######## design 1 ########
Fig. 1: design 1, met1 routing
The bar under the picture is 50 µm long.
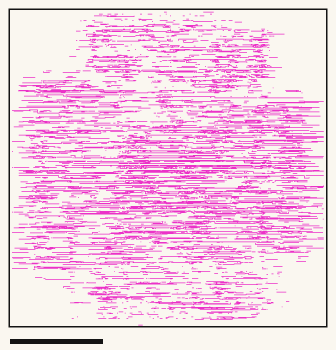

**config.mk**
```make
export PLATFORM = sky130hd
export DESIGN_NAME = lighthouse_frame_tx_flat
export DESIGN_NICKNAME = d
export VERILOG_FILES = /design/src/rtl/lighthouse_frame_tx_if.sv /design/src/rtl/lighthouse_frame_tx.sv /design/src/flat_wrapper.sv
export SDC_FILE = /design/constraint.sdc
export NUM_CORES = 1
export LEC_CHECK = 0
export CAP_MARGIN = 20
export CORE_UTILIZATION = 42
export DETAILED_ROUTE_END_ITERATION = 8
export PLACE_DENSITY = 0.66
export SYNTH_ARGS = -nofsm -noshare
export SYNTH_HDL_FRONTEND = slang
export SYNTH_SLANG_ARGS = --single-unit
```
**constraint.sdc**
```tcl
create_clock -name clk_72MHz -period 9.2 [get_ports clk_72MHz]
set_clock_uncertainty 0.1 [all_clocks]
set_input_delay 1.84 -clock clk_72MHz [delete_from_list [all_inputs] [get_ports clk_72MHz]]
set_output_delay 1.84 -clock clk_72MHz [all_outputs]
set_load 0.02 [all_outputs]
```
**src/rtl/lighthouse_frame_tx_if.sv**
```systemverilog
// rtl/lighthouse_frame_tx_if.sv - producer handoff and UART byte stream bundle for lighthouse_frame_tx
interface lighthouse_frame_tx_if;
    logic        ident_ready;
    logic        ident_ack;
    logic [16:0] polynomial;
    logic [16:0] iteration_0;
    logic [16:0] iteration_1;
    logic [16:0] iteration_2;
    logic [16:0] iteration_3;
    logic [16:0] iteration_4;
    logic [16:0] iteration_5;
    logic [16:0] iteration_6;
    logic [16:0] iteration_7;
    logic [23:0] sys_ts;
    logic [7:0]  tx_data;
    logic        tx_valid;
    logic        tx_ready;

    modport master (
        input  ident_ready, polynomial,
        input  iteration_0, iteration_1, iteration_2, iteration_3,
        input  iteration_4, iteration_5, iteration_6, iteration_7,
        input  sys_ts, tx_ready,
        output ident_ack, tx_data, tx_valid
    );

    modport slave (
        output ident_ready, polynomial,
        output iteration_0, iteration_1, iteration_2, iteration_3,
        output iteration_4, iteration_5, iteration_6, iteration_7,
        output sys_ts, tx_ready,
        input  ident_ack, tx_data, tx_valid
    );
endinterface

```
**src/rtl/lighthouse_frame_tx.sv**
```systemverilog
// rtl/lighthouse_frame_tx.sv - latches an identification result and serializes a 35-byte checksummed frame
module lighthouse_frame_tx #(
    parameter int         TX_TIMEOUT = 72000,
    parameter logic [7:0] HEADER0    = 8'hA5,
    parameter logic [7:0] HEADER1    = 8'h5A
) (
    input  logic                         clk_72MHz,
    input  logic                         reset,
    lighthouse_frame_tx_if.master        bus,
    output logic [15:0]                  frame_count,
    output logic [7:0]                   abort_count,
    output logic                         busy
);
    localparam int TW = $clog2(TX_TIMEOUT + 1);

    typedef enum logic [2:0] {IDLE, CAPTURE, ACK, SEND, ABORT} state_t;
    state_t state, state_next;

    logic [16:0]   poly_cap;
    logic [16:0]   iter_cap [8];
    logic [16:0]   iter_in  [8];
    logic [23:0]   ts_cap;
    logic [7:0]    mask;
    logic [7:0]    seq;
    logic [7:0]    checksum;
    logic [5:0]    idx;
    logic [TW-1:0] timer;
    logic [7:0]    frame_byte [35];
    logic          xfer, stall, last_byte, timed_out;

    assign iter_in[0] = bus.iteration_0;
    assign iter_in[1] = bus.iteration_1;
    assign iter_in[2] = bus.iteration_2;
    assign iter_in[3] = bus.iteration_3;
    assign iter_in[4] = bus.iteration_4;
    assign iter_in[5] = bus.iteration_5;
    assign iter_in[6] = bus.iteration_6;
    assign iter_in[7] = bus.iteration_7;

    assign xfer      = (state == SEND) && bus.tx_ready;
    assign stall     = (state == SEND) && !bus.tx_ready;
    assign last_byte = (idx == 6'd34);
    assign timed_out = stall && (timer == TW'(TX_TIMEOUT - 1));

    // Frame image built from the captured snapshot; only byte 34 depends on transfer history.
    always_comb begin
        frame_byte[0] = HEADER0;
        frame_byte[1] = HEADER1;
        frame_byte[2] = seq;
        frame_byte[3] = {7'b0, poly_cap[16]};
        frame_byte[4] = poly_cap[15:8];
        frame_byte[5] = poly_cap[7:0];
        frame_byte[6] = mask;
        for (int i = 0; i < 8; i++) begin
            frame_byte[7 + 3*i] = {7'b0, iter_cap[i][16]};
            frame_byte[8 + 3*i] = iter_cap[i][15:8];
            frame_byte[9 + 3*i] = iter_cap[i][7:0];
        end
        frame_byte[31] = ts_cap[23:16];
        frame_byte[32] = ts_cap[15:8];
        frame_byte[33] = ts_cap[7:0];
        frame_byte[34] = checksum;
    end

    always_ff @(posedge clk_72MHz) begin
        if (reset) state <= IDLE;
        else       state <= state_next;
    end

    always_comb begin
        state_next = state;
        case (state)
            IDLE:    if (bus.ident_ready) state_next = CAPTURE;
            CAPTURE: state_next = ACK;
            ACK:     if (!bus.ident_ready) state_next = SEND;
            SEND: begin
                if (xfer && last_byte) state_next = IDLE;
                else if (timed_out)    state_next = ABORT;
            end
            ABORT:   state_next = IDLE;
            default: state_next = IDLE;
        endcase
    end

    always_comb begin
        bus.ident_ack = (state == ACK);
        bus.tx_valid  = (state == SEND);
        bus.tx_data   = (state == SEND) ? frame_byte[idx] : 8'h00;
        busy          = (state != IDLE);
    end

    always_ff @(posedge clk_72MHz) begin
        if (reset) begin
            poly_cap    <= '0;
            ts_cap      <= '0;
            mask        <= '0;
            seq         <= '0;
            checksum    <= '0;
            idx         <= '0;
            timer       <= '0;
            frame_count <= '0;
            abort_count <= '0;
            for (int i = 0; i < 8; i++) iter_cap[i] <= '0;
        end else begin
            case (state)
                CAPTURE: begin
                    poly_cap <= bus.polynomial;
                    ts_cap   <= bus.sys_ts;
                    for (int i = 0; i < 8; i++) begin
                        iter_cap[i] <= iter_in[i];
                        mask[i]     <= (iter_in[i] != 17'd0);
                    end
                    checksum <= '0;
                    idx      <= '0;
                    timer    <= '0;
                end
                SEND: begin
                    if (xfer) begin
                        idx   <= idx + 6'd1;
                        timer <= '0;
                        // Checksum accumulates as bytes 2..33 leave, so byte 34 is ready in time.
                        if (idx >= 6'd2 && idx <= 6'd33) checksum <= checksum ^ frame_byte[idx];
                        if (last_byte) begin
                            frame_count <= frame_count + 16'd1;
                            seq         <= seq + 8'd1;
                        end
                    end else begin
                        timer <= timer + TW'(1);
                    end
                end
                ABORT: begin
                    if (abort_count != 8'hFF) abort_count <= abort_count + 8'd1;
                end
                default: ;
            endcase
        end
    end
endmodule
```
**src/flat_wrapper.sv**
```systemverilog
// flat-port wrapper written by rule: the top's interface ports become plain ports
module lighthouse_frame_tx_flat 
#(
    parameter int         TX_TIMEOUT = 72000,
    parameter logic [7:0] HEADER0    = 8'hA5,
    parameter logic [7:0] HEADER1    = 8'h5A
)
  (clk_72MHz, reset, frame_count, abort_count, busy, bus_ident_ready, bus_polynomial, bus_iteration_0, bus_iteration_1, bus_iteration_2, bus_iteration_3, bus_iteration_4, bus_iteration_5, bus_iteration_6, bus_iteration_7, bus_sys_ts, bus_tx_ready, bus_ident_ack, bus_tx_data, bus_tx_valid);
  lighthouse_frame_tx_if bus_i ();
  input  logic clk_72MHz;
  input  logic reset;
  output logic [15:0] frame_count;
  output logic [7:0] abort_count;
  output logic busy;
  input wire logic [$bits(bus_i.ident_ready)-1:0] bus_ident_ready;
  input wire logic [$bits(bus_i.polynomial)-1:0] bus_polynomial;
  input wire logic [$bits(bus_i.iteration_0)-1:0] bus_iteration_0;
  input wire logic [$bits(bus_i.iteration_1)-1:0] bus_iteration_1;
  input wire logic [$bits(bus_i.iteration_2)-1:0] bus_iteration_2;
  input wire logic [$bits(bus_i.iteration_3)-1:0] bus_iteration_3;
  input wire logic [$bits(bus_i.iteration_4)-1:0] bus_iteration_4;
  input wire logic [$bits(bus_i.iteration_5)-1:0] bus_iteration_5;
  input wire logic [$bits(bus_i.iteration_6)-1:0] bus_iteration_6;
  input wire logic [$bits(bus_i.iteration_7)-1:0] bus_iteration_7;
  input wire logic [$bits(bus_i.sys_ts)-1:0] bus_sys_ts;
  input wire logic [$bits(bus_i.tx_ready)-1:0] bus_tx_ready;
  output wire logic [$bits(bus_i.ident_ack)-1:0] bus_ident_ack;
  output wire logic [$bits(bus_i.tx_data)-1:0] bus_tx_data;
  output wire logic [$bits(bus_i.tx_valid)-1:0] bus_tx_valid;
  assign bus_i.ident_ready = bus_ident_ready;
  assign bus_i.polynomial = bus_polynomial;
  assign bus_i.iteration_0 = bus_iteration_0;
  assign bus_i.iteration_1 = bus_iteration_1;
  assign bus_i.iteration_2 = bus_iteration_2;
  assign bus_i.iteration_3 = bus_iteration_3;
  assign bus_i.iteration_4 = bus_iteration_4;
  assign bus_i.iteration_5 = bus_iteration_5;
  assign bus_i.iteration_6 = bus_iteration_6;
  assign bus_i.iteration_7 = bus_iteration_7;
  assign bus_i.sys_ts = bus_sys_ts;
  assign bus_i.tx_ready = bus_tx_ready;
  assign bus_ident_ack = bus_i.ident_ack;
  assign bus_tx_data = bus_i.tx_data;
  assign bus_tx_valid = bus_i.tx_valid;
  lighthouse_frame_tx #(.TX_TIMEOUT(TX_TIMEOUT), .HEADER0(HEADER0), .HEADER1(HEADER1)) u_core (.clk_72MHz(clk_72MHz), .reset(reset), .bus(bus_i), .frame_count(frame_count), .abort_count(abort_count), .busy(busy));
endmodule
```
######## design 2 ########
[src/rtl/du_pkg.sv]
// rtl/du_pkg.sv - shared field widths, bundle sizing and skid-buffer state encoding for the decode unit
package du_pkg;

    localparam int RD_W    = 5;
    localparam int OPC_W   = 7;
    localparam int F3_W    = 3;
    localparam int F7_W    = 7;
    localparam int SHAMT_W = 6;

    // Bundle layout, MSB first: instAddr, rdAddr, rdWe, rs1, rs2, imm, opCode, funct3, funct7, shamt, pID
    function automatic int du_bundle_w(input int addr_w, input int xlen, input int pid_w);
        return addr_w + RD_W + 1 + 3 * xlen + OPC_W + F3_W + F7_W + SHAMT_W + pid_w;
    endfunction

    // Encoding is {main_valid, skid_valid}; 2'b01 cannot occur
    typedef enum logic [1:0] {
        SB_EMPTY = 2'b00,
        SB_ONE   = 2'b10,
        SB_TWO   = 2'b11
    } sb_state_e;

endpackage

[src/rtl/skid_buffer.sv]
// rtl/skid_buffer.sv - generic 2-entry skid buffer with registered ready and flush
module skid_buffer
    import du_pkg::*;
#(
    parameter int WIDTH = 8
) (
    input  logic             clk,
    input  logic             rst,
    input  logic             flush,
    input  logic             in_valid,
    output logic             in_ready,
    input  logic [WIDTH-1:0] in_data,
    output logic             out_valid,
    input  logic             out_ready,
    output logic [WIDTH-1:0] out_data
);

    sb_state_e        state_q, state_d;
    logic [WIDTH-1:0] main_q;
    logic [WIDTH-1:0] skid_q;
    logic             in_xfer;
    logic             out_xfer;
    logic             load_main;
    logic             load_skid;
    logic             main_from_skid;

    assign in_ready  = (state_q != SB_TWO) && !rst;
    assign out_valid = state_q[1];
    assign out_data  = main_q;
    assign in_xfer   = in_valid && in_ready;
    assign out_xfer  = out_valid && out_ready;

    always_comb begin
        state_d        = state_q;
        load_main      = 1'b0;
        load_skid      = 1'b0;
        main_from_skid = 1'b0;
        case (state_q)
            SB_EMPTY: begin
                if (in_xfer) begin
                    load_main = 1'b1;
                    state_d   = SB_ONE;
                end
            end
            SB_ONE: begin
                if (in_xfer && out_xfer) begin
                    load_main = 1'b1;
                end else if (in_xfer) begin
                    load_skid = 1'b1;
                    state_d   = SB_TWO;
                end else if (out_xfer) begin
                    state_d = SB_EMPTY;
                end
            end
            SB_TWO: begin
                if (out_xfer) begin
                    main_from_skid = 1'b1;
                    state_d        = SB_ONE;
                end
            end
            default: state_d = SB_EMPTY;
        endcase
        // Flush wins over any concurrent transfer; payload is left untouched
        if (flush) begin
            state_d        = SB_EMPTY;
            load_main      = 1'b0;
            load_skid      = 1'b0;
            main_from_skid = 1'b0;
        end
    end

    always_ff @(posedge clk) begin
        if (rst) begin
            state_q <= SB_EMPTY;
            main_q  <= '0;
            skid_q  <= '0;
        end else begin
            state_q <= state_d;
            if (load_main) begin
                main_q <= in_data;
            end else if (main_from_skid) begin
                main_q <= skid_q;
            end
            if (load_skid) begin
                skid_q <= in_data;
            end
        end
    end

endmodule

[src/rtl/du_reg_way1.sv]
// rtl/du_reg_way1.sv - way1 decode-to-execute pipeline register built on a 2-entry skid buffer
module du_reg_way1
    import du_pkg::*;
#(
    parameter int ADDR_W = 32,
    parameter int XLEN   = 64,
    parameter int PID_W  = 2
) (
    input  logic               clk,
    input  logic               rst,
    input  logic               flush_i,
    input  logic               valid_i,
    output logic               ready_o,
    input  logic [ADDR_W-1:0]  instAddr_i,
    input  logic [RD_W-1:0]    rdAddr_i,
    input  logic               rdWriteEnable_i,
    input  logic [XLEN-1:0]    rs1ReadData_i,
    input  logic [XLEN-1:0]    rs2ReadData_i,
    input  logic [XLEN-1:0]    imm_i,
    input  logic [OPC_W-1:0]   opCode_i,
    input  logic [F3_W-1:0]    funct3_i,
    input  logic [F7_W-1:0]    funct7_i,
    input  logic [SHAMT_W-1:0] shamt_i,
    input  logic [PID_W-1:0]   pID_i,
    output logic               valid_o,
    input  logic               ready_i,
    output logic [ADDR_W-1:0]  instAddr_o,
    output logic [RD_W-1:0]    rdAddr_o,
    output logic               rdWriteEnable_o,
    output logic [XLEN-1:0]    rs1ReadData_o,
    output logic [XLEN-1:0]    rs2ReadData_o,
    output logic [XLEN-1:0]    imm_o,
    output logic [OPC_W-1:0]   opCode_o,
    output logic [F3_W-1:0]    funct3_o,
    output logic [F7_W-1:0]    funct7_o,
    output logic [SHAMT_W-1:0] shamt_o,
    output logic [PID_W-1:0]   pID_o
);

    localparam int BUNDLE_W = du_bundle_w(ADDR_W, XLEN, PID_W);

    logic [BUNDLE_W-1:0] bundle_in;
    logic [BUNDLE_W-1:0] bundle_out;
    logic                rd_we_held;

    assign bundle_in = {instAddr_i, rdAddr_i, rdWriteEnable_i, rs1ReadData_i, rs2ReadData_i,
                        imm_i, opCode_i, funct3_i, funct7_i, shamt_i, pID_i};

    skid_buffer #(
        .WIDTH(BUNDLE_W)
    ) u_skid (
        .clk      (clk),
        .rst      (rst),
        .flush    (flush_i),
        .in_valid (valid_i),
        .in_ready (ready_o),
        .in_data  (bundle_in),
        .out_valid(valid_o),
        .out_ready(ready_i),
        .out_data (bundle_out)
    );

    assign {instAddr_o, rdAddr_o, rd_we_held, rs1ReadData_o, rs2ReadData_o,
            imm_o, opCode_o, funct3_o, funct7_o, shamt_o, pID_o} = bundle_out;

    // A stale write enable must never reach the EU once the bundle has left
    assign rdWriteEnable_o = rd_we_held && valid_o;

endmodule

[config.mk]
export PLATFORM = sky130hd
export DESIGN_NAME = du_reg_way1
export DESIGN_NICKNAME = d
export VERILOG_FILES = /design/src/rtl/du_pkg.sv /design/src/rtl/skid_buffer.sv /design/src/rtl/du_reg_way1.sv
export SDC_FILE = /design/constraint.sdc
export NUM_CORES = 1
export LEC_CHECK = 0
export CORE_UTILIZATION = 30
export DETAILED_ROUTE_END_ITERATION = 7
export PLACE_DENSITY = 0.52
export SLEW_MARGIN = 5
export SYNTH_ARGS = -nofsm -noshare
export SYNTH_HDL_FRONTEND = slang
export SYNTH_SLANG_ARGS = --single-unit
[constraint.sdc]
create_clock -name clk -period 2.14 [get_ports clk]
set_input_delay 0.535 -clock clk [delete_from_list [all_inputs] [get_ports clk]]
set_output_delay 0.535 -clock clk [all_outputs]
set_load 0.02 [all_outputs]
######## design 3 ########
==> config.mk <==
export PLATFORM = sky130hd
export DESIGN_NAME = way_data_writer_flat
export DESIGN_NICKNAME = d
export VERILOG_FILES = /design/src/rtl/way_data_writer_if.sv /design/src/rtl/way_data_writer.sv /design/src/flat_wrapper.sv
export SDC_FILE = /design/constraint.sdc
export NUM_CORES = 1
export LEC_CHECK = 0
export CAP_MARGIN = 20
export CORE_ASPECT_RATIO = 1.2
export CORE_MARGIN = 5
export CORE_UTILIZATION = 38
export CTS_CLUSTER_SIZE = 20
export DETAILED_ROUTE_END_ITERATION = 6
export HOLD_SLACK_MARGIN = 0.1
export PLACE_DENSITY_LB_ADDON = 0.3
export SETUP_SLACK_MARGIN = 0.02
export SYNTH_ARGS = -nofsm -noshare
export SYNTH_HDL_FRONTEND = slang
export SYNTH_SLANG_ARGS = --single-unit
==> constraint.sdc <==
create_clock -name clk -period 1.9 [get_ports clk]
set_clock_uncertainty 0.1 [all_clocks]
set_input_delay 0.19 -clock clk [delete_from_list [all_inputs] [get_ports clk]]
set_output_delay 0.19 -clock clk [all_outputs]
set_load 0.1 [all_outputs]
==> src/rtl/way_data_writer_if.sv <==
// Bundles the fill-request, refill-beat, store and array-write signals of the cache way data writer.
// The master modport is the request/memory side; the slave modport is the writer itself.
interface way_data_writer_if #(
  parameter int unsigned NUM_WAYS     = 4,
  parameter int unsigned DATA_WIDTH   = 32,
  parameter int unsigned OFFSET_WIDTH = 3,
  parameter int unsigned INDEX_WIDTH  = 6
);
  logic                    fill_req_valid;
  logic                    fill_req_ready;
  logic [NUM_WAYS-1:0]     fill_way;
  logic [INDEX_WIDTH-1:0]  fill_index;
  logic [OFFSET_WIDTH-1:0] fill_offset;

  logic                    mem_valid;
  logic                    mem_ready;
  logic [DATA_WIDTH-1:0]   mem_data;

  logic                    st_valid;
  logic                    st_ready;
  logic [NUM_WAYS-1:0]     st_way;
  logic [INDEX_WIDTH-1:0]  st_index;
  logic [OFFSET_WIDTH-1:0] st_offset;
  logic [DATA_WIDTH-1:0]   st_data;

  logic [NUM_WAYS-1:0]     wr_en;
  logic [INDEX_WIDTH-1:0]  wr_index;
  logic [OFFSET_WIDTH-1:0] wr_offset;
  logic [DATA_WIDTH-1:0]   wr_data;

  logic                    busy;
  logic                    fill_done;
  logic                    err_way;

  modport master (
    output fill_req_valid, fill_way, fill_index, fill_offset,
    output mem_valid, mem_data,
    output st_valid, st_way, st_index, st_offset, st_data,
    input  fill_req_ready, mem_ready, st_ready,
    input  wr_en, wr_index, wr_offset, wr_data,
    input  busy, fill_done, err_way
  );

  modport slave (
    input  fill_req_valid, fill_way, fill_index, fill_offset,
    input  mem_valid, mem_data,
    input  st_valid, st_way, st_index, st_offset, st_data,
    output fill_req_ready, mem_ready, st_ready,
    output wr_en, wr_index, wr_offset, wr_data,
    output busy, fill_done, err_way
  );
endinterface

==> src/rtl/way_data_writer.sv <==
// Cache way data writer: serialises line-fill beats and single-word store hits into one-hot way array writes.
// Define WAY_WRITER_CRITICAL_WORD_FIRST_EN to start each fill at the requested critical word offset.
module way_data_writer #(
  parameter int unsigned NUM_WAYS     = 4,
  parameter int unsigned DATA_WIDTH   = 32,
  parameter int unsigned OFFSET_WIDTH = 3,
  parameter int unsigned INDEX_WIDTH  = 6
) (
  input  logic              clk,
  input  logic              rst_n,
  way_data_writer_if.slave  bus
);

  localparam int unsigned LINE_WORDS = 1 << OFFSET_WIDTH;

  typedef enum logic [1:0] {
    S_IDLE = 2'd0,
    S_FILL = 2'd1,
    S_DONE = 2'd2
  } state_e;

  state_e                  state_q;
  logic                    fill_rdy_q;
  logic                    mem_rdy_q;
  logic                    busy_q;
  logic                    fill_done_q;
  logic                    err_way_q;
  logic [NUM_WAYS-1:0]     way_q;
  logic [INDEX_WIDTH-1:0]  index_q;
  logic [OFFSET_WIDTH-1:0] ptr_q;
  logic [OFFSET_WIDTH-1:0] cnt_q;
  logic [NUM_WAYS-1:0]     wr_en_q;
  logic [INDEX_WIDTH-1:0]  wr_index_q;
  logic [OFFSET_WIDTH-1:0] wr_offset_q;
  logic [DATA_WIDTH-1:0]   wr_data_q;

  logic st_ready_c;
  logic fill_acc_c;
  logic st_acc_c;
  logic beat_c;
  logic last_beat_c;
  logic fill_way_ok_c;
  logic st_way_ok_c;
  logic [OFFSET_WIDTH-1:0] start_ptr_c;

  // A pending fill request always wins over a store in the same cycle.
  assign st_ready_c    = fill_rdy_q & ~bus.fill_req_valid;
  assign fill_acc_c    = bus.fill_req_valid & fill_rdy_q;
  assign st_acc_c      = bus.st_valid & st_ready_c;
  assign beat_c        = bus.mem_valid & mem_rdy_q;
  assign last_beat_c   = (cnt_q == OFFSET_WIDTH'(LINE_WORDS - 1));
  assign fill_way_ok_c = $onehot(bus.fill_way);
  assign st_way_ok_c   = $onehot(bus.st_way);

`ifdef WAY_WRITER_CRITICAL_WORD_FIRST_EN
  assign start_ptr_c = bus.fill_offset;
`else
  assign start_ptr_c = '0;
`endif

  // Fill FSM and all registered outputs; write strobes and pulses default low every cycle.
  always_ff @(posedge clk or negedge rst_n) begin
    if (!rst_n) begin
      state_q     <= S_IDLE;
      fill_rdy_q  <= 1'b1;
      mem_rdy_q   <= 1'b0;
      busy_q      <= 1'b0;
      fill_done_q <= 1'b0;
      err_way_q   <= 1'b0;
      way_q       <= '0;
      index_q     <= '0;
      ptr_q       <= '0;
      cnt_q       <= '0;
      wr_en_q     <= '0;
      wr_index_q  <= '0;
      wr_offset_q <= '0;
      wr_data_q   <= '0;
    end else begin
      wr_en_q     <= '0;
      fill_done_q <= 1'b0;
      err_way_q   <= 1'b0;
      unique case (state_q)
        S_IDLE: begin
          if (fill_acc_c) begin
            if (fill_way_ok_c) begin
              state_q    <= S_FILL;
              fill_rdy_q <= 1'b0;
              mem_rdy_q  <= 1'b1;
              busy_q     <= 1'b1;
              way_q      <= bus.fill_way;
              index_q    <= bus.fill_index;
              ptr_q      <= start_ptr_c;
              cnt_q      <= '0;
            end else begin
              err_way_q <= 1'b1;
            end
          end else if (st_acc_c) begin
            if (st_way_ok_c) begin
              wr_en_q     <= bus.st_way;
              wr_index_q  <= bus.st_index;
              wr_offset_q <= bus.st_offset;
              wr_data_q   <= bus.st_data;
            end else begin
              err_way_q <= 1'b1;
            end
          end
        end
        S_FILL: begin
          if (beat_c) begin
            wr_en_q     <= way_q;
            wr_index_q  <= index_q;
            wr_offset_q <= ptr_q;
            wr_data_q   <= bus.mem_data;
            ptr_q       <= OFFSET_WIDTH'(ptr_q + 1'b1);
            cnt_q       <= OFFSET_WIDTH'(cnt_q + 1'b1);
            if (last_beat_c) begin
              state_q     <= S_DONE;
              mem_rdy_q   <= 1'b0;
              fill_done_q <= 1'b1;
            end
          end
        end
        S_DONE: begin
          state_q    <= S_IDLE;
          fill_rdy_q <= 1'b1;
          busy_q     <= 1'b0;
        end
        default: begin
          state_q    <= S_IDLE;
          fill_rdy_q <= 1'b1;
          mem_rdy_q  <= 1'b0;
          busy_q     <= 1'b0;
        end
      endcase
    end
  end

  assign bus.fill_req_ready = fill_rdy_q;
  assign bus.mem_ready      = mem_rdy_q;
  assign bus.st_ready       = st_ready_c;
  assign bus.wr_en          = wr_en_q;
  assign bus.wr_index       = wr_index_q;
  assign bus.wr_offset      = wr_offset_q;
  assign bus.wr_data        = wr_data_q;
  assign bus.busy           = busy_q;
  assign bus.fill_done      = fill_done_q;
  assign bus.err_way        = err_way_q;

endmodule

==> src/flat_wrapper.sv <==
// flat-port wrapper written by rule: the top's interface ports become plain ports
module way_data_writer_flat 
#(
  parameter int unsigned NUM_WAYS     = 4,
  parameter int unsigned DATA_WIDTH   = 32,
  parameter int unsigned OFFSET_WIDTH = 3,
  parameter int unsigned INDEX_WIDTH  = 6
)
  (clk, rst_n, bus_fill_req_valid, bus_fill_way, bus_fill_index, bus_fill_offset, bus_mem_valid, bus_mem_data, bus_st_valid, bus_st_way, bus_st_index, bus_st_offset, bus_st_data, bus_fill_req_ready, bus_mem_ready, bus_st_ready, bus_wr_en, bus_wr_index, bus_wr_offset, bus_wr_data, bus_busy, bus_fill_done, bus_err_way);
  way_data_writer_if #(.NUM_WAYS(NUM_WAYS), .DATA_WIDTH(DATA_WIDTH), .OFFSET_WIDTH(OFFSET_WIDTH), .INDEX_WIDTH(INDEX_WIDTH)) bus_i ();
  input  logic clk;
  input  logic rst_n;
  input wire logic [$bits(bus_i.fill_req_valid)-1:0] bus_fill_req_valid;
  input wire logic [$bits(bus_i.fill_way)-1:0] bus_fill_way;
  input wire logic [$bits(bus_i.fill_index)-1:0] bus_fill_index;
  input wire logic [$bits(bus_i.fill_offset)-1:0] bus_fill_offset;
  input wire logic [$bits(bus_i.mem_valid)-1:0] bus_mem_valid;
  input wire logic [$bits(bus_i.mem_data)-1:0] bus_mem_data;
  input wire logic [$bits(bus_i.st_valid)-1:0] bus_st_valid;
  input wire logic [$bits(bus_i.st_way)-1:0] bus_st_way;
  input wire logic [$bits(bus_i.st_index)-1:0] bus_st_index;
  input wire logic [$bits(bus_i.st_offset)-1:0] bus_st_offset;
  input wire logic [$bits(bus_i.st_data)-1:0] bus_st_data;
  output wire logic [$bits(bus_i.fill_req_ready)-1:0] bus_fill_req_ready;
  output wire logic [$bits(bus_i.mem_ready)-1:0] bus_mem_ready;
  output wire logic [$bits(bus_i.st_ready)-1:0] bus_st_ready;
  output wire logic [$bits(bus_i.wr_en)-1:0] bus_wr_en;
  output wire logic [$bits(bus_i.wr_index)-1:0] bus_wr_index;
  output wire logic [$bits(bus_i.wr_offset)-1:0] bus_wr_offset;
  output wire logic [$bits(bus_i.wr_data)-1:0] bus_wr_data;
  output wire logic [$bits(bus_i.busy)-1:0] bus_busy;
  output wire logic [$bits(bus_i.fill_done)-1:0] bus_fill_done;
  output wire logic [$bits(bus_i.err_way)-1:0] bus_err_way;
  assign bus_i.fill_req_valid = bus_fill_req_valid;
  assign bus_i.fill_way = bus_fill_way;
  assign bus_i.fill_index = bus_fill_index;
  assign bus_i.fill_offset = bus_fill_offset;
  assign bus_i.mem_valid = bus_mem_valid;
  assign bus_i.mem_data = bus_mem_data;
  assign bus_i.st_valid = bus_st_valid;
  assign bus_i.st_way = bus_st_way;
  assign bus_i.st_index = bus_st_index;
  assign bus_i.st_offset = bus_st_offset;
  assign bus_i.st_data = bus_st_data;
  assign bus_fill_req_ready = bus_i.fill_req_ready;
  assign bus_mem_ready = bus_i.mem_ready;
  assign bus_st_ready = bus_i.st_ready;
  assign bus_wr_en = bus_i.wr_en;
  assign bus_wr_index = bus_i.wr_index;
  assign bus_wr_offset = bus_i.wr_offset;
  assign bus_wr_data = bus_i.wr_data;
  assign bus_busy = bus_i.busy;
  assign bus_fill_done = bus_i.fill_done;
  assign bus_err_way = bus_i.err_way;
  way_data_writer #(.NUM_WAYS(NUM_WAYS), .DATA_WIDTH(DATA_WIDTH), .OFFSET_WIDTH(OFFSET_WIDTH), .INDEX_WIDTH(INDEX_WIDTH)) u_core (.clk(clk), .rst_n(rst_n), .bus(bus_i));
endmodule
######## design 4 ########
## config.mk

```make
export PLATFORM = sky130hd
export DESIGN_NAME = pulse_tx
export DESIGN_NICKNAME = d
export VERILOG_FILES = /design/src/rtl/pulse_tx.sv
export SDC_FILE = /design/constraint.sdc
export NUM_CORES = 1
export LEC_CHECK = 0
export CELL_PAD_IN_SITES_DETAIL_PLACEMENT = 1
export CELL_PAD_IN_SITES_GLOBAL_PLACEMENT = 1
export CORE_ASPECT_RATIO = 0.6
export CORE_MARGIN = 2
export CORE_UTILIZATION = 33
export CTS_BUF_LIST = sky130_fd_sc_hd__clkbuf_4 sky130_fd_sc_hd__clkbuf_8
export DETAILED_ROUTE_END_ITERATION = 8
export HOLD_SLACK_MARGIN = 0.08
export PLACE_DENSITY_LB_ADDON = 0.1
export SLEW_MARGIN = 10
export SYNTH_ARGS = -nofsm -noshare
export SYNTH_HDL_FRONTEND = slang
export SYNTH_SLANG_ARGS = --single-unit
```

## constraint.sdc

```tcl
create_clock -name clk -period 2.7 [get_ports clk]
set_input_delay 0.405 -clock clk [delete_from_list [all_inputs] [get_ports clk]]
set_output_delay 0.405 -clock clk [all_outputs]
set_load 0.02 [all_outputs]
```

## src/rtl/pulse_tx.sv

```systemverilog
// Shaped pulse transmitter: turns queued single-cycle requests into HIGH_TIME-wide
// pulses separated by at least LOW_TIME low cycles. Optional flush port: PULSE_TX_FLUSH_EN.
module pulse_tx #(
  parameter int HIGH_TIME   = 10,
  parameter int LOW_TIME    = 10,
  parameter int MAX_PENDING = 15,
  parameter int CNT_W       = 32,
  localparam int PEND_W     = $clog2(MAX_PENDING + 1)
) (
  input  logic              clk,
  input  logic              reset,
`ifdef PULSE_TX_FLUSH_EN
  input  logic              flush,
`endif
  input  logic              req_valid,
  output logic              req_ready,
  output logic              o,
  output logic              busy,
  output logic [PEND_W-1:0] pending
);

  typedef enum logic [1:0] {
    IDLE,
    HIGH,
    LOW
  } state_t;

  localparam logic [CNT_W-1:0]  HIGH_LAST = CNT_W'(HIGH_TIME - 1);
  localparam logic [CNT_W-1:0]  LOW_LAST  = CNT_W'(LOW_TIME - 1);
  localparam logic [PEND_W-1:0] PEND_MAX  = PEND_W'(MAX_PENDING);

  state_t            state, state_next;
  logic [CNT_W-1:0]  cnt, cnt_next;
  logic              o_next;
  logic [PEND_W-1:0] pending_next;
  logic              flush_i;
  logic              accept;
  logic              gap_done;
  logic              start;

`ifdef PULSE_TX_FLUSH_EN
  assign flush_i = flush;
`else
  assign flush_i = 1'b0;
`endif

  assign req_ready = (pending < PEND_MAX) && !flush_i;
  assign accept    = req_valid && req_ready;
  assign gap_done  = (state == LOW) && (cnt == LOW_LAST);
  // A flushed queue must not launch a new pulse; an in-flight pulse and its gap still run out.
  assign start     = ((state == IDLE) || gap_done) && ((pending != '0) || accept) && !flush_i;
  assign busy      = (state != IDLE) || (pending != '0);

  always_comb begin
    // NOTE: every output of this block gets a default first, so no path leaves one unassigned (no latch).
    state_next = state;
    cnt_next   = cnt;
    o_next     = o;
    unique case (state)
      IDLE: begin
        if (start) begin
          state_next = HIGH;
          cnt_next   = '0;
          o_next     = 1'b1;
        end
      end
      HIGH: begin
        if (cnt == HIGH_LAST) begin
          state_next = LOW;
          cnt_next   = '0;
          o_next     = 1'b0;
        end else begin
          cnt_next = cnt + CNT_W'(1);
        end
      end
      LOW: begin
        if (gap_done) begin
          cnt_next   = '0;
          state_next = start ? HIGH : IDLE;
          o_next     = start;
        end else begin
          cnt_next = cnt + CNT_W'(1);
        end
      end
      default: begin
        state_next = IDLE;
        cnt_next   = '0;
        o_next     = 1'b0;
      end
    endcase
  end

  // Start consumes a queued request first, or the same-cycle accept when the queue is empty.
  always_comb begin
    pending_next = pending;
    if (flush_i)
      pending_next = '0;
    else if (accept && !start)
      pending_next = pending + PEND_W'(1);
    else if (!accept && start)
      pending_next = pending - PEND_W'(1);
  end

  // o has its own flop so the pad sees a clean registered edge, not a state decode.
  always_ff @(posedge clk) begin
    // NOTE: sequential state uses non-blocking assignments so every flop samples pre-edge values.
    if (reset) begin
      state   <= IDLE;
      cnt     <= '0;
      o       <= 1'b0;
      pending <= '0;
    end else begin
      state   <= state_next;
      cnt     <= cnt_next;
      o       <= o_next;
      pending <= pending_next;
    end
  end

endmodule

```

Fig. 2: design 1, ports around the boundary
The bar under the picture is 50 µm long. Pins as bars across the die edge, other pins in grey.
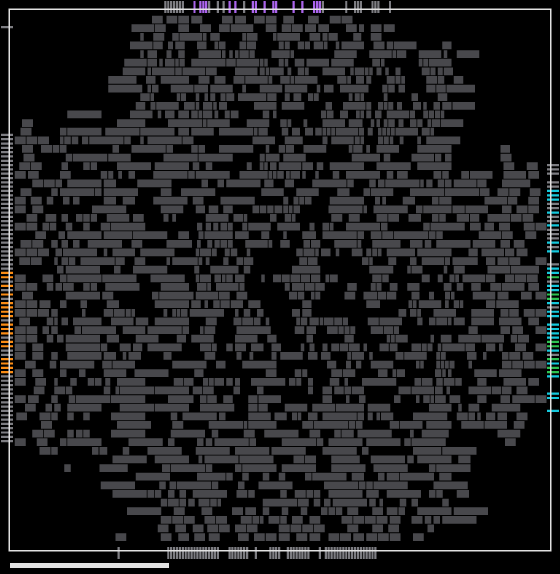
Key: cyan = bus_sys_ts [pins 24, direction input, edge right]; purple = frame_count [pins 16, direction output, edge top]; green = bus_tx_data [pins 8, direction output, edge right]; orange = bus_iteration_2 [pins 17, direction input, edge left]
All pins by edge: 73 left, 58 bottom, 49 right, 36 top.

About Fig. 1:
The longest straight run is 64.0 µm. The layer carries 15900 µm of wire. The wires run mostly horizontal.

==> flow_metrics.tcl, design 1 <==
# implementation run metrics
set metrics [dict create \
    status "finished, final reports clean" \
    total_power_uw 2850 \
    seq_area_frac_synth_pct 53.7 \
    hold_depth 2 \
    root_buffer "clkbuf_16" \
    fin_crit_sh_pct 64.7 \
    min_path_type "flip-flop to flip-flop" \
    met1_length_mm 15.9 \
    power_leader "registers" \
    final_antenna_net_count 0 \
    largest_register_ffs 136 \
    rows 61 \
    log.warning_count 31 \
    use_met3_pct 4.44 \
    placedCellCount 1638 \
    tap_cells 378 \
    clkCellAreaFrac_pct 6.16 \
    layout.cells.most_common "clkdlybuf4s50_1" \
    syn_inst 1113 \
    dr.pass1.iters 5 \
    io_buffers 215 \
    flop_area_um2 6390 \
    finalHoldViolCount 0 \
    wl_mm 34.7 \
    p_int_uw 2150 \
    hold_slack_ps 350 \
    area_growth_pct 28.2 \
    fmax_mhz 168 \
    antenna_found_initial 0 \
    seq-cell-share_pct 41.9 \
    holdPathEnd "u_core.mask[4]$_SDFFE_PP0P_" \
    critical_path_class "flip-flop to output pin" \
    coreArea_um2 27900 \
    grt_max_degree 117 \
    syn_area_per_cell_um2 10.7 \
    die_w_um 170 \
    switching_power_uw 700 \
    die_y_um 170 \
    crit_top_cell "nor2_1" \
    setup_tns_ps 0 \
    fin_crit_ps 5960 \
    fill_cells 2392 \
    netlist_area_um2 11900 \
    highest_layer "met4" \
    cts_tree "done" \
    crit_fanout 68 \
    route.met2.wl_mm 15.3 \
    diodes 0 \
    slew_violations 0 \
    grt.busiest_layer "met2" \
    nFlopsAndLatches 251 \
    pre_cts_ws_ps 3870 \
    nMultiInputCombCells 768 \
    drt_iter0_markers 971 \
    power.density_nw_per_um2 187 \
    critPathSlowestCell "buf_4" \
    htree_num_levels 1 \
    dieArea_um2 29000 \
    rsz0062_at_grt "no" \
    top_cells_by_count "edfxtp_1 (136), dfxtp_1 (115), and2_1 (107)" \
    ys_ff 251 \
    worst_slack_ps 3240 \
    fin_cells 1688 \
    wl_met3_mm 2.67 \
    worstSkewPairLatency_ps 540 \
    top_area_share_pct 34.3 \
    logic_area_um2 5140 \
    drive_gt1_share_pct 8.32 \
    buffer_area_share_pct 14.7 \
]
design 1: cells by family after synthesis:
| kind of cell | after synthesis | synth area share, % |
|---|---|---|
| xor gates and xnor gates | 29 | 2.14 |
| AOI/OAI and AO/OA | 210 | 13.0 |
| muxes | 66 | 6.41 |
| DFF | 251 | 53.7 |
| buffers and inverters | 94 | 3.22 |
| and+or+nand+nor | 455 | 20.7 |
| adders and majority gates | 8 | 0.842 |
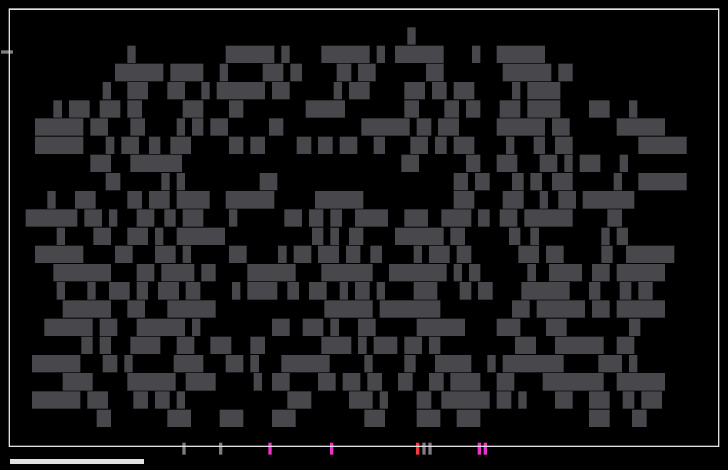
Fig. 3. Ports around the boundary (design 4).
The bar under the picture is 20 µm long. Pins as bars across the die edge, other pins in grey.
Key: red = busy [pins 1, direction output, edge bottom]; magenta = pending [pins 4, direction output, edge bottom]

==> flow_metrics.tcl, design 4 <==
# implementation run metrics
set metrics [dict create \
    nClkBuffers 8 \
    final_core_util_pct 44.3 \
    flop_cell "dfxtp_1" \
    clkSlewWorstSetupHoldPaths_ps 80 \
    ys_ff 39 \
    worst_slew_pin_slew_ps 545 \
    fin_worst_skew_ps 4.89 \
    ctsHoldBuffers 0 \
    fmax_mhz 378 \
    nMultiInputCombCells 182 \
    htree_num_levels 2 \
    coreArea_um2 6060 \
    area_growth_pct 30.7 \
    hold_depth 2 \
    crit_required_ps 2930 \
    seq_area_frac_synth_pct 38.0 \
    status "finished, final reports clean" \
    use_met3_pct 4.56 \
    wl_met3_um 173 \
    placedCellCount 354 \
    fin_nets 290 \
    place.gp.congestion 0.773 \
    fin_crit_sh_pct 97.9 \
    cap_violations 0 \
    comb_share_pct 49.0 \
    io_buffers 9 \
    signal_buffers 42 \
]
## design 4: power breakdown
group / internal [µW] / total, µW / switching [µW]
Clock: 243 / 456 / 213
Combinational: 371 / 801 / 430
Sequential: 622 / 664 / 42.1
## design 4: sequential cells by signal, summed over array words and instances (netlist names)
register	flops
cnt	32
state	2
pending	4
o	1
## design 4: worst max-delay path: stages (launching register included)
cell and delay [ps]:
dfxtp_1 340, nor4_2 370, nand4_1 210, nor3_2 210, o21ai_1 90, ha_2 200, inv_2 70, ha_4 190
a21o_1 180, a21oi_2 130, xnor2_1 90, or3_1 380, a21oi_2 110
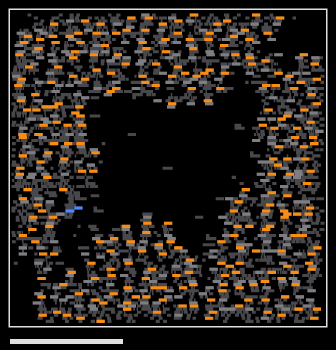
Fig. 4. Sequential cells coloured by netlist name (design 2).
The bar under the picture is 100 µm long. Other sequential cells in the stronger grey, the rest of the logic in the fainter grey.
Key: orange = u_skid.out_data [sequential cells 255, where spread over the die]; blue = u_skid.state_q [sequential cells 2]

Fig. 5: design 2, met1 routing
The bar under the picture is 100 µm long.
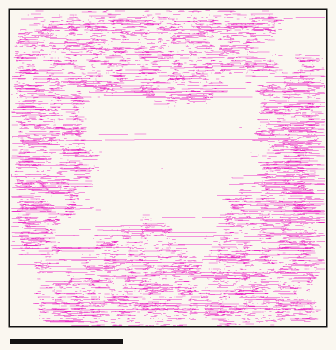
The wires run mostly horizontal. The layer carries 26.5 mm of wire. 2735 nets have wire on it. The longest straight run is 144 µm.

==> flow_metrics.tcl, design 2 <==
# implementation run metrics
set metrics [dict create \
    cts_num_sinks 512 \
    worst_slew_pin_slew_ps 649 \
    fp_nets 2783 \
    ctsHoldBuffers 0 \
    clk-power_uw 10600 \
    dieArea_um2 78700 \
    fin_worst_skew_ps 11.6 \
    fin_nets 3018 \
    simple_gate_share_pct 12.7 \
    gr-total-overflow 0 \
    nFlopsAndLatches 512 \
    grt_pass1_wl_mm 99.9 \
    logic_area_um2 10100 \
    dpl-instance-area_um2 28200 \
    min_path_type "primary input to flip-flop" \
    fin_crit_sh_pct 97.3 \
    top_cells_by_count "nand2_1 (514), dfxtp_1 (512), nor2_1 (257)" \
    post_cts_resized 222 \
    fin_crit_ps 2080 \
    topCombFamilyByArea "AND-OR/OR-AND gates" \
    holdPathEnd "u_skid.skid_q[203]$_SDFFE_PP0P_" \
    coreArea_um2 76300 \
    switching_power_uw 5610 \
    wl_per_cell_um 17.1 \
    leakage_uw 0.0133 \
    status "finished, final reports clean" \
    flop_cell "dfxtp_1" \
    seq_area_frac_synth_pct 44.1 \
    pg_comb_uw 2460 \
    htree_num_levels 2 \
]
design 2: per-layer routing:
layer  vias to the layer above  GRT usage [%]  wire length [µm]
met1                      8402           18.7             26500
met4                        10           5.21              1570
met5                         -              0                70
met2                       388           28.3             33100
li1                       8730              -                 -
met3                        98           4.68              4500
design 2: flip-flops by register name (all words and copies together), names as in the netlist:
register	flops
u_skid.skid_q	255
u_skid.out_data	255
u_skid.state_q	2
Fig. 6: design 3, met1 routing
The bar under the picture is 20 µm long.
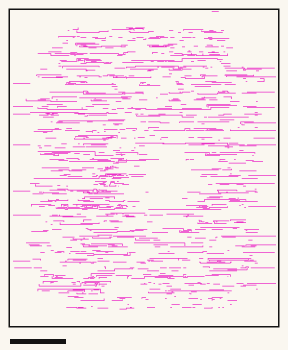
456 nets have wire on it. The layer holds 39% of the routed length.

==> flow_metrics.tcl, design 3 <==
# implementation run metrics
set metrics [dict create \
    use_met3_pct 4.59 \
    pre_cts_ws_ps -1170 \
    topCombFamilyByArea "multiplexers" \
    grtUsageMet1_pct 19.3 \
    top_area_share_pct 51.0 \
    end_kind "flip-flop" \
    nFlopsAndLatches 68 \
    clkSlewWorstSetupHoldPaths_ps 70 \
    simple_gate_share_pct 4.57 \
    holdPathEnd "u_core.way_q[1]$_DFFE_PN0P_" \
    dieArea_um2 10600 \
    path_depth 9 \
    placedCellCount 501 \
    drc 0 \
    synthXorXnorAreaFrac_pct 0 \
    status "finished with violations" \
    seq_area_frac_synth_pct 51.8 \
    ctsHoldBuffers 5 \
    hold_start "bus_fill_way[1]" \
    rsz0062_at_grt "yes" \
    top_cells_by_area "dfrtp_1 (51%), mux2_2 (32%), ha_1 (3.4%)" \
    hold_depth 3 \
    netlist_area_um2 3290 \
    worst_slack_ps -403 \
    violations "negative setup slack" \
    peakVddDrop_v 0.000355 \
    syn_inst 230 \
    wl_met3_um 566 \
    first_global_vias 2937 \
    drt_iter0_markers 52 \
    synthDistinctLibCells 31 \
    yosysCellCount 230 \
    final_core_util_pct 67.4 \
    seq-cell-share_pct 29.7 \
    routed_via_density 4.83 \
    crit_top_cell "ha_4" \
    fp_nets 336 \
    ys_async_sr_fraction_pct 100 \
    ys_area_um2 3290 \
    p_clk_share_pct 33.0 \
    tap_cells 117 \
    setup-violations-final 55 \
    crit_end "u_core.bus.wr_data[14]$_DFFE_PN0P_" \
]
-- design 3: logic make-up (layout without fill, tap and decap cells) --
logic type / count (synthesis) / count (layout)
adder cells (fa/ha/maj): 11 / 11
buffers and inverters: 15 / 208
multiplexers: 94 / 94
AND-OR/OR-AND: 17 / 17
flip-flops: 68 / 68
AND/OR/NAND/NOR: 25 / 25
-- design 3: power groups by stage --
stage | clock network, µW | registers (µW) | logic, µW
floorplan | 0 | 1790 | 174
global placement | 0 | 1550 | 750
detailed placement | 0 | 1550 | 762
CTS | 1180 | 1530 | 796
global route | 1240 | 1530 | 874
finish | 1160 | 1530 | 824

==> notes/layouts.md <==
Pictures saved along the way, in no particular order.

Clock wiring as the flow saved it.
shot_01.png
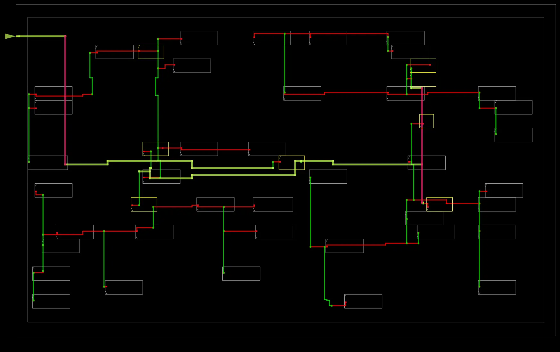
shot_02.png
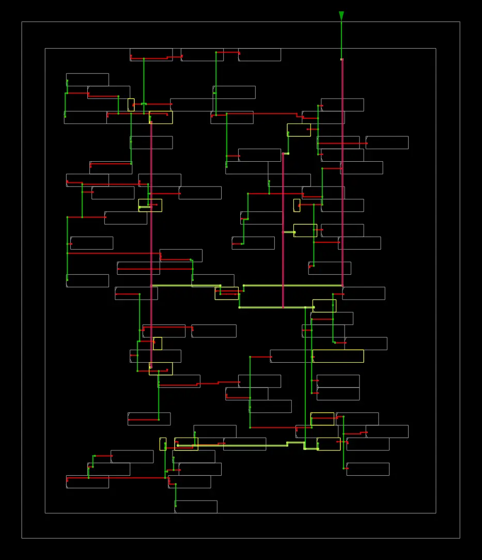
shot_03.png
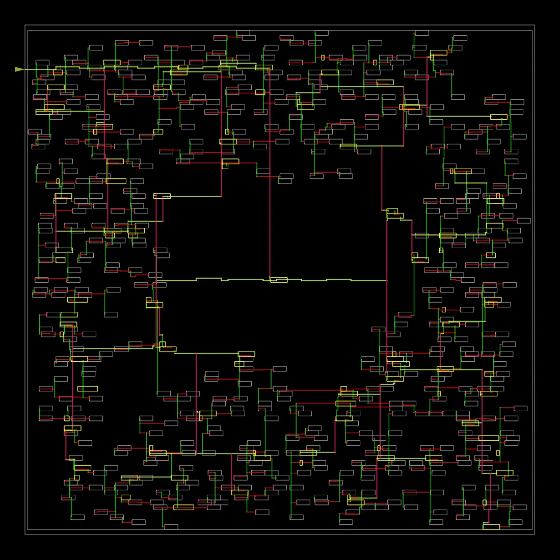
shot_04.png
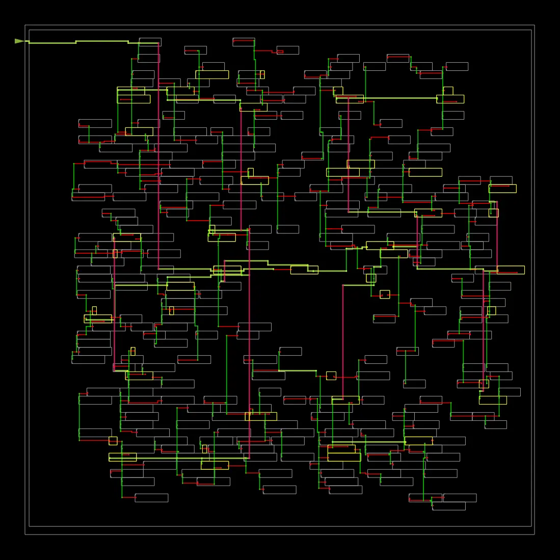
shot_01.png -> design 4
shot_02.png -> design 3
shot_04.png -> design 1
shot_03.png -> design 2
- most sequential cells: shot_03.png


######## design 5 ########
### src/rtl/mips_pipeline_chain_pkg.sv
// Shared definitions for the MIPS pipeline-register chain.
//   REG_ZERO      : architectural $zero, never a forwarding source
//   log2 / idx_w  : ceiling log2 and stage-index width (at least 1 bit)
//   MPC_* macros  : slot field layout, {write, dest, payload} with payload in the LSBs
`ifndef MPC_SLOT_MACROS
`define MPC_SLOT_MACROS
`define MPC_SLOT_W(W, R)        ((W) + (R) + 1)
`define MPC_PAYLOAD(s, W, R)    s[(W)-1:0]
`define MPC_DEST(s, W, R)       s[(W)+(R)-1:(W)]
`define MPC_WRITE(s, W, R)      s[(W)+(R)]
`endif

package mips_pipeline_pkg;

    localparam int REG_ZERO = 0;

    // Ceiling log2: log2(1)=0, log2(4)=2, log2(5)=3.
    function automatic int log2(input int value);
        int v;
        int r;
        v = value - 1;
        r = 0;
        while (v > 0) begin
            r++;
            v = v >> 1;
        end
        return r;
    endfunction

    // A single-stage chain still needs a 1-bit index port.
    function automatic int idx_w(input int depth);
        return (log2(depth) < 1) ? 1 : log2(depth);
    endfunction

endpackage

### src/rtl/mips_pipeline_chain_if.sv
// Bus bundle for the pipeline chain: the producer side (in*), consumer side
// (out*), per-stage flush and the two scoreboard/forwarding lookup ports.
//   slave  : the chain itself
//   master : whatever drives the chain (core control / testbench)
interface mips_pipeline_chain_if
    import mips_pipeline_pkg::*;
#(
    parameter int WIDTH = 32,
    parameter int DEPTH = 4,
    parameter int REG_W = 5
) ();
    localparam int IDX_W = idx_w(DEPTH);

    logic             inValid;
    logic             inReady;
    logic [WIDTH-1:0] inData;
    logic [REG_W-1:0] inDest;
    logic             inWrite;

    logic             outValid;
    logic             outReady;
    logic [WIDTH-1:0] outData;
    logic [REG_W-1:0] outDest;
    logic             outWrite;

    logic [DEPTH-1:0] flush;

    logic [REG_W-1:0] srcA;
    logic [REG_W-1:0] srcB;
    logic             hitA;
    logic             hitB;
    logic [WIDTH-1:0] fwdA;
    logic [WIDTH-1:0] fwdB;
    logic [IDX_W-1:0] stageA;
    logic [IDX_W-1:0] stageB;

    modport slave (
        input  inValid, inData, inDest, inWrite, outReady, flush, srcA, srcB,
        output inReady, outValid, outData, outDest, outWrite,
               hitA, hitB, fwdA, fwdB, stageA, stageB
    );

    modport master (
        output inValid, inData, inDest, inWrite, outReady, flush, srcA, srcB,
        input  inReady, outValid, outData, outDest, outWrite,
               hitA, hitB, fwdA, fwdB, stageA, stageB
    );
endinterface

### src/rtl/mips_pipeline_chain_slot.sv
// One stage of the pipeline chain: valid bit plus packed slot word.
//   load     : stage advances this cycle (take upstream valid/data)
//   up_valid : upstream effective valid (or inValid for stage 0)
//   up_data  : upstream slot word
//   flush    : kill the current occupant
//   eff      : valid & !flush, the only view of validity used elsewhere
//   data     : stored slot word
module mips_pipeline_slot #(
    parameter int SLOT_W = 38
) (
    input  logic              clock,
    input  logic              resetN,
    input  logic              load,
    input  logic              up_valid,
    input  logic [SLOT_W-1:0] up_data,
    input  logic              flush,
    output logic              eff,
    output logic [SLOT_W-1:0] data
);
    logic valid;

    assign eff = valid & ~flush;

    // Holding uses eff, so a flush on a stalled stage still empties it.
    always_ff @(posedge clock or negedge resetN) begin
        if (!resetN) begin
            valid <= 1'b0;
            data  <= '0;
        end else if (load) begin
            valid <= up_valid;
            data  <= up_data;
        end else begin
            valid <= eff;
        end
    end
endmodule

### src/rtl/mips_pipeline_chain.sv
// Elastic, flushable pipeline-register chain with scoreboard lookup.
//   clock, resetN : rising-edge clock, async active-low reset
//   bus (slave)   : in* producer handshake, out* consumer handshake,
//                   flush[DEPTH], srcA/srcB lookups -> hit/fwd/stage
// Stage 0 is the input end, stage DEPTH-1 the output end. Lookups return
// the youngest (lowest-index) live writer of the queried register.
module mips_pipeline_chain
    import mips_pipeline_pkg::*;
#(
    parameter int WIDTH = 32,
    parameter int DEPTH = 4,
    parameter int REG_W = 5,
    parameter int IDX_W = idx_w(DEPTH)
) (
    input logic                  clock,
    input logic                  resetN,
    mips_pipeline_chain_if.slave bus
);
    localparam int SLOT_W = `MPC_SLOT_W(WIDTH, REG_W);

    logic [DEPTH-1:0]             eff;
    logic [DEPTH-1:0]             adv;
    logic [DEPTH-1:0]             up_vld;
    logic [DEPTH-1:0][SLOT_W-1:0] up_data;
    logic [DEPTH-1:0][SLOT_W-1:0] slot_q;

    // Ready ripples back from the output: a stage moves if it is empty
    // (after flush) or the stage ahead of it moves.
    assign adv[DEPTH-1] = ~eff[DEPTH-1] | bus.outReady;
    assign up_vld[0]    = bus.inValid;
    assign up_data[0]   = {bus.inWrite, bus.inDest, bus.inData};

    genvar g;
    generate
        for (g = 1; g < DEPTH; g++) begin : g_link
            assign adv[g-1]   = ~eff[g-1] | adv[g];
            assign up_vld[g]  = eff[g-1];
            assign up_data[g] = slot_q[g-1];
        end

        for (g = 0; g < DEPTH; g++) begin : g_slot
            mips_pipeline_slot #(.SLOT_W(SLOT_W)) u_slot (
                .clock    (clock),
                .resetN   (resetN),
                .load     (adv[g]),
                .up_valid (up_vld[g]),
                .up_data  (up_data[g]),
                .flush    (bus.flush[g]),
                .eff      (eff[g]),
                .data     (slot_q[g])
            );
        end
    endgenerate

    assign bus.inReady  = adv[0];
    assign bus.outValid = eff[DEPTH-1];
    assign bus.outData  = `MPC_PAYLOAD(slot_q[DEPTH-1], WIDTH, REG_W);
    assign bus.outDest  = `MPC_DEST(slot_q[DEPTH-1], WIDTH, REG_W);
    assign bus.outWrite = `MPC_WRITE(slot_q[DEPTH-1], WIDTH, REG_W);

    // Per-stage candidates; $zero is excluded up front.
    logic [DEPTH-1:0] cand_a;
    logic [DEPTH-1:0] cand_b;

    generate
        for (g = 0; g < DEPTH; g++) begin : g_cand
            assign cand_a[g] = eff[g] & `MPC_WRITE(slot_q[g], WIDTH, REG_W)
                             & (`MPC_DEST(slot_q[g], WIDTH, REG_W) == bus.srcA)
                             & (bus.srcA != REG_W'(REG_ZERO));
            assign cand_b[g] = eff[g] & `MPC_WRITE(slot_q[g], WIDTH, REG_W)
                             & (`MPC_DEST(slot_q[g], WIDTH, REG_W) == bus.srcB)
                             & (bus.srcB != REG_W'(REG_ZERO));
        end
    endgenerate

    logic             hit_a;
    logic             hit_b;
    logic [WIDTH-1:0] fwd_a;
    logic [WIDTH-1:0] fwd_b;
    logic [IDX_W-1:0] stage_a;
    logic [IDX_W-1:0] stage_b;

    // Scan oldest to youngest so the lowest matching index wins last.
    always_comb begin
        hit_a   = 1'b0;
        hit_b   = 1'b0;
        fwd_a   = '0;
        fwd_b   = '0;
        stage_a = '0;
        stage_b = '0;
        for (int i = DEPTH - 1; i >= 0; i--) begin
            if (cand_a[i]) begin
                hit_a   = 1'b1;
                fwd_a   = slot_q[i][WIDTH-1:0];
                stage_a = IDX_W'(i);
            end
            if (cand_b[i]) begin
                hit_b   = 1'b1;
                fwd_b   = slot_q[i][WIDTH-1:0];
                stage_b = IDX_W'(i);
            end
        end
    end

    assign bus.hitA   = hit_a;
    assign bus.hitB   = hit_b;
    assign bus.fwdA   = fwd_a;
    assign bus.fwdB   = fwd_b;
    assign bus.stageA = stage_a;
    assign bus.stageB = stage_b;
endmodule

### src/flat_wrapper.sv
// flat-port wrapper written by rule: the top's interface ports become plain ports
module mips_pipeline_chain_flat import mips_pipeline_pkg::*;
#(
    parameter int WIDTH = 32,
    parameter int DEPTH = 4,
    parameter int REG_W = 5,
    parameter int IDX_W = idx_w(DEPTH)
)
  (clock, resetN, bus_inValid, bus_inData, bus_inDest, bus_inWrite, bus_outReady, bus_flush, bus_srcA, bus_srcB, bus_inReady, bus_outValid, bus_outData, bus_outDest, bus_outWrite, bus_hitA, bus_hitB, bus_fwdA, bus_fwdB, bus_stageA, bus_stageB);
  mips_pipeline_chain_if #(.WIDTH(WIDTH), .DEPTH(DEPTH), .REG_W(REG_W)) bus_i ();
  input logic clock;
  input logic resetN;
  input wire logic [$bits(bus_i.inValid)-1:0] bus_inValid;
  input wire logic [$bits(bus_i.inData)-1:0] bus_inData;
  input wire logic [$bits(bus_i.inDest)-1:0] bus_inDest;
  input wire logic [$bits(bus_i.inWrite)-1:0] bus_inWrite;
  input wire logic [$bits(bus_i.outReady)-1:0] bus_outReady;
  input wire logic [$bits(bus_i.flush)-1:0] bus_flush;
  input wire logic [$bits(bus_i.srcA)-1:0] bus_srcA;
  input wire logic [$bits(bus_i.srcB)-1:0] bus_srcB;
  output wire logic [$bits(bus_i.inReady)-1:0] bus_inReady;
  output wire logic [$bits(bus_i.outValid)-1:0] bus_outValid;
  output wire logic [$bits(bus_i.outData)-1:0] bus_outData;
  output wire logic [$bits(bus_i.outDest)-1:0] bus_outDest;
  output wire logic [$bits(bus_i.outWrite)-1:0] bus_outWrite;
  output wire logic [$bits(bus_i.hitA)-1:0] bus_hitA;
  output wire logic [$bits(bus_i.hitB)-1:0] bus_hitB;
  output wire logic [$bits(bus_i.fwdA)-1:0] bus_fwdA;
  output wire logic [$bits(bus_i.fwdB)-1:0] bus_fwdB;
  output wire logic [$bits(bus_i.stageA)-1:0] bus_stageA;
  output wire logic [$bits(bus_i.stageB)-1:0] bus_stageB;
  assign bus_i.inValid = bus_inValid;
  assign bus_i.inData = bus_inData;
  assign bus_i.inDest = bus_inDest;
  assign bus_i.inWrite = bus_inWrite;
  assign bus_i.outReady = bus_outReady;
  assign bus_i.flush = bus_flush;
  assign bus_i.srcA = bus_srcA;
  assign bus_i.srcB = bus_srcB;
  assign bus_inReady = bus_i.inReady;
  assign bus_outValid = bus_i.outValid;
  assign bus_outData = bus_i.outData;
  assign bus_outDest = bus_i.outDest;
  assign bus_outWrite = bus_i.outWrite;
  assign bus_hitA = bus_i.hitA;
  assign bus_hitB = bus_i.hitB;
  assign bus_fwdA = bus_i.fwdA;
  assign bus_fwdB = bus_i.fwdB;
  assign bus_stageA = bus_i.stageA;
  assign bus_stageB = bus_i.stageB;
  mips_pipeline_chain #(.WIDTH(WIDTH), .DEPTH(DEPTH), .REG_W(REG_W), .IDX_W(IDX_W)) u_core (.clock(clock), .resetN(resetN), .bus(bus_i));
endmodule
### config.mk
export PLATFORM = sky130hd
export DESIGN_NAME = mips_pipeline_chain_flat
export DESIGN_NICKNAME = d
export VERILOG_FILES = /design/src/rtl/mips_pipeline_chain_pkg.sv /design/src/rtl/mips_pipeline_chain_if.sv /design/src/rtl/mips_pipeline_chain_slot.sv /design/src/rtl/mips_pipeline_chain.sv /design/src/flat_wrapper.sv
export SDC_FILE = /design/constraint.sdc
export NUM_CORES = 1
export LEC_CHECK = 0
export CAP_MARGIN = 30
export CORE_AREA = 3 3 138 140
export CTS_CLUSTER_SIZE = 25
export DETAILED_ROUTE_END_ITERATION = 8
export DIE_AREA = 0 0 141 143
export PLACE_DENSITY = 0.77
export SKIP_CTS_REPAIR_TIMING = 1
export SLEW_MARGIN = 15
export SYNTH_ARGS = -nofsm -noshare
export SYNTH_HDL_FRONTEND = slang
export SYNTH_SLANG_ARGS = --single-unit
### constraint.sdc
create_clock -name clock -period 3.9 [get_ports clock]
set_clock_uncertainty 0.1 [all_clocks]
set_input_delay 1.17 -clock clock [delete_from_list [all_inputs] [get_ports clock]]
set_output_delay 1.17 -clock clock [all_outputs]
set_load 0.01 [all_outputs]
######## design 6 ########
===== src/rtl/ro_meas_controller.sv =====
// rtl/ro_meas_controller.sv - host command sequencer for ring-oscillator measurement and result streaming
module ro_meas_controller #(
    parameter int N_BYTES    = 3,
    parameter int N_CH       = 4,
    parameter int GAP_CYCLES = 100,
    parameter int USE_BUSY   = 1,
    localparam int SEL_W     = (N_BYTES > 1) ? $clog2(N_BYTES) : 1,
    localparam int CH_W      = (N_CH > 1) ? $clog2(N_CH) : 1
) (
    input  logic             clk,
    input  logic             reset,
    input  logic             sum_ready,
    input  logic             tx_busy,
    input  logic             rx_ready,
    input  logic [7:0]       rx_data,
    output logic             sum_en,
    output logic             tx_send,
    output logic [SEL_W-1:0] send_sel,
    output logic [CH_W-1:0]  ch_sel,
    output logic             running
);
    localparam int GW = (GAP_CYCLES > 1) ? $clog2(GAP_CYCLES) : 1;
    localparam logic [GW-1:0]    GAP_MAX  = GW'(GAP_CYCLES - 1);
    localparam logic [SEL_W-1:0] LAST_IDX = SEL_W'(N_BYTES - 1);

    typedef enum logic [2:0] {
        S_IDLE,
        S_DECODE,
        S_WAIT_SUM,
        S_SEND,
        S_WAIT_SEND
    } state_t;

    state_t           state_q, state_d;
    logic [7:0]       cmd_q, cmd_d;
    logic [7:0]       pend_data_q, pend_data_d;
    logic             pend_valid_q, pend_valid_d;
    logic [GW-1:0]    gap_cnt_q, gap_cnt_d;
    logic [SEL_W-1:0] byte_idx_q, byte_idx_d;
    logic [CH_W-1:0]  ch_sel_q, ch_sel_d;
    logic             running_q, running_d;
    logic             tx_free;

    assign tx_free = (USE_BUSY == 0) || !tx_busy;

    always_comb begin
        state_d      = state_q;
        cmd_d        = cmd_q;
        pend_data_d  = pend_data_q;
        pend_valid_d = pend_valid_q;
        byte_idx_d   = byte_idx_q;
        ch_sel_d     = ch_sel_q;
        running_d    = running_q;

        // Commands arriving mid-frame are parked; the newest one wins.
        if ((state_q == S_SEND || state_q == S_WAIT_SEND) && rx_ready) begin
            pend_data_d  = rx_data;
            pend_valid_d = 1'b1;
        end

        case (state_q)
            S_IDLE: begin
                if (rx_ready) begin
                    cmd_d   = rx_data;
                    state_d = S_DECODE;
                end
            end
            S_DECODE: begin
                case (cmd_q)
                    8'h00: begin
                        running_d = 1'b1;
                        state_d   = S_WAIT_SUM;
                    end
                    8'h01: begin
                        running_d = 1'b0;
                        state_d   = S_WAIT_SUM;
                    end
                    8'h02: begin
                        running_d = 1'b0;
                        state_d   = S_IDLE;
                    end
                    default: begin
                        if (cmd_q[7:4] == 4'h1 && 32'(cmd_q[3:0]) < N_CH) begin
                            ch_sel_d = cmd_q[CH_W-1:0];
                        end
                        state_d = running_q ? S_WAIT_SUM : S_IDLE;
                    end
                endcase
            end
            S_WAIT_SUM: begin
                if (rx_ready) begin
                    cmd_d   = rx_data;
                    state_d = S_DECODE;
                end else if (sum_ready) begin
                    byte_idx_d = '0;
                    state_d    = S_SEND;
                end
            end
            S_SEND: begin
                state_d = S_WAIT_SEND;
            end
            S_WAIT_SEND: begin
                if (gap_cnt_q >= GAP_MAX && tx_free) begin
                    if (byte_idx_q < LAST_IDX) begin
                        byte_idx_d = byte_idx_q + 1'b1;
                        state_d    = S_SEND;
                    end else if (pend_valid_d) begin
                        cmd_d        = pend_data_d;
                        pend_valid_d = 1'b0;
                        state_d      = S_DECODE;
                    end else begin
                        state_d = running_q ? S_WAIT_SUM : S_IDLE;
                    end
                end
            end
            default: begin
                state_d = S_IDLE;
            end
        endcase

        if (state_d != state_q) begin
            gap_cnt_d = '0;
        end else if (state_q == S_WAIT_SEND && gap_cnt_q < GAP_MAX) begin
            gap_cnt_d = gap_cnt_q + 1'b1;
        end else begin
            gap_cnt_d = gap_cnt_q;
        end
    end

    always_ff @(posedge clk) begin
        if (reset) begin
            state_q      <= S_IDLE;
            cmd_q        <= '0;
            pend_data_q  <= '0;
            pend_valid_q <= 1'b0;
            gap_cnt_q    <= '0;
            byte_idx_q   <= '0;
            ch_sel_q     <= '0;
            running_q    <= 1'b0;
        end else begin
            state_q      <= state_d;
            cmd_q        <= cmd_d;
            pend_data_q  <= pend_data_d;
            pend_valid_q <= pend_valid_d;
            gap_cnt_q    <= gap_cnt_d;
            byte_idx_q   <= byte_idx_d;
            ch_sel_q     <= ch_sel_d;
            running_q    <= running_d;
        end
    end

    assign sum_en   = (state_q == S_WAIT_SUM);
    assign tx_send  = (state_q == S_SEND);
    assign send_sel = (state_q == S_SEND || state_q == S_WAIT_SEND) ? byte_idx_q : '0;
    assign ch_sel   = ch_sel_q;
    assign running  = running_q;

endmodule


===== config.mk =====
export PLATFORM = sky130hd
export DESIGN_NAME = ro_meas_controller
export DESIGN_NICKNAME = d
export VERILOG_FILES = /design/src/rtl/ro_meas_controller.sv
export SDC_FILE = /design/constraint.sdc
export NUM_CORES = 1
export LEC_CHECK = 0
export ABC_AREA = 1
export CAP_MARGIN = 15
export CORE_MARGIN = 4
export CORE_UTILIZATION = 60
export CTS_CLUSTER_DIAMETER = 120
export DETAILED_ROUTE_END_ITERATION = 10
export DONT_BUFFER_PORTS = 1
export GPL_TIMING_DRIVEN = 0
export MAX_ROUTING_LAYER = met4
export PLACE_DENSITY = 0.74
export SLEW_MARGIN = 15
export SYNTH_ARGS = -nofsm -noshare
export SYNTH_HDL_FRONTEND = slang
export SYNTH_SLANG_ARGS = --single-unit

===== constraint.sdc =====
create_clock -name clk -period 2.68 [get_ports clk]
set_clock_uncertainty 0.1 [all_clocks]
set_input_delay 0.536 -clock clk [delete_from_list [all_inputs] [get_ports clk]]
set_output_delay 0.536 -clock clk [all_outputs]
set_load 0.01 [all_outputs]

######## design 7 ########
<file path="config.mk">
export PLATFORM = sky130hd
export DESIGN_NAME = memory_game_core
export DESIGN_NICKNAME = d
export VERILOG_FILES = /design/src/rtl/memory_game_pkg.sv /design/src/rtl/memory_row_popcount.sv /design/src/rtl/memory_game_core.sv
export SDC_FILE = /design/constraint.sdc
export NUM_CORES = 1
export LEC_CHECK = 0
export CAP_MARGIN = 5
export CORE_MARGIN = 3
export CORE_UTILIZATION = 59
export CTS_BUF_LIST = sky130_fd_sc_hd__clkbuf_8
export CTS_CLUSTER_SIZE = 20
export DETAILED_ROUTE_END_ITERATION = 16
export MAX_ROUTING_LAYER = met4
export PLACE_DENSITY = 0.86
export SYNTH_ARGS = -nofsm -noshare
export SYNTH_HDL_FRONTEND = slang
export SYNTH_HIERARCHICAL = 1
export SYNTH_SLANG_ARGS = --single-unit
</file>
<file path="constraint.sdc">
create_clock -name Clk -period 10.3 [get_ports Clk]
set_input_delay 2.06 -clock Clk [delete_from_list [all_inputs] [get_ports Clk]]
set_output_delay 2.06 -clock Clk [all_outputs]
set_load 0.01 [all_outputs]
</file>
<file path="src/rtl/memory_game_pkg.sv">
// Shared types and helpers for the memory tile game core: one-hot state
// encoding, default geometry with its derived widths, and flat tile indexing.
package memory_game_pkg;

  localparam int DEF_GRID_W     = 4;
  localparam int DEF_GRID_H     = 4;
  localparam int DEF_LIVES_INIT = 3;

  localparam int CUR_X_W = $clog2(DEF_GRID_W);
  localparam int CUR_Y_W = $clog2(DEF_GRID_H);
  localparam int REM_W   = $clog2(DEF_GRID_W * DEF_GRID_H + 1);
  localparam int LIVES_W = $clog2(DEF_LIVES_INIT + 1);

  // Bit positions of the one-hot state vector; the Q* flags are these bits.
  localparam int ST_I = 0;
  localparam int ST_G = 1;
  localparam int ST_C = 2;
  localparam int ST_V = 3;
  localparam int ST_P = 4;
  localparam int ST_L = 5;

  typedef enum logic [5:0] {
    S_INITIAL  = 6'(1 << ST_I),
    S_GENERATE = 6'(1 << ST_G),
    S_COUNT    = 6'(1 << ST_C),
    S_PREVIEW  = 6'(1 << ST_V),
    S_PLAY     = 6'(1 << ST_P),
    S_LOSE     = 6'(1 << ST_L)
  } state_t;

  function automatic int flat_idx(input int r, input int c, input int w);
    return r * w + c;
  endfunction

endpackage

</file>
<file path="src/rtl/memory_row_popcount.sv">
// Combinational popcount of one pattern row.
module memory_row_popcount #(
  parameter int W = 4
) (
  input  logic [W-1:0]           row,
  output logic [$clog2(W+1)-1:0] count
);

  always_comb begin
    count = '0;
    for (int i = 0; i < W; i++)
      count = count + ($clog2(W+1))'(row[i]);
  end

endmodule

</file>
<file path="src/rtl/memory_game_core.sv">
// Memory tile game core: pattern generation, target count, optional preview
// window (`define MEMORY_GAME_PREVIEW_EN), and the cursor/select play loop.
module memory_game_core
  import memory_game_pkg::*;
#(
  parameter int GRID_W         = DEF_GRID_W,
  parameter int GRID_H         = DEF_GRID_H,
  parameter int LIVES_INIT     = DEF_LIVES_INIT,
  parameter int SCORE_W        = 4,
  parameter int PREVIEW_CYCLES = 50_000_000
) (
  input  logic                                 Clk,
  input  logic                                 Reset,
  input  logic                                 Start,
  input  logic                                 Ack,
  input  logic [GRID_W-1:0]                    SeedIn,
  input  logic [GRID_W-1:0]                    IncIn,
  input  logic                                 Right,
  input  logic                                 Left,
  input  logic                                 Up,
  input  logic                                 Down,
  input  logic                                 Select,
  output logic [GRID_W*GRID_H-1:0]             Pattern,
  output logic [GRID_W*GRID_H-1:0]             Marked,
  output logic [$clog2(GRID_W)-1:0]            CurX,
  output logic [$clog2(GRID_H)-1:0]            CurY,
  output logic [$clog2(GRID_W*GRID_H+1)-1:0]   Remaining,
  output logic [$clog2(LIVES_INIT+1)-1:0]      Lives,
  output logic [SCORE_W-1:0]                   Score,
  output logic                                 Qi,
  output logic                                 Qg,
  output logic                                 Qc,
  output logic                                 Qv,
  output logic                                 Qp,
  output logic                                 Ql,
  output logic                                 Show
);

  localparam int N     = GRID_W * GRID_H;
  localparam int XW    = $clog2(GRID_W);
  localparam int YW    = $clog2(GRID_H);
  localparam int RW    = $clog2(N + 1);
  localparam int LW    = $clog2(LIVES_INIT + 1);
  localparam int IDXW  = $clog2(N);
  localparam int PCW   = $clog2(GRID_W + 1);
  localparam int ROW_W = (GRID_H > 1) ? $clog2(GRID_H) : 1;

  state_t            state, state_next;
  logic [GRID_W-1:0] seed, inc;
  logic [ROW_W-1:0]  row_cnt;
  logic [IDXW-1:0]   row_base, sel_idx;
  logic [GRID_W-1:0] cur_row;
  logic [PCW-1:0]    row_pop;
  logic [RW-1:0]     count_total;
  logic              last_row;
  logic [XW-1:0]     cur_x_next;
  logic [YW-1:0]     cur_y_next;

`ifdef MEMORY_GAME_PREVIEW_EN
  localparam int PVW = (PREVIEW_CYCLES > 1) ? $clog2(PREVIEW_CYCLES) : 1;
  logic [PVW-1:0] pv_cnt;
`else
  logic count_done;
`endif

  assign row_base    = IDXW'(flat_idx(int'(row_cnt), 0, GRID_W));
  assign sel_idx     = IDXW'(flat_idx(int'(CurY), int'(CurX), GRID_W));
  assign cur_row     = Pattern[row_base +: GRID_W];
  assign last_row    = (row_cnt == ROW_W'(GRID_H - 1));
  assign count_total = Remaining + RW'(row_pop);

  memory_row_popcount #(.W(GRID_W)) u_popcount (
    .row   (cur_row),
    .count (row_pop)
  );

  always_comb begin
    // NOTE: every always_comb output gets a default first so no path can infer a latch.
    cur_x_next = CurX;
    cur_y_next = CurY;
    if (Right && !Left)
      cur_x_next = (CurX == XW'(GRID_W - 1)) ? '0 : CurX + 1'b1;
    else if (Left && !Right)
      cur_x_next = (CurX == '0) ? XW'(GRID_W - 1) : CurX - 1'b1;
    if (Down && !Up)
      cur_y_next = (CurY == YW'(GRID_H - 1)) ? '0 : CurY + 1'b1;
    else if (Up && !Down)
      cur_y_next = (CurY == '0) ? YW'(GRID_H - 1) : CurY - 1'b1;
  end

  always_comb begin
    state_next = state;
    unique case (state)
      S_INITIAL:  if (Start) state_next = S_GENERATE;
      S_GENERATE: if (last_row) state_next = S_COUNT;
`ifdef MEMORY_GAME_PREVIEW_EN
      S_COUNT:    if (last_row) state_next = (count_total == '0) ? S_GENERATE : S_PREVIEW;
      S_PREVIEW:  if (pv_cnt == '0) state_next = S_PLAY;
`else
      S_COUNT: begin
        if (count_done) begin
          if (Start) state_next = S_PLAY;
        end else if (last_row && count_total == '0) begin
          state_next = S_GENERATE;
        end
      end
`endif
      S_PLAY: begin
        if (Remaining == '0)  state_next = S_GENERATE;
        else if (Lives == '0) state_next = S_LOSE;
      end
      S_LOSE:     if (Ack) state_next = S_INITIAL;
      default:    state_next = S_INITIAL;
    endcase
  end

  always_ff @(posedge Clk or posedge Reset) begin
    // NOTE: sequential state uses non-blocking assignments so every register samples pre-edge values.
    if (Reset) state <= S_INITIAL;
    else       state <= state_next;
  end

  always_ff @(posedge Clk or posedge Reset) begin
    if (Reset) begin
      // NOTE: the pattern store is reset because the display reads it straight out of reset.
      Pattern   <= '0;
      Marked    <= '0;
      Remaining <= '0;
      Score     <= '0;
      Lives     <= LW'(LIVES_INIT);
      CurX      <= '0;
      CurY      <= '0;
      seed      <= '0;
      inc       <= '0;
      row_cnt   <= '0;
`ifdef MEMORY_GAME_PREVIEW_EN
      pv_cnt    <= '0;
`else
      count_done <= 1'b0;
`endif
    end else begin
      case (state)
        S_INITIAL: begin
          seed    <= SeedIn;
          inc     <= IncIn;
          Score   <= '0;
          Lives   <= LW'(LIVES_INIT);
          Marked  <= '0;
          CurX    <= '0;
          CurY    <= '0;
          row_cnt <= '0;
        end
        S_GENERATE: begin
          Pattern[row_base +: GRID_W] <= seed;
          seed      <= seed + inc;
          Marked    <= '0;
          Remaining <= '0;
          row_cnt   <= last_row ? '0 : row_cnt + 1'b1;
`ifndef MEMORY_GAME_PREVIEW_EN
          count_done <= 1'b0;
`endif
        end
        S_COUNT: begin
`ifdef MEMORY_GAME_PREVIEW_EN
          Remaining <= count_total;
          row_cnt   <= last_row ? '0 : row_cnt + 1'b1;
          if (last_row) pv_cnt <= PVW'(PREVIEW_CYCLES - 1);
`else
          // Once the total is in, hold the board until Start.
          if (!count_done) begin
            Remaining <= count_total;
            row_cnt   <= last_row ? '0 : row_cnt + 1'b1;
            if (last_row && count_total != '0) count_done <= 1'b1;
          end
`endif
        end
`ifdef MEMORY_GAME_PREVIEW_EN
        S_PREVIEW: if (pv_cnt != '0) pv_cnt <= pv_cnt - 1'b1;
`endif
        S_PLAY: begin
          if (Remaining == '0) begin
            if (Score != '1) Score <= Score + 1'b1;
            CurX <= '0;
            CurY <= '0;
          end else if (Lives != '0) begin
            // Select uses the cursor before this cycle's move.
            if (Select && !Marked[sel_idx]) begin
              Marked[sel_idx] <= 1'b1;
              if (Pattern[sel_idx]) Remaining <= Remaining - 1'b1;
              else                  Lives     <= Lives - 1'b1;
            end
            CurX <= cur_x_next;
            CurY <= cur_y_next;
          end
        end
        default: ;
      endcase
    end
  end

  assign Qi = state[ST_I];
  assign Qg = state[ST_G];
  assign Qc = state[ST_C];
  assign Qp = state[ST_P];
  assign Ql = state[ST_L];
`ifdef MEMORY_GAME_PREVIEW_EN
  assign Qv   = state[ST_V];
  assign Show = state[ST_V];
`else
  assign Qv   = 1'b0;
  assign Show = 1'b0;
`endif

endmodule

</file>
######## design 8 ########
**src/rtl/serial_sub_pkg.sv**
```systemverilog
// Shared definitions for the bit-serial subtractor: FSM state encoding and
// the default operand width.
package serial_sub_pkg;

    // Controller states: wait for a request, shift one bit per cycle, report.
    typedef enum logic [1:0] {
        IDLE  = 2'd0,
        SHIFT = 2'd1,
        DONE  = 2'd2
    } state_t;

    // Operand/result width used when the parent does not override WIDTH.
    localparam int SUB_DEFAULT_WIDTH = 8;

endpackage : serial_sub_pkg

```
**src/rtl/full_subtractor.sv**
```systemverilog
// One-bit full subtractor: d = x - y - bin, bout = borrow into the next bit.
// Purely combinational; the serial controller owns all state.
module full_subtractor (
    input  logic x,
    input  logic y,
    input  logic bin,
    output logic d,
    output logic bout
);

    // Difference and borrow for a single bit position.
    // NOTE: every output is assigned on every pass through the block, so no
    // latch can be inferred; keep it that way when editing combinational code.
    always_comb begin
        d    = x ^ y ^ bin;
        bout = (~x & y) | (~x & bin) | (y & bin);
    end

endmodule : full_subtractor

```
**src/rtl/serial_subtractor.sv**
```systemverilog
// Bit-serial unsigned subtractor computing diff = a - b (mod 2^WIDTH), one bit
// per clock, LSB first. A request is taken only in IDLE; the operands are
// captured then, so later changes on a/b have no effect. Results appear only
// once the whole word is done and hold until the next completion.
//
// Timing for a start accepted at edge N:
//   edges N+1 .. N+WIDTH  process bits 0 .. WIDTH-1 (state SHIFT)
//   edge  N+WIDTH         loads diff/borrow_out and enters DONE
//   edge  N+WIDTH+1       returns to IDLE and raises the one-cycle done pulse
// A continuously held start therefore repeats every WIDTH+2 cycles.
//
// Optional feature: define SERIAL_SUB_OVERFLOW_EN to add the overflow output
// (two's-complement overflow of a - b, loaded and held alongside diff).
module serial_subtractor
    import serial_sub_pkg::*;
#(
    parameter int WIDTH = SUB_DEFAULT_WIDTH
) (
    input  logic             clk,
    input  logic             rst,
    input  logic             start,
    input  logic [WIDTH-1:0] a,
    input  logic [WIDTH-1:0] b,
    output logic             busy,
    output logic             done,
    output logic [WIDTH-1:0] diff,
    output logic             borrow_out
`ifdef SERIAL_SUB_OVERFLOW_EN
    ,
    output logic             overflow
`endif
);

    localparam int CNT_W = $clog2(WIDTH + 1);
    localparam logic [CNT_W-1:0] LAST_BIT = CNT_W'(WIDTH - 1);

    state_t           state;
    logic [WIDTH-1:0] a_sh;      // minuend, shifted right as bits are consumed
    logic [WIDTH-1:0] b_sh;      // subtrahend, shifted right as bits are consumed
    logic [WIDTH-1:0] res_sh;    // result bits enter at the MSB and move down
    logic [WIDTH-1:0] res_next;
    logic             br;        // borrow carried between bit positions
    logic [CNT_W-1:0] cnt;       // bits processed so far in this operation
    logic             fs_d;
    logic             fs_bout;

`ifdef SERIAL_SUB_OVERFLOW_EN
    // Sign bits of the captured operands; the shift registers lose them.
    logic             a_msb;
    logic             b_msb;
`endif

    // The pre-shift LSB falls off the end on each shift and is never needed.
    logic unused_res_lsb;
    assign unused_res_lsb = res_sh[0];

    // Result register after the current bit has been shifted in at the top.
    assign res_next = {fs_d, res_sh[WIDTH-1:1]};

    // Single shared bit slice fed by the low bits of the operand registers.
    full_subtractor u_bit (
        .x    (a_sh[0]),
        .y    (b_sh[0]),
        .bin  (br),
        .d    (fs_d),
        .bout (fs_bout)
    );

    // Controller, datapath registers and registered outputs.
    // NOTE: clocked state uses non-blocking assignments only, so every
    // register here samples the values from before this edge.
    always_ff @(posedge clk) begin
        if (rst) begin
            // NOTE: the shift registers are cleared on reset as well, so an
            // aborted operation leaves no stale operand or partial result.
            state      <= IDLE;
            a_sh       <= '0;
            b_sh       <= '0;
            res_sh     <= '0;
            br         <= 1'b0;
            cnt        <= '0;
            busy       <= 1'b0;
            done       <= 1'b0;
            diff       <= '0;
            borrow_out <= 1'b0;
`ifdef SERIAL_SUB_OVERFLOW_EN
            a_msb      <= 1'b0;
            b_msb      <= 1'b0;
            overflow   <= 1'b0;
`endif
        end else begin
            done <= 1'b0;
            case (state)
                IDLE: begin
                    if (start) begin
                        a_sh   <= a;
                        b_sh   <= b;
                        res_sh <= '0;
                        br     <= 1'b0;
                        cnt    <= '0;
                        busy   <= 1'b1;
                        state  <= SHIFT;
`ifdef SERIAL_SUB_OVERFLOW_EN
                        a_msb  <= a[WIDTH-1];
                        b_msb  <= b[WIDTH-1];
`endif
                    end
                end

                SHIFT: begin
                    a_sh   <= a_sh >> 1;
                    b_sh   <= b_sh >> 1;
                    res_sh <= res_next;
                    br     <= fs_bout;
                    cnt    <= cnt + CNT_W'(1);
                    if (cnt == LAST_BIT) begin
                        // Last bit: publish the complete word in one step.
                        diff       <= res_next;
                        borrow_out <= fs_bout;
`ifdef SERIAL_SUB_OVERFLOW_EN
                        overflow   <= (a_msb != b_msb) && (fs_d != a_msb);
`endif
                        state      <= DONE;
                    end
                end

                DONE: begin
                    done  <= 1'b1;
                    busy  <= 1'b0;
                    state <= IDLE;
                end

                default: begin
                    busy  <= 1'b0;
                    state <= IDLE;
                end
            endcase
        end
    end

endmodule : serial_subtractor

```
**config.mk**
```make
export PLATFORM = sky130hd
export DESIGN_NAME = serial_subtractor
export DESIGN_NICKNAME = d
export VERILOG_FILES = /design/src/rtl/serial_sub_pkg.sv /design/src/rtl/full_subtractor.sv /design/src/rtl/serial_subtractor.sv
export SDC_FILE = /design/constraint.sdc
export NUM_CORES = 1
export LEC_CHECK = 0
export ABC_AREA = 1
export CELL_PAD_IN_SITES_DETAIL_PLACEMENT = 1
export CELL_PAD_IN_SITES_GLOBAL_PLACEMENT = 1
export CORE_UTILIZATION = 34
export DETAILED_ROUTE_END_ITERATION = 7
export GPL_TIMING_DRIVEN = 0
export HOLD_SLACK_MARGIN = 0.06
export PLACE_DENSITY = 0.82
export SYNTH_ARGS = -nofsm -noshare
export SYNTH_HDL_FRONTEND = slang
export SYNTH_SLANG_ARGS = --single-unit
```
**constraint.sdc**
```tcl
create_clock -name clk -period 1.5 [get_ports clk]
set_clock_uncertainty 0.05 [all_clocks]
set_input_delay 0.3 -clock clk [delete_from_list [all_inputs] [get_ports clk]]
set_output_delay 0.3 -clock clk [all_outputs]
set_load 0.01 [all_outputs]
```

==> gallery <==
Clock wiring as the flow saved it.
Plate I
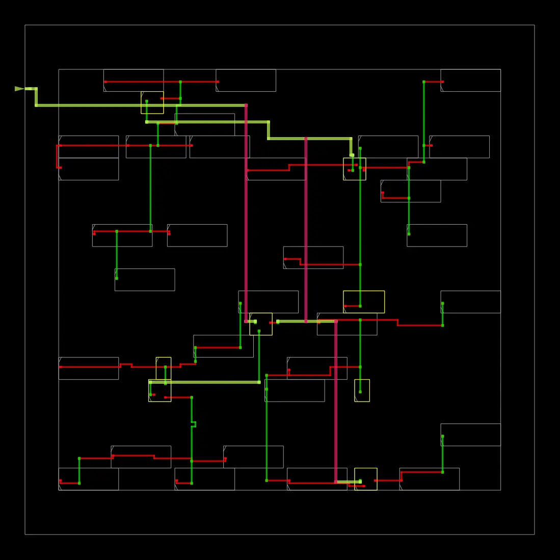
Plate II
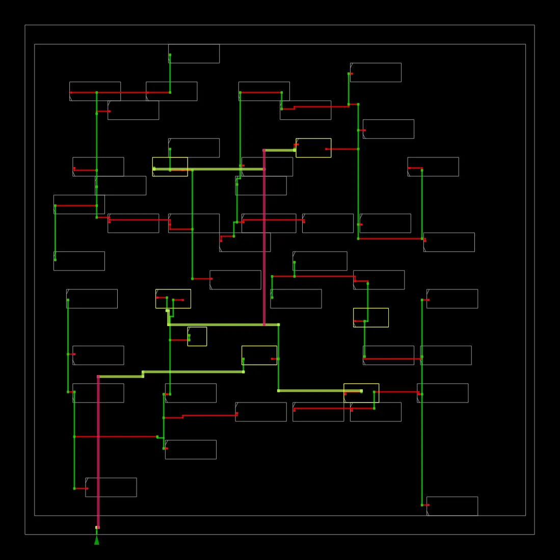
Plate III
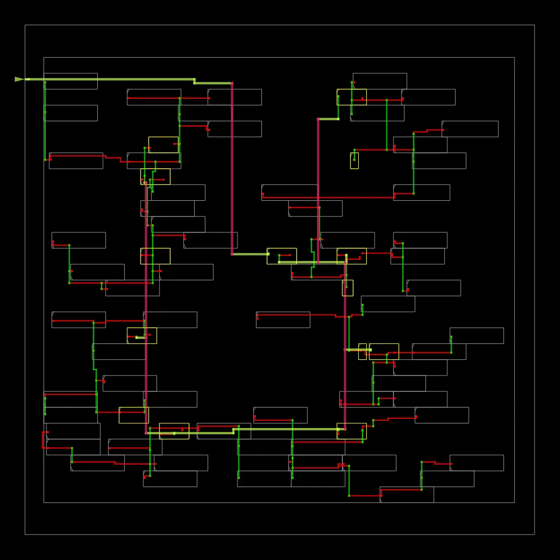
Plate IV
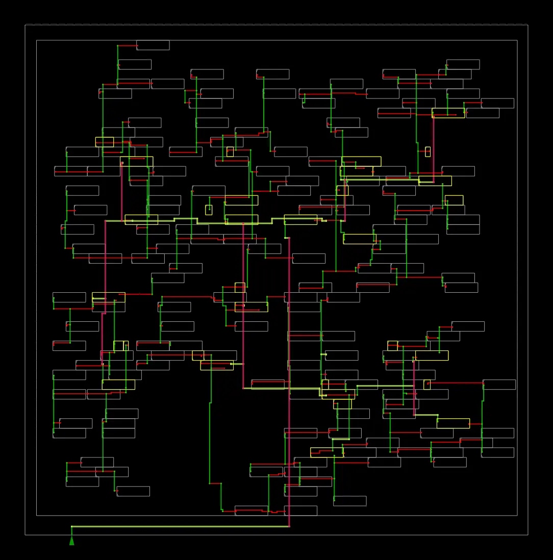
For design 7, see Plate III.
For design 5, see Plate IV.
For design 8, see Plate II.
For design 6, see Plate I.
The one with the most clock buffers is Plate IV.
The one with the most sequential cells is Plate IV.

Fig. 7: design 5, sequential cells coloured by netlist name
The bar under the picture is 50 µm long. Other cells in grey.
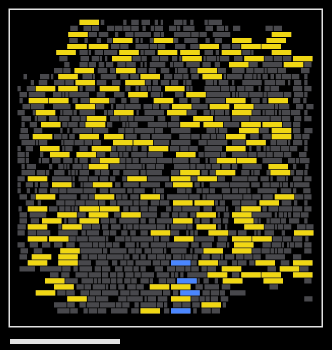
Key: blue = u_core.g_slot.u_slot.valid [sequential cells 4, where bottom middle]; yellow = u_core.g_slot.u_slot.data [sequential cells 152, where spread over the die]

Fig. 8: design 5, met1 routing
The bar under the picture is 50 µm long.
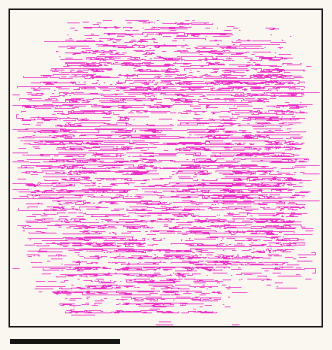
The layer holds 38% of the routed length. The longest straight run is 43.2 µm. The layer carries 12900 µm of wire.

==> flow_metrics.tcl, design 5 <==
# implementation run metrics
set metrics [dict create \
    largest_register_ffs 152 \
    cts_tree "done" \
    critical_path_class "primary input to output pin" \
    critPathMaxStageDelay_ps 310 \
    route.met2.wl_mm 16.3 \
    die_w_um 141 \
    power_leader "registers" \
    setup_tns_ps -21290 \
    relSlewSlack_pct 54.5 \
    drc 0 \
    cp_num_buf_inv 6 \
    hpwlAfterDp_mm 17.1 \
    setup-violations-final 70 \
    p_int_uw 2870 \
    netlist_area_um2 8590 \
    io_pins 166 \
    place.gp.congestion 0.817 \
    switching_power_uw 1010 \
    antenna_found_initial 0 \
    combPwrFrac_pct 11.2 \
    holdPathEnd "u_core.g_slot[3].u_slot.data[37]$_DFFE_PN0P_" \
    synth_top_cell_by_area "dfrtp_1" \
    hold_slack_ps 448 \
    synth.area.mux_share_pct 23.7 \
    ys_area_um2 8590 \
    yosysCellCount 804 \
    first_global_vias 7663 \
    wl_mm 33.6 \
    logic_area_um2 5790 \
    worst_slack_ps -404 \
    synthDistinctLibCells 31 \
    seq_area_frac_synth_pct 45.5 \
    power.density_nw_per_um2 286 \
    end_kind "output pin" \
    ys_ff 156 \
    violations "negative setup slack" \
    flop_area_um2 3900 \
    dieArea_um2 20200 \
    diodes 0 \
    io_buffers 165 \
    fa_ha_area_share_pct 0 \
    critPathSlowestCell "mux2i_1" \
    fin_crit_ps 4300 \
    r2r_start "u_core.g_slot[3].u_slot.valid$_DFF_PN0_" \
    grt_max_degree 69 \
    slew_violations 0 \
    status "finished with violations" \
    grt_util_all_layers_pct 26.9 \
    routed_via_density 6.31 \
    top_regs "u_core.g_slot.u_slot.data: 152 flops, u_core.g_slot.u_slot.valid: 4 flops" \
    pg_comb_uw 437 \
    total_power_uw 3890 \
    dpl-instance-area_um2 11400 \
]
==> design 5: worst max-delay path by stage <==
stage                    to   startpoint  cells after the start  slack, ps
2_1_floorplan  bus_fwdA[18]  bus_srcA[0]                      8        -70
6_report        bus_fwdB[1]  bus_srcB[2]                     11       -400
3_5_place_dp   bus_fwdA[18]  bus_srcA[2]                      8      -1320
4_1_cts        bus_fwdA[18]  bus_srcA[2]                      8      -1330
5_1_grt         bus_fwdB[1]  bus_srcB[2]                     11       -490
3_3_place_gp    bus_fwdA[8]  bus_srcA[4]                      9      -1300
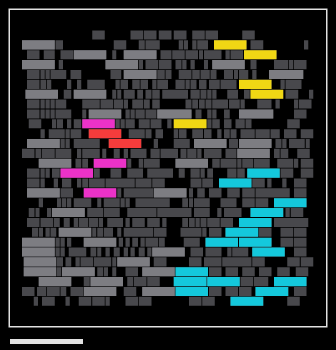
Fig. 9. Sequential cells coloured by netlist name (design 7).
The bar under the picture is 20 µm long. Other sequential cells in the stronger grey, the rest of the logic in the fainter grey.
Key: red = row_cnt [sequential cells 2]; cyan = Marked [sequential cells 16]; yellow = Remaining [sequential cells 5, where top right]; magenta = seed [sequential cells 4, where left middle]
Another 36 sequential cells are not coloured.

==> flow_metrics.tcl, design 7 <==
# implementation run metrics
set metrics [dict create \
    gr-total-overflow 0 \
    comb_share_pct 44.7 \
    min_path_type "flip-flop to flip-flop" \
    syn_inst 391 \
    first_global_vias 3417 \
    dr.pass1.iters 5 \
    drc 0 \
    simple_gate_share_pct 16.1 \
    status "finished, final reports clean" \
    worst_slack_ps 6340 \
    wl_mm 10.1 \
    drive_gt1_share_pct 7.21 \
    post_cts_resized 0 \
    syn_area_per_cell_um2 9.94 \
    cts_tree "done" \
    use_met3_pct 5.49 \
    clk-power_uw 186 \
    root_buffer "clkbuf_8" \
    topCombFamilyByArea "AND-OR/OR-AND gates" \
    grt_pass1_wl_mm 16.8 \
    final_core_util_pct 77.0 \
    clkSlewWorstSetupHoldPaths_ps 70 \
    highest_layer "met4" \
    powerSeq_uw 383 \
    synth-edff-count 0 \
    hold_depth 2 \
    critPathLaunch "row_cnt[1]$_DFFE_PP0P_" \
    ys_ff 63 \
    vias 3401 \
    logic_area_um2 2110 \
    fin_worst_skew_ps 8.31 \
    die_w_um 87.1 \
    critPathMaxStageDelay_ps 560 \
    netlist_area_um2 3880 \
    nFlopsAndLatches 63 \
    met1_length_mm 4.07 \
    die_y_um 87.1 \
    fp-utilization_pct 63.4 \
    nClkBuffers 11 \
    synthXorXnorAreaFrac_pct 2.25 \
    yosysWarnings 6 \
    seq-cell-share_pct 33.5 \
    setup_tns_ps 0 \
    finalHoldViolCount 0 \
    synthDistinctLibCells 54 \
    ys_area_um2 3880 \
    r2r-end "state[0]$_DFFE_PP1P_" \
    inverters_excl_clock 23 \
    io_buffers 68 \
    crit_fanout 9 \
    wl_per_cell_um 18.9 \
    final_cell_mix "nand2_1 (73), clkdlybuf4s50_1 (68), dfrtp_1 (60), o21ai_0 (27), ha_1 (27)" \
    rsz0062_at_grt "no" \
    pg_comb_uw 479 \
    cts_num_sinks 63 \
    slew_violations 0 \
    seqPwrFrac_pct 36.6 \
    combPwrFrac_pct 45.7 \
    routed_via_density 6.38 \
]
==> design 7: flip-flops by register name (all words and copies together) (netlist names) <==
register,flops
Lives,2
seed,4
Score,4
Remaining,5
row_cnt,2
inc,4
state,5
Pattern,16
Marked,16
CurY,2
count_done,1
CurX,2
==> design 7: stage by stage <==
| step | cells | hold WS (ps) |
|---|---|---|
| 6_report | 533 | 495 |
| 5_1_grt | 533 | 526 |
| 4_1_cts | 533 | 499 |
| 3_5_place_dp | 519 | 483 |
| 3_3_place_gp | 519 | 464 |
| 2_1_floorplan | 392 | 450 |
Fig. 10: design 8, wire density map
The bar under the picture is 20 µm long. The die is cut into 15 by 15 equal tiles; dark blue is low, red is high, scaled to the fullest tile. Values are wire area over tile area, all layers added.
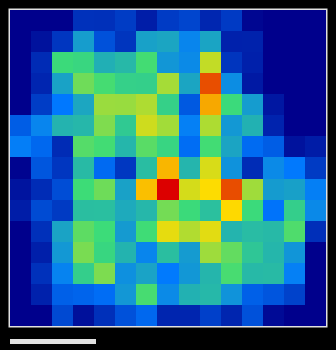
19% of the tiles are over half the peak. The mean over all tiles is 0.13. 16% of the tiles are nearly empty. The densest ninth of the die: middle. The emptiest ninth of the die: top right.

==> flow_metrics.tcl, design 8 <==
# implementation run metrics
set metrics [dict create \
    seq-cell-share_pct 36.7 \
    topCombFamilyByArea "simple AND/OR/NAND/NOR gates" \
    clkSlewWorstSetupHoldPaths_ps 80 \
    synth-edff-count 0 \
    status "finished, final reports clean" \
    leakage_uw 0.00111 \
    met2_usage_pct 31.0 \
    top_cells_by_count "nand2_1 (91), dfxtp_1 (41), nor2_1 (36)" \
    rows 25 \
    layout.cells.most_common "nand2_1" \
    relSlewSlack_pct 80.2 \
    total_power_uw 2170 \
    highest_layer "met4" \
    use_met3_pct 4.25 \
    area_growth_pct 29.0 \
    clk-power_uw 749 \
    fin_nets 313 \
    startpoint_type "primary input" \
    combPwrFrac_pct 12.5 \
    seqPwrFrac_pct 53.0 \
    signal_buffers 42 \
    gr-total-overflow 0 \
    log.warning_count 26 \
    inverters_excl_clock 25 \
    synthDistinctLibCells 18 \
    powerSeq_uw 1150 \
    wl_met3_um 126 \
    peakVddDrop_v 0.000474 \
    antenna_found_initial 0 \
    cts_num_sinks 41 \
    hold_slack_ps 367 \
    grt_util_all_layers_pct 18.2 \
    placedCellCount 348 \
    r2r_start "cnt[1]$_SDFFE_PP0P_" \
    crit_fanout 10 \
    coreArea_um2 4820 \
    root_buffer "clkbuf_8" \
    ctsHoldBuffers 0 \
    fp-utilization_pct 36.1 \
    first_global_vias 1669 \
    cp_num_buf_inv 3 \
    yosys.area_share.aoi_pct 5.40 \
    p_int_uw 1610 \
    worst_slack_ps 79.8 \
    critPathSlowestCell "clkdlybuf4s50_1" \
    tap_cells 67 \
    clockBufferDepth 2 \
    nFlopsAndLatches 41 \
    cts_buffers 5 \
    route.met2.wl_mm 2.29 \
    io_buffers 28 \
    ys_async_sr_fraction_pct 0 \
    yosysWarnings 0 \
    ys_ff 41 \
    logic_area_um2 793 \
    syn_inst 253 \
]
design 8: worst min path at each step:
stage / slack (ps) / endpoint
final: 370 / state[0]$_SDFFE_PP0P_
after global routing: 380 / state[0]$_SDFFE_PP0P_
after CTS: 360 / state[0]$_SDFFE_PP0P_
after detailed placement: 390 / a_sh[6]$_SDFFE_PP0P_
after global placement: 380 / a_sh[6]$_SDFFE_PP0P_
after floorplan: 340 / state[1]$_SDFFE_PP0P_
design 8: flip-flops by register name, summed over array words and instances, names as in the netlist:
register    cells
a_sh            8
b_sh            8
borrow_out      1
br              1
busy            1
cnt             4
diff            8
done            1
res_sh          7
state           2
Fig. 11: design 6, sequential cells coloured by netlist name
The bar under the picture is 20 µm long. Other sequential cells in the stronger grey, the rest of the logic in the fainter grey.
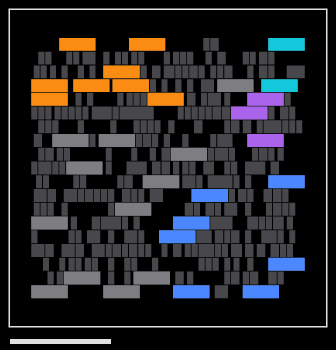
Key: orange = cmd_q [sequential cells 8]; purple = state_q [sequential cells 3]; blue = gap_cnt_q [sequential cells 7]; cyan = ch_sel [sequential cells 2]
Another 12 sequential cells are not coloured.

==> flow_metrics.tcl, design 6 <==
# implementation run metrics
set metrics [dict create \
    drc 0 \
    crit_arrival_ps 1410 \
    top_regs "cmd_q: 8 flops, pend_data_q: 8 flops, gap_cnt_q: 7 flops" \
    htree_num_levels 2 \
    post_cts_resized 0 \
    ff2ff_path_depth 9 \
    fill_cells 275 \
    netlist_area_um2 1790 \
    hold_depth 1 \
    seq_area_frac_synth_pct 35.9 \
    grtUsageMet1_pct 24.5 \
    io_buffers 0 \
    first_global_vias 1526 \
    flop_area_um2 641 \
    log.warning_count 26 \
    path_depth 5 \
    worst_slew_pin_slew_ps 533 \
    peakVddDrop_v 0.000368 \
    leakage_uw 0.000922 \
    end_kind "output pin" \
    cap_violations 0 \
    cts_tree "done" \
    synth_top_cell_by_area "dfxtp_1" \
    grt.busiest_layer "met2" \
    top_area_share_pct 35.9 \
    top_cells_by_count "nand2_1 (79), inv_1 (51), nor2_1 (46)" \
    powerSeq_uw 502 \
    status "finished, final reports clean" \
    routed_via_density 5.05 \
    power.density_nw_per_um2 475 \
    fin_nets 306 \
    final_antenna_net_count 0 \
    layout.cells.most_common "nand2_1" \
    crit_fanout 9 \
    highest_layer "met4" \
    final_cell_mix "nand2_1 (79), inv_1 (51), nor2_1 (46), dfxtp_1 (32), nand3_1 (18)" \
    rrSetupSlack_ps 850 \
    ctsHoldBuffers 0 \
    final_core_util_pct 67.3 \
    dieArea_um2 3920 \
    setup-violations-final 0 \
    pg_comb_uw 96.0 \
    wl_mm 3.56 \
    grt_util_all_layers_pct 21.2 \
    dpl-instance-area_um2 1830 \
    simple_gate_share_pct 41.2 \
    die_y_um 62.6 \
    cts_num_sinks 32 \
    yosysCellCount 285 \
    crit_end "send_sel[0]" \
    flop_cell "dfxtp_1" \
    grt_max_degree 11 \
    critPathSlowestCell "dfxtp_1" \
    p_int_uw 650 \
    crit_required_ps 2040 \
    cp_num_buf_inv 2 \
    fin_crit_sh_pct 76.3 \
    use_met3_pct 7.37 \
    r2r_start "gap_cnt_q[0]$_SDFFE_PP0P_" \
    clkSlewWorstSetupHoldPaths_ps 100 \
    setup_tns_ps 0 \
    worstSkewPairLatency_ps 340 \
    fmax_mhz 489 \
    wl_met3_um 220 \
]
design 6: per-stage QoR:
stage | power (µW) | worst slack, ps | cells | hold slack, ps
2_1_floorplan | 589 | 1100 | 285 | 354
3_3_place_gp | 608 | 888 | 316 | 368
3_5_place_dp | 610 | 881 | 316 | 378
4_1_cts | 909 | 628 | 324 | 125
5_1_grt | 951 | 535 | 324 | 120
6_report | 895 | 636 | 324 | 140
design 6: cell type report:
type,count,area share [%]
Multi-Input combinational cell,195,48.5
Clock buffer,6,2.72
Inverter,52,10.3
Clock inverter,2,0.531
Buffer,6,1.86
Tap cell,31,2.06
Sequential cell,32,34.0

######## design 9 ########
Fig. 12: design 9, zoomed window
The bar under the picture is 20 µm long. Window x 58 to 108, y 91 to 141 µm. Cells in grey, sequential cells in the stronger grey; small squares are vias.
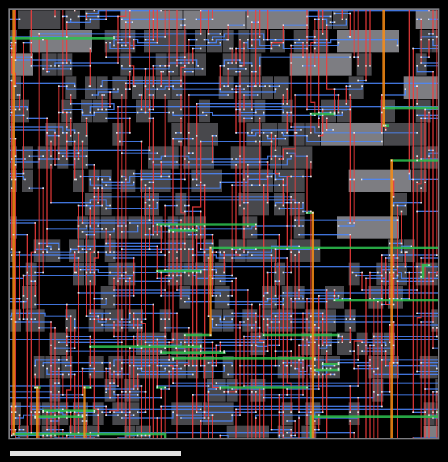

## config.mk

```make
export PLATFORM = sky130hd
export DESIGN_NAME = fp_multiplier_seq
export DESIGN_NICKNAME = d
export VERILOG_FILES = /design/src/rtl/fp_pkg.sv /design/src/rtl/fp_shift_add_core.sv /design/src/rtl/fp_multiplier_seq.sv
export SDC_FILE = /design/constraint.sdc
export NUM_CORES = 1
export LEC_CHECK = 0
export ABC_AREA = 1
export CAP_MARGIN = 0
export CORE_MARGIN = 1
export CORE_UTILIZATION = 50
export CTS_BUF_LIST = sky130_fd_sc_hd__clkbuf_8
export CTS_CLUSTER_DIAMETER = 40
export DETAILED_ROUTE_END_ITERATION = 12
export PLACE_DENSITY = 0.72
export RECOVER_POWER = 50
export SYNTH_ARGS = -nofsm -noshare
export SYNTH_HDL_FRONTEND = slang
export SYNTH_SLANG_ARGS = --single-unit
```

## constraint.sdc

```tcl
create_clock -name CLOCK -period 8.69 [get_ports CLOCK]
set_input_delay 0.869 -clock CLOCK [delete_from_list [all_inputs] [get_ports CLOCK]]
set_output_delay 0.869 -clock CLOCK [all_outputs]
set_load 0.02 [all_outputs]
```

## src/rtl/fp_pkg.sv

```systemverilog
// Shared constants, state encoding and field helpers for the FP multiply/divide datapath.
// Latency: n/a (declarations only).
// Backpressure: n/a.
package fp_pkg;

    localparam int FP_EXP_W  = 8;
    localparam int FP_MANT_W = 23;
    localparam int FP_BIAS   = 127;

    // Exception codes shared with the divider; 00 is "none" here since a multiply cannot divide by zero
    localparam logic [1:0] EXC_NONE = 2'b00;
    localparam logic [1:0] EXC_UNDF = 2'b01;
    localparam logic [1:0] EXC_OVF  = 2'b10;
    localparam logic [1:0] EXC_NAN  = 2'b11;

    localparam logic [31:0] QNAN = 32'h7FC0_0000;

    typedef enum logic [2:0] {
        ST_IDLE,
        ST_CHECK,
        ST_MULT,
        ST_NORM,
        ST_FINISH
    } state_t;

    function automatic logic fp_sign(input logic [31:0] x);
        return x[31];
    endfunction

    function automatic logic [FP_EXP_W-1:0] fp_exp(input logic [31:0] x);
        return x[30:23];
    endfunction

    function automatic logic [FP_MANT_W-1:0] fp_mant(input logic [31:0] x);
        return x[22:0];
    endfunction

endpackage

```

## src/rtl/fp_shift_add_core.sv

```systemverilog
// Unsigned W x W shift-add multiplier engine producing a 2W-bit product.
// Latency: load cycle, then W iterate cycles; product valid the cycle after 'last' was high while iterating.
// Backpressure: none; the caller holds iterate high only while it wants progress.
module fp_shift_add_core #(
    parameter int W = 24
) (
    input  logic           CLOCK,
    input  logic           RESET,
    input  logic           load,
    input  logic           iterate,
    input  logic [W-1:0]   mcand,
    input  logic [W-1:0]   mplier,
    output logic [2*W-1:0] product,
    output logic           last
);

    localparam int CW = $clog2(W);

    logic [W-1:0]   mcand_q;
    logic [W-1:0]   mplier_q;
    logic [CW-1:0]  cnt;
    logic [2*W-1:0] acc;

    // One partial product per cycle: add the shifted multiplicand when the current multiplier bit is set
    always_ff @(posedge CLOCK) begin
        if (RESET) begin
            mcand_q  <= '0;
            mplier_q <= '0;
            cnt      <= '0;
            acc      <= '0;
        end else if (load) begin
            mcand_q  <= mcand;
            mplier_q <= mplier;
            cnt      <= '0;
            acc      <= '0;
        end else if (iterate) begin
            if (mplier_q[cnt]) begin
                acc <= acc + ({{W{1'b0}}, mcand_q} << cnt);
            end
            cnt <= cnt + 1'b1;
        end
    end

    assign product = acc;
    assign last    = (cnt == CW'(W - 1));

endmodule

```

## src/rtl/fp_multiplier_seq.sv

```systemverilog
// Iterative IEEE-754 single-precision multiplier with truncating rounding and divider-compatible exception codes.
// Latency: 2 cycles START-to-DONE for special operands, 27 cycles for the normal shift-add path.
// Backpressure: START is only sampled in IDLE; requests while BUSY are dropped.
module fp_multiplier_seq
    import fp_pkg::*;
#(
    parameter int EXP_W  = FP_EXP_W,
    parameter int MANT_W = FP_MANT_W,
    parameter int BIAS   = FP_BIAS
) (
    input  logic        CLOCK,
    input  logic        RESET,
    input  logic        START,
    input  logic [31:0] InputA,
    input  logic [31:0] InputB,
    output logic [31:0] AxB,
    output logic        DONE,
    output logic        BUSY,
    output logic [1:0]  Exception
);

    localparam int SIG_W = MANT_W + 1;
    localparam int EW    = EXP_W + 2;
    localparam logic [EXP_W-1:0]     EXP_MAX = '1;
    localparam logic signed [EW-1:0] E_BIAS  = EW'(BIAS);
    localparam logic signed [EW-1:0] E_OVF   = EW'((1 << EXP_W) - 1);
    localparam logic signed [EW-1:0] E_ONE   = EW'(1);
    localparam logic signed [EW-1:0] E_ZERO  = '0;

    state_t state, state_nxt;

    logic [31:0]        a_q, b_q;
    logic               sign;
    logic [EXP_W-1:0]   ea, eb;
    logic [MANT_W-1:0]  ma, mb;
    logic               a_zero, b_zero, a_inf, b_inf, a_nan, b_nan;

    logic               spec_vld;
    logic [31:0]        spec_res;
    logic [1:0]         spec_exc;

    logic [2*SIG_W-1:0] prod;
    logic               core_last;
    logic               prod_unused;

    logic signed [EW-1:0] e_raw, e_norm;
    logic [MANT_W-1:0]    m_norm;
    logic [31:0]          norm_res;
    logic [1:0]           norm_exc;

    assign sign = fp_sign(a_q) ^ fp_sign(b_q);
    assign ea   = fp_exp(a_q);
    assign eb   = fp_exp(b_q);
    assign ma   = fp_mant(a_q);
    assign mb   = fp_mant(b_q);

    // Exponent zero covers true zero and subnormals, which are flushed to zero
    assign a_zero = (ea == '0);
    assign b_zero = (eb == '0);
    assign a_inf  = (ea == EXP_MAX) && (ma == '0);
    assign b_inf  = (eb == EXP_MAX) && (mb == '0);
    assign a_nan  = (ea == EXP_MAX) && (ma != '0);
    assign b_nan  = (eb == EXP_MAX) && (mb != '0);

    // Special-operand decode, in priority order NaN, Inf x 0, Inf, zero
    always_comb begin
        spec_vld = 1'b1;
        spec_res = QNAN;
        spec_exc = EXC_NAN;
        if (a_nan || b_nan) begin
            spec_res = QNAN;
        end else if ((a_inf && b_zero) || (b_inf && a_zero)) begin
            spec_res = QNAN;
        end else if (a_inf || b_inf) begin
            spec_res = {sign, EXP_MAX, {MANT_W{1'b0}}};
            spec_exc = EXC_OVF;
        end else if (a_zero || b_zero) begin
            spec_res = {sign, {(EXP_W + MANT_W){1'b0}}};
            spec_exc = EXC_NONE;
        end else begin
            spec_vld = 1'b0;
        end
    end

    fp_shift_add_core #(.W(SIG_W)) u_core (
        .CLOCK   (CLOCK),
        .RESET   (RESET),
        .load    (state == ST_CHECK),
        .iterate (state == ST_MULT),
        .mcand   ({1'b1, ma}),
        .mplier  ({1'b1, mb}),
        .product (prod),
        .last    (core_last)
    );

    // Bits below the kept mantissa are discarded by truncation
    assign prod_unused = ^prod[MANT_W-1:0];

    assign e_raw = $signed({2'b00, ea}) + $signed({2'b00, eb}) - E_BIAS;

    // Normalise the 48-bit product, then clamp the exponent into overflow/underflow
    always_comb begin
        e_norm   = e_raw;
        m_norm   = prod[2*SIG_W-3 -: MANT_W];
        norm_res = '0;
        norm_exc = EXC_NONE;
        if (prod[2*SIG_W-1]) begin
            m_norm = prod[2*SIG_W-2 -: MANT_W];
            e_norm = e_raw + E_ONE;
        end
        if (e_norm >= E_OVF) begin
            norm_res = {sign, EXP_MAX, {MANT_W{1'b0}}};
            norm_exc = EXC_OVF;
        end else if (e_norm <= E_ZERO) begin
            norm_res = {sign, {(EXP_W + MANT_W){1'b0}}};
            norm_exc = EXC_UNDF;
        end else begin
            norm_res = {sign, e_norm[EXP_W-1:0], m_norm};
            norm_exc = EXC_NONE;
        end
    end

    // State register
    always_ff @(posedge CLOCK) begin
        if (RESET) begin
            state <= ST_IDLE;
        end else begin
            state <= state_nxt;
        end
    end

    // Next-state logic and handshake outputs
    always_comb begin
        state_nxt = state;
        DONE      = 1'b0;
        BUSY      = 1'b1;
        case (state)
            ST_IDLE: begin
                BUSY = 1'b0;
                if (START) state_nxt = ST_CHECK;
            end
            ST_CHECK:  state_nxt = spec_vld ? ST_FINISH : ST_MULT;
            ST_MULT:   if (core_last) state_nxt = ST_NORM;
            ST_NORM:   state_nxt = ST_FINISH;
            ST_FINISH: begin
                DONE      = 1'b1;
                state_nxt = ST_IDLE;
            end
            default:   state_nxt = ST_IDLE;
        endcase
    end

    // Operand capture and result registers; results only move when heading into FINISH
    always_ff @(posedge CLOCK) begin
        if (RESET) begin
            a_q       <= '0;
            b_q       <= '0;
            AxB       <= '0;
            Exception <= EXC_NONE;
        end else begin
            case (state)
                ST_IDLE: begin
                    if (START) begin
                        a_q <= InputA;
                        b_q <= InputB;
                    end
                end
                ST_CHECK: begin
                    if (spec_vld) begin
                        AxB       <= spec_res;
                        Exception <= spec_exc;
                    end
                end
                ST_NORM: begin
                    AxB       <= norm_res;
                    Exception <= norm_exc;
                end
                default: ;
            endcase
        end
    end

endmodule
```

######## design 10 ########
## src/rtl/ps2_hex_entry.sv

```systemverilog
// rtl/ps2_hex_entry.sv - PS/2 Set-2 hex digit entry: 8-digit buffer, Enter latch, repeat filter.
module ps2_hex_entry (
  input  logic        Clock_50,
  input  logic        Resetn,
  input  logic [7:0]  PS2_code,
  input  logic        PS2_code_ready,
  input  logic        PS2_make_code,
  input  logic        Clear,
  output logic [31:0] Digits,
  output logic [3:0]  Digit_count,
  output logic [31:0] Entry_value,
  output logic        Enter_pulse,
  output logic        Key_pulse,
  output logic        Overflow_pulse
);

  typedef enum logic [1:0] {S_IDLE, S_DECODE, S_APPLY} state_t;
  typedef enum logic [2:0] {C_HEX, C_ENTER, C_BKSP, C_ESC, C_OTHER} cls_t;

  state_t      state, state_next;
  cls_t        dec_cls, cls_q;
  logic [3:0]  dec_val, val_q;
  logic [7:0]  code_q, held_code;
  logic        make_q, held, act_q, ready_prev;
  logic        rise, is_repeat;

  assign rise      = PS2_code_ready & ~ready_prev;
  assign is_repeat = held && (held_code == code_q);

  always_comb begin
    dec_cls = C_HEX;
    dec_val = 4'h0;
    case (code_q)
      8'h45: dec_val = 4'h0;
      8'h16: dec_val = 4'h1;
      8'h1E: dec_val = 4'h2;
      8'h26: dec_val = 4'h3;
      8'h25: dec_val = 4'h4;
      8'h2E: dec_val = 4'h5;
      8'h36: dec_val = 4'h6;
      8'h3D: dec_val = 4'h7;
      8'h3E: dec_val = 4'h8;
      8'h46: dec_val = 4'h9;
      8'h1C: dec_val = 4'hA;
      8'h32: dec_val = 4'hB;
      8'h21: dec_val = 4'hC;
      8'h23: dec_val = 4'hD;
      8'h24: dec_val = 4'hE;
      8'h2B: dec_val = 4'hF;
      8'h5A: dec_cls = C_ENTER;
      8'h66: dec_cls = C_BKSP;
      8'h76: dec_cls = C_ESC;
      default: dec_cls = C_OTHER;
    endcase
  end

  always_comb begin
    state_next = state;
    case (state)
      S_IDLE:   if (rise) state_next = S_DECODE;
      S_DECODE: state_next = S_APPLY;
      S_APPLY:  state_next = S_IDLE;
      default:  state_next = S_IDLE;
    endcase
    if (Clear) state_next = S_IDLE;
  end

  always_ff @(posedge Clock_50 or negedge Resetn) begin
    if (!Resetn) state <= S_IDLE;
    else         state <= state_next;
  end

  always_ff @(posedge Clock_50 or negedge Resetn) begin
    if (!Resetn) begin
      ready_prev     <= 1'b0;
      code_q         <= 8'h00;
      make_q         <= 1'b0;
      cls_q          <= C_OTHER;
      val_q          <= 4'h0;
      act_q          <= 1'b0;
      held           <= 1'b0;
      held_code      <= 8'h00;
      Digits         <= 32'h0;
      Digit_count    <= 4'd0;
      Entry_value    <= 32'h0;
      Enter_pulse    <= 1'b0;
      Key_pulse      <= 1'b0;
      Overflow_pulse <= 1'b0;
    end else begin
      ready_prev     <= PS2_code_ready;
      Enter_pulse    <= 1'b0;
      Key_pulse      <= 1'b0;
      Overflow_pulse <= 1'b0;
      if (state == S_IDLE && rise) begin
        code_q <= PS2_code;
        make_q <= PS2_make_code;
      end
      // Held-key tracking happens here even if Clear aborts the event this cycle.
      if (state == S_DECODE) begin
        cls_q <= dec_cls;
        val_q <= dec_val;
        act_q <= make_q && !is_repeat;
        if (make_q) begin
          if (!is_repeat) begin
            held      <= 1'b1;
            held_code <= code_q;
          end
        end else if (code_q != 8'hF0) begin
          held <= 1'b0;
        end
      end
      if (Clear) begin
        Digits      <= 32'h0;
        Digit_count <= 4'd0;
      end else if (state == S_APPLY && act_q) begin
        case (cls_q)
          C_HEX: begin
            if (Digit_count < 4'd8) begin
              Digits      <= {Digits[27:0], val_q};
              Digit_count <= Digit_count + 4'd1;
              Key_pulse   <= 1'b1;
            end else begin
              Overflow_pulse <= 1'b1;
            end
          end
          C_BKSP: begin
            if (Digit_count != 4'd0) begin
              Digits      <= {4'h0, Digits[31:4]};
              Digit_count <= Digit_count - 4'd1;
            end
          end
          C_ESC: begin
            Digits      <= 32'h0;
            Digit_count <= 4'd0;
          end
          C_ENTER: begin
            Entry_value <= Digits;
            Enter_pulse <= 1'b1;
            Digits      <= 32'h0;
            Digit_count <= 4'd0;
          end
          default: ;
        endcase
      end
    end
  end

endmodule

```

## config.mk

```make
export PLATFORM = sky130hd
export DESIGN_NAME = ps2_hex_entry
export DESIGN_NICKNAME = d
export VERILOG_FILES = /design/src/rtl/ps2_hex_entry.sv
export SDC_FILE = /design/constraint.sdc
export NUM_CORES = 1
export LEC_CHECK = 0
export ABC_AREA = 1
export CORE_MARGIN = 5
export CORE_UTILIZATION = 58
export CTS_BUF_LIST = sky130_fd_sc_hd__clkbuf_4
export CTS_CLUSTER_DIAMETER = 80
export DETAILED_ROUTE_END_ITERATION = 10
export DONT_BUFFER_PORTS = 1
export GPL_TIMING_DRIVEN = 1
export MAX_ROUTING_LAYER = met4
export PLACE_DENSITY = 0.74
export SYNTH_ARGS = -nofsm -noshare
export SYNTH_HDL_FRONTEND = slang
export SYNTH_SLANG_ARGS = --single-unit
```

## constraint.sdc

```tcl
create_clock -name Clock_50 -period 4.65 [get_ports Clock_50]
set_clock_uncertainty 0.2 [all_clocks]
set_input_delay 0.465 -clock Clock_50 [delete_from_list [all_inputs] [get_ports Clock_50]]
set_output_delay 0.465 -clock Clock_50 [all_outputs]
set_load 0.03 [all_outputs]
```


==> screenshots <==
Sequential cells coloured by netlist name.
(a)
The bar under the picture is 20 µm long. Other sequential cells in the stronger grey, the rest of the logic in the fainter grey.
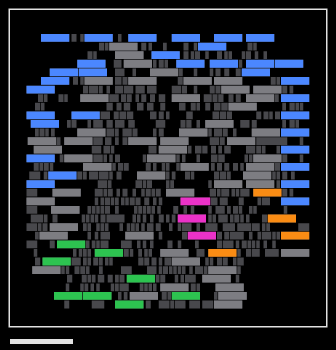
(b)
The bar under the picture is 50 µm long. Other sequential cells in the stronger grey, the rest of the logic in the fainter grey.
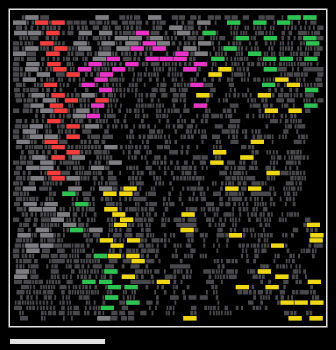
(b) is design 9.
(a) is design 10.
The one with the most sequential cells is (b).
The one with the largest die is (b).

Fig. 13: design 10, zoomed window
The bar under the picture is 20 µm long. Window x 25 to 75, y 45 to 95 µm. Cells in grey, sequential cells in the stronger grey; small squares are vias.
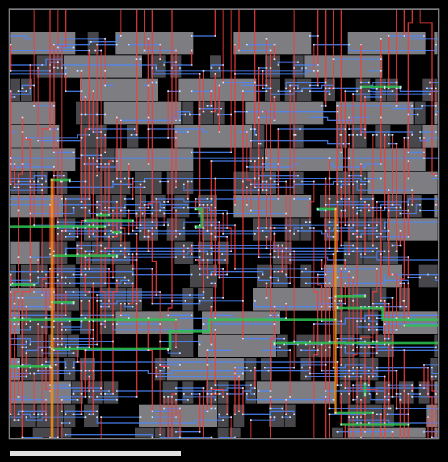
Key: blue = metal 1; orange = metal 4; green = metal 3; red = metal 2
185 logic cells have their middle in the window. Netlist names of flops here include Digits (20), Entry_value (10), val_q (3). Sequential cells in the window: 33. Most frequent: dfrtp_1 (33), nand2_1 (29), o21ai_0 (26).

Fig. 14: design 10, clock wiring as the flow saved it
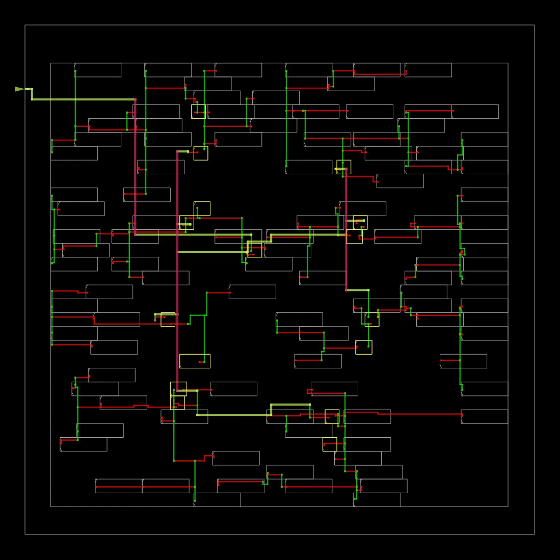
CTS sink count: 100
cts bufs inserted: 9
Clock Buffer Count: 10
clk latency of the worst-skew pair: 460 ps

==> flow_metrics.tcl, design 10 <==
# implementation run metrics
set metrics [dict create \
    seqPwrFrac_pct 59.8 \
    pg_comb_uw 216 \
    top_area_share_pct 52.8 \
    grt_pass1_wl_mm 17.9 \
    grt_util_all_layers_pct 22.9 \
    status "finished, final reports clean" \
    ys_async_sr_fraction_pct 100 \
    wl_met3_um 847 \
    inverters_excl_clock 67 \
    power.density_nw_per_um2 326 \
    ctsHoldBuffers 13 \
    signal_buffers 14 \
    top_cells_by_area "dfrtp_1 (53%), nand2_1 (10%), o21ai_0 (5.9%)" \
    critPathLaunch "cls_q[2]$_DFFE_PN1P_" \
    dr.pass1.iters 4 \
    leakage_uw 0.00234 \
    route.met2.wl_mm 4.91 \
    final_cell_mix "nand2_1 (130), dfrtp_1 (99), inv_1 (62), o21ai_0 (55), nand3_1 (54)" \
    fp_nets 571 \
    ys_area_um2 4690 \
    power_leader "registers" \
    cap_violations 0 \
    fill_cells 660 \
]
==> design 10: stage by stage <==
stage	hold WS [ps]	util, %	std cells
6_report	63.9	63.9	665
5_1_grt	67.2	63.9	665
4_1_cts	55.6	63.9	665
3_5_place_dp	-27.5	60.3	636
3_3_place_gp	-27.1	60.3	636
2_1_floorplan	-30.6	-	556
==> design 10: registers in the layout, indices dropped and copies added, names as in the netlist <==
signal	cells
Digits	32
Entry_value	32
code_q	8
held_code	8
Digit_count	4
val_q	4
cls_q	3
state	2
Enter_pulse	1
Key_pulse	1
Overflow_pulse	1
act_q	1
held	1
make_q	1
ready_prev	1
Fig. 15: design 9, clock wiring as the flow saved it
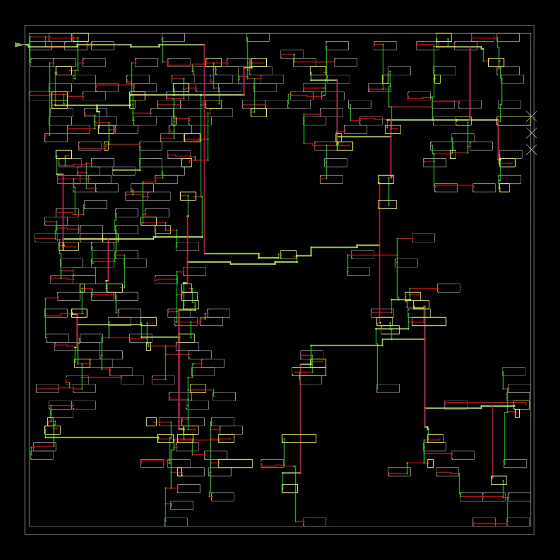
CTS sink count: 201
clk latency of the worst-skew pair: 570 ps

Fig. 16: design 9, met1 routing
The bar under the picture is 50 µm long.
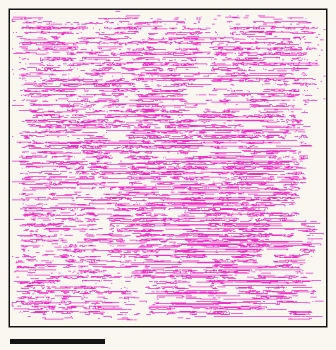
The longest straight run is 58.4 µm. The layer carries 18400 µm of wire. The layer holds 43% of the routed length. 2133 nets have wire on it. The wires run mostly horizontal.

Notes on Fig. 12 above:
Key: blue = metal 1; orange = metal 4; green = metal 3; red = metal 2
Netlist names of flops here include u_core.mcand_q (8), u_core.product (2). Sequential cells in the window: 10. 229 logic cells have their middle in the window. Most frequent: nand2_1 (65), o21ai_0 (64), inv_1 (23).

==> flow_metrics.tcl, design 9 <==
# implementation run metrics
set metrics [dict create \
    status "finished with violations" \
    violations "design-rule violations, max-capacitance violations, max-slew violations" \
    crit_chain "dlygate4sd3_1 > clkbuf_1 > inv_1 > clkbuf_1 > o21ai_0 > a21oi_1" \
    antenna_found_initial 0 \
    fill_cells 2561 \
    power_leader "combinational logic" \
    r2r-end "u_core.product[37]$_SDFFE_PP0P_" \
    slew_violations 103 \
    comb_share_pct 51.9 \
    synthDistinctLibCells 46 \
    cap_violations 2 \
    met1_length_mm 18.4 \
    use_met3_pct 3.74 \
    dr.pass1.iters 9 \
    nMultiInputCombCells 1525 \
    root_buffer "clkbuf_8" \
    grt_max_degree 95 \
    crit_top_cell "clkbuf_1" \
    drc 3 \
    yosys.area_share.aoi_pct 23.8 \
    wl_met3_mm 2.32 \
    gr-total-overflow 0 \
    grt_util_all_layers_pct 30.5 \
    final_core_util_pct 58.7 \
    powerSeq_uw 1360 \
    top_cells_by_area "dfxtp_1 (30%), o21ai_0 (12%), nand2_1 (9.9%)" \
    synthXorXnorAreaFrac_pct 2.81 \
    htree_num_levels 2 \
    first_global_vias 12800 \
    top_area_share_pct 30.0 \
    critical_path_class "primary input to flip-flop" \
    p_int_uw 2460 \
]
## design 9: worst reg2reg max path, delay by kind of cell (launching register included)
family	cells	cell delay, ps
AOI/OAI and AO/OA	5	1440
and+or+nand+nor	10	1300
DFF	1	910
buffers and inverters	1	660
adders and majority gates	1	450
xor gates and xnor gates	1	130
## design 9: state kept, by name, indices dropped and copies added, names as in the netlist
register and count:
Exception 2, u_core.cnt 5, u_core.mplier_q 24, u_core.mcand_q 23, AxB 32, state 3, u_core.product 48, a_q 32
b_q 32


## Gallery

Met1 routing.
The bar under the picture is 20 µm long.
panel A
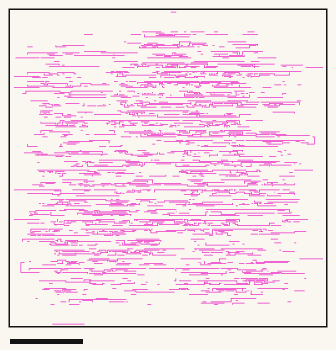
panel B
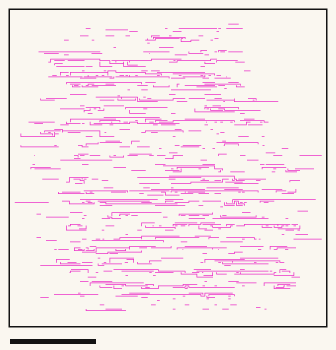
panel C
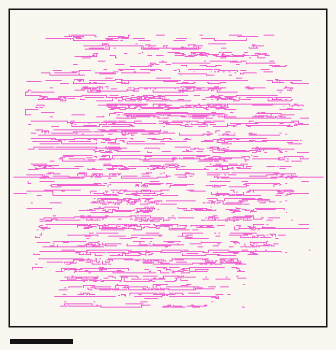
panel D
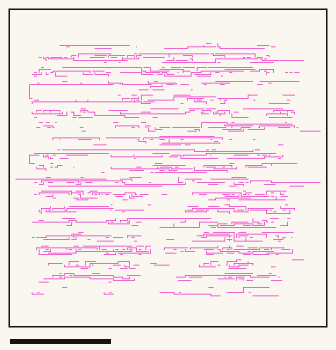
panel E
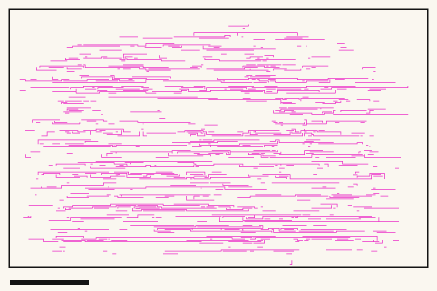
- smallest die: panel D
- largest die: panel C
- design 6 = panel D
- design 8 = panel B
- design 10 = panel C
- design 4 = panel E
- design 7 = panel A

Key to panel D:
The layer holds 50% of the routed length. The wires run mostly horizontal. The longest straight run is 26.2 µm.


==> layout pictures side by side <==
Sequential cells coloured by netlist name.
image #1
The bar under the picture is 20 µm long. Other sequential cells in the stronger grey, the rest of the logic in the fainter grey.
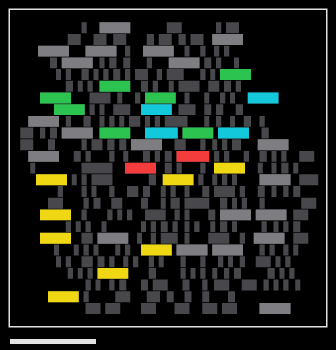
image #2
The bar under the picture is 50 µm long. Other sequential cells in the stronger grey, the rest of the logic in the fainter grey.
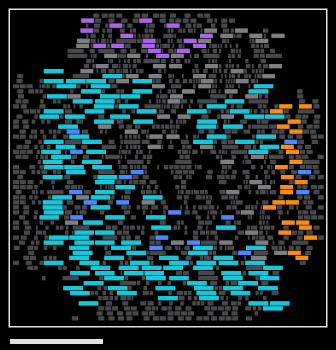
image #3
The bar under the picture is 20 µm long. Other sequential cells in the stronger grey, the rest of the logic in the fainter grey.
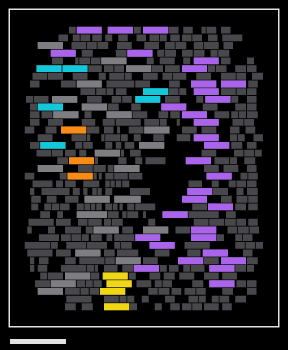
image #4
The bar under the picture is 20 µm long. Other sequential cells in the stronger grey, the rest of the logic in the fainter grey.
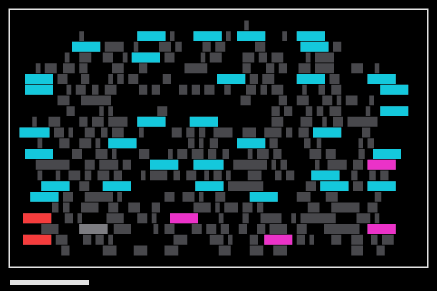
For design 1, see image #2.
For design 3, see image #3.
For design 4, see image #4.
For design 8, see image #1.
- smallest die: image #1
- most sequential cells: image #2

Power is estimated from default activity; no workload was simulated.
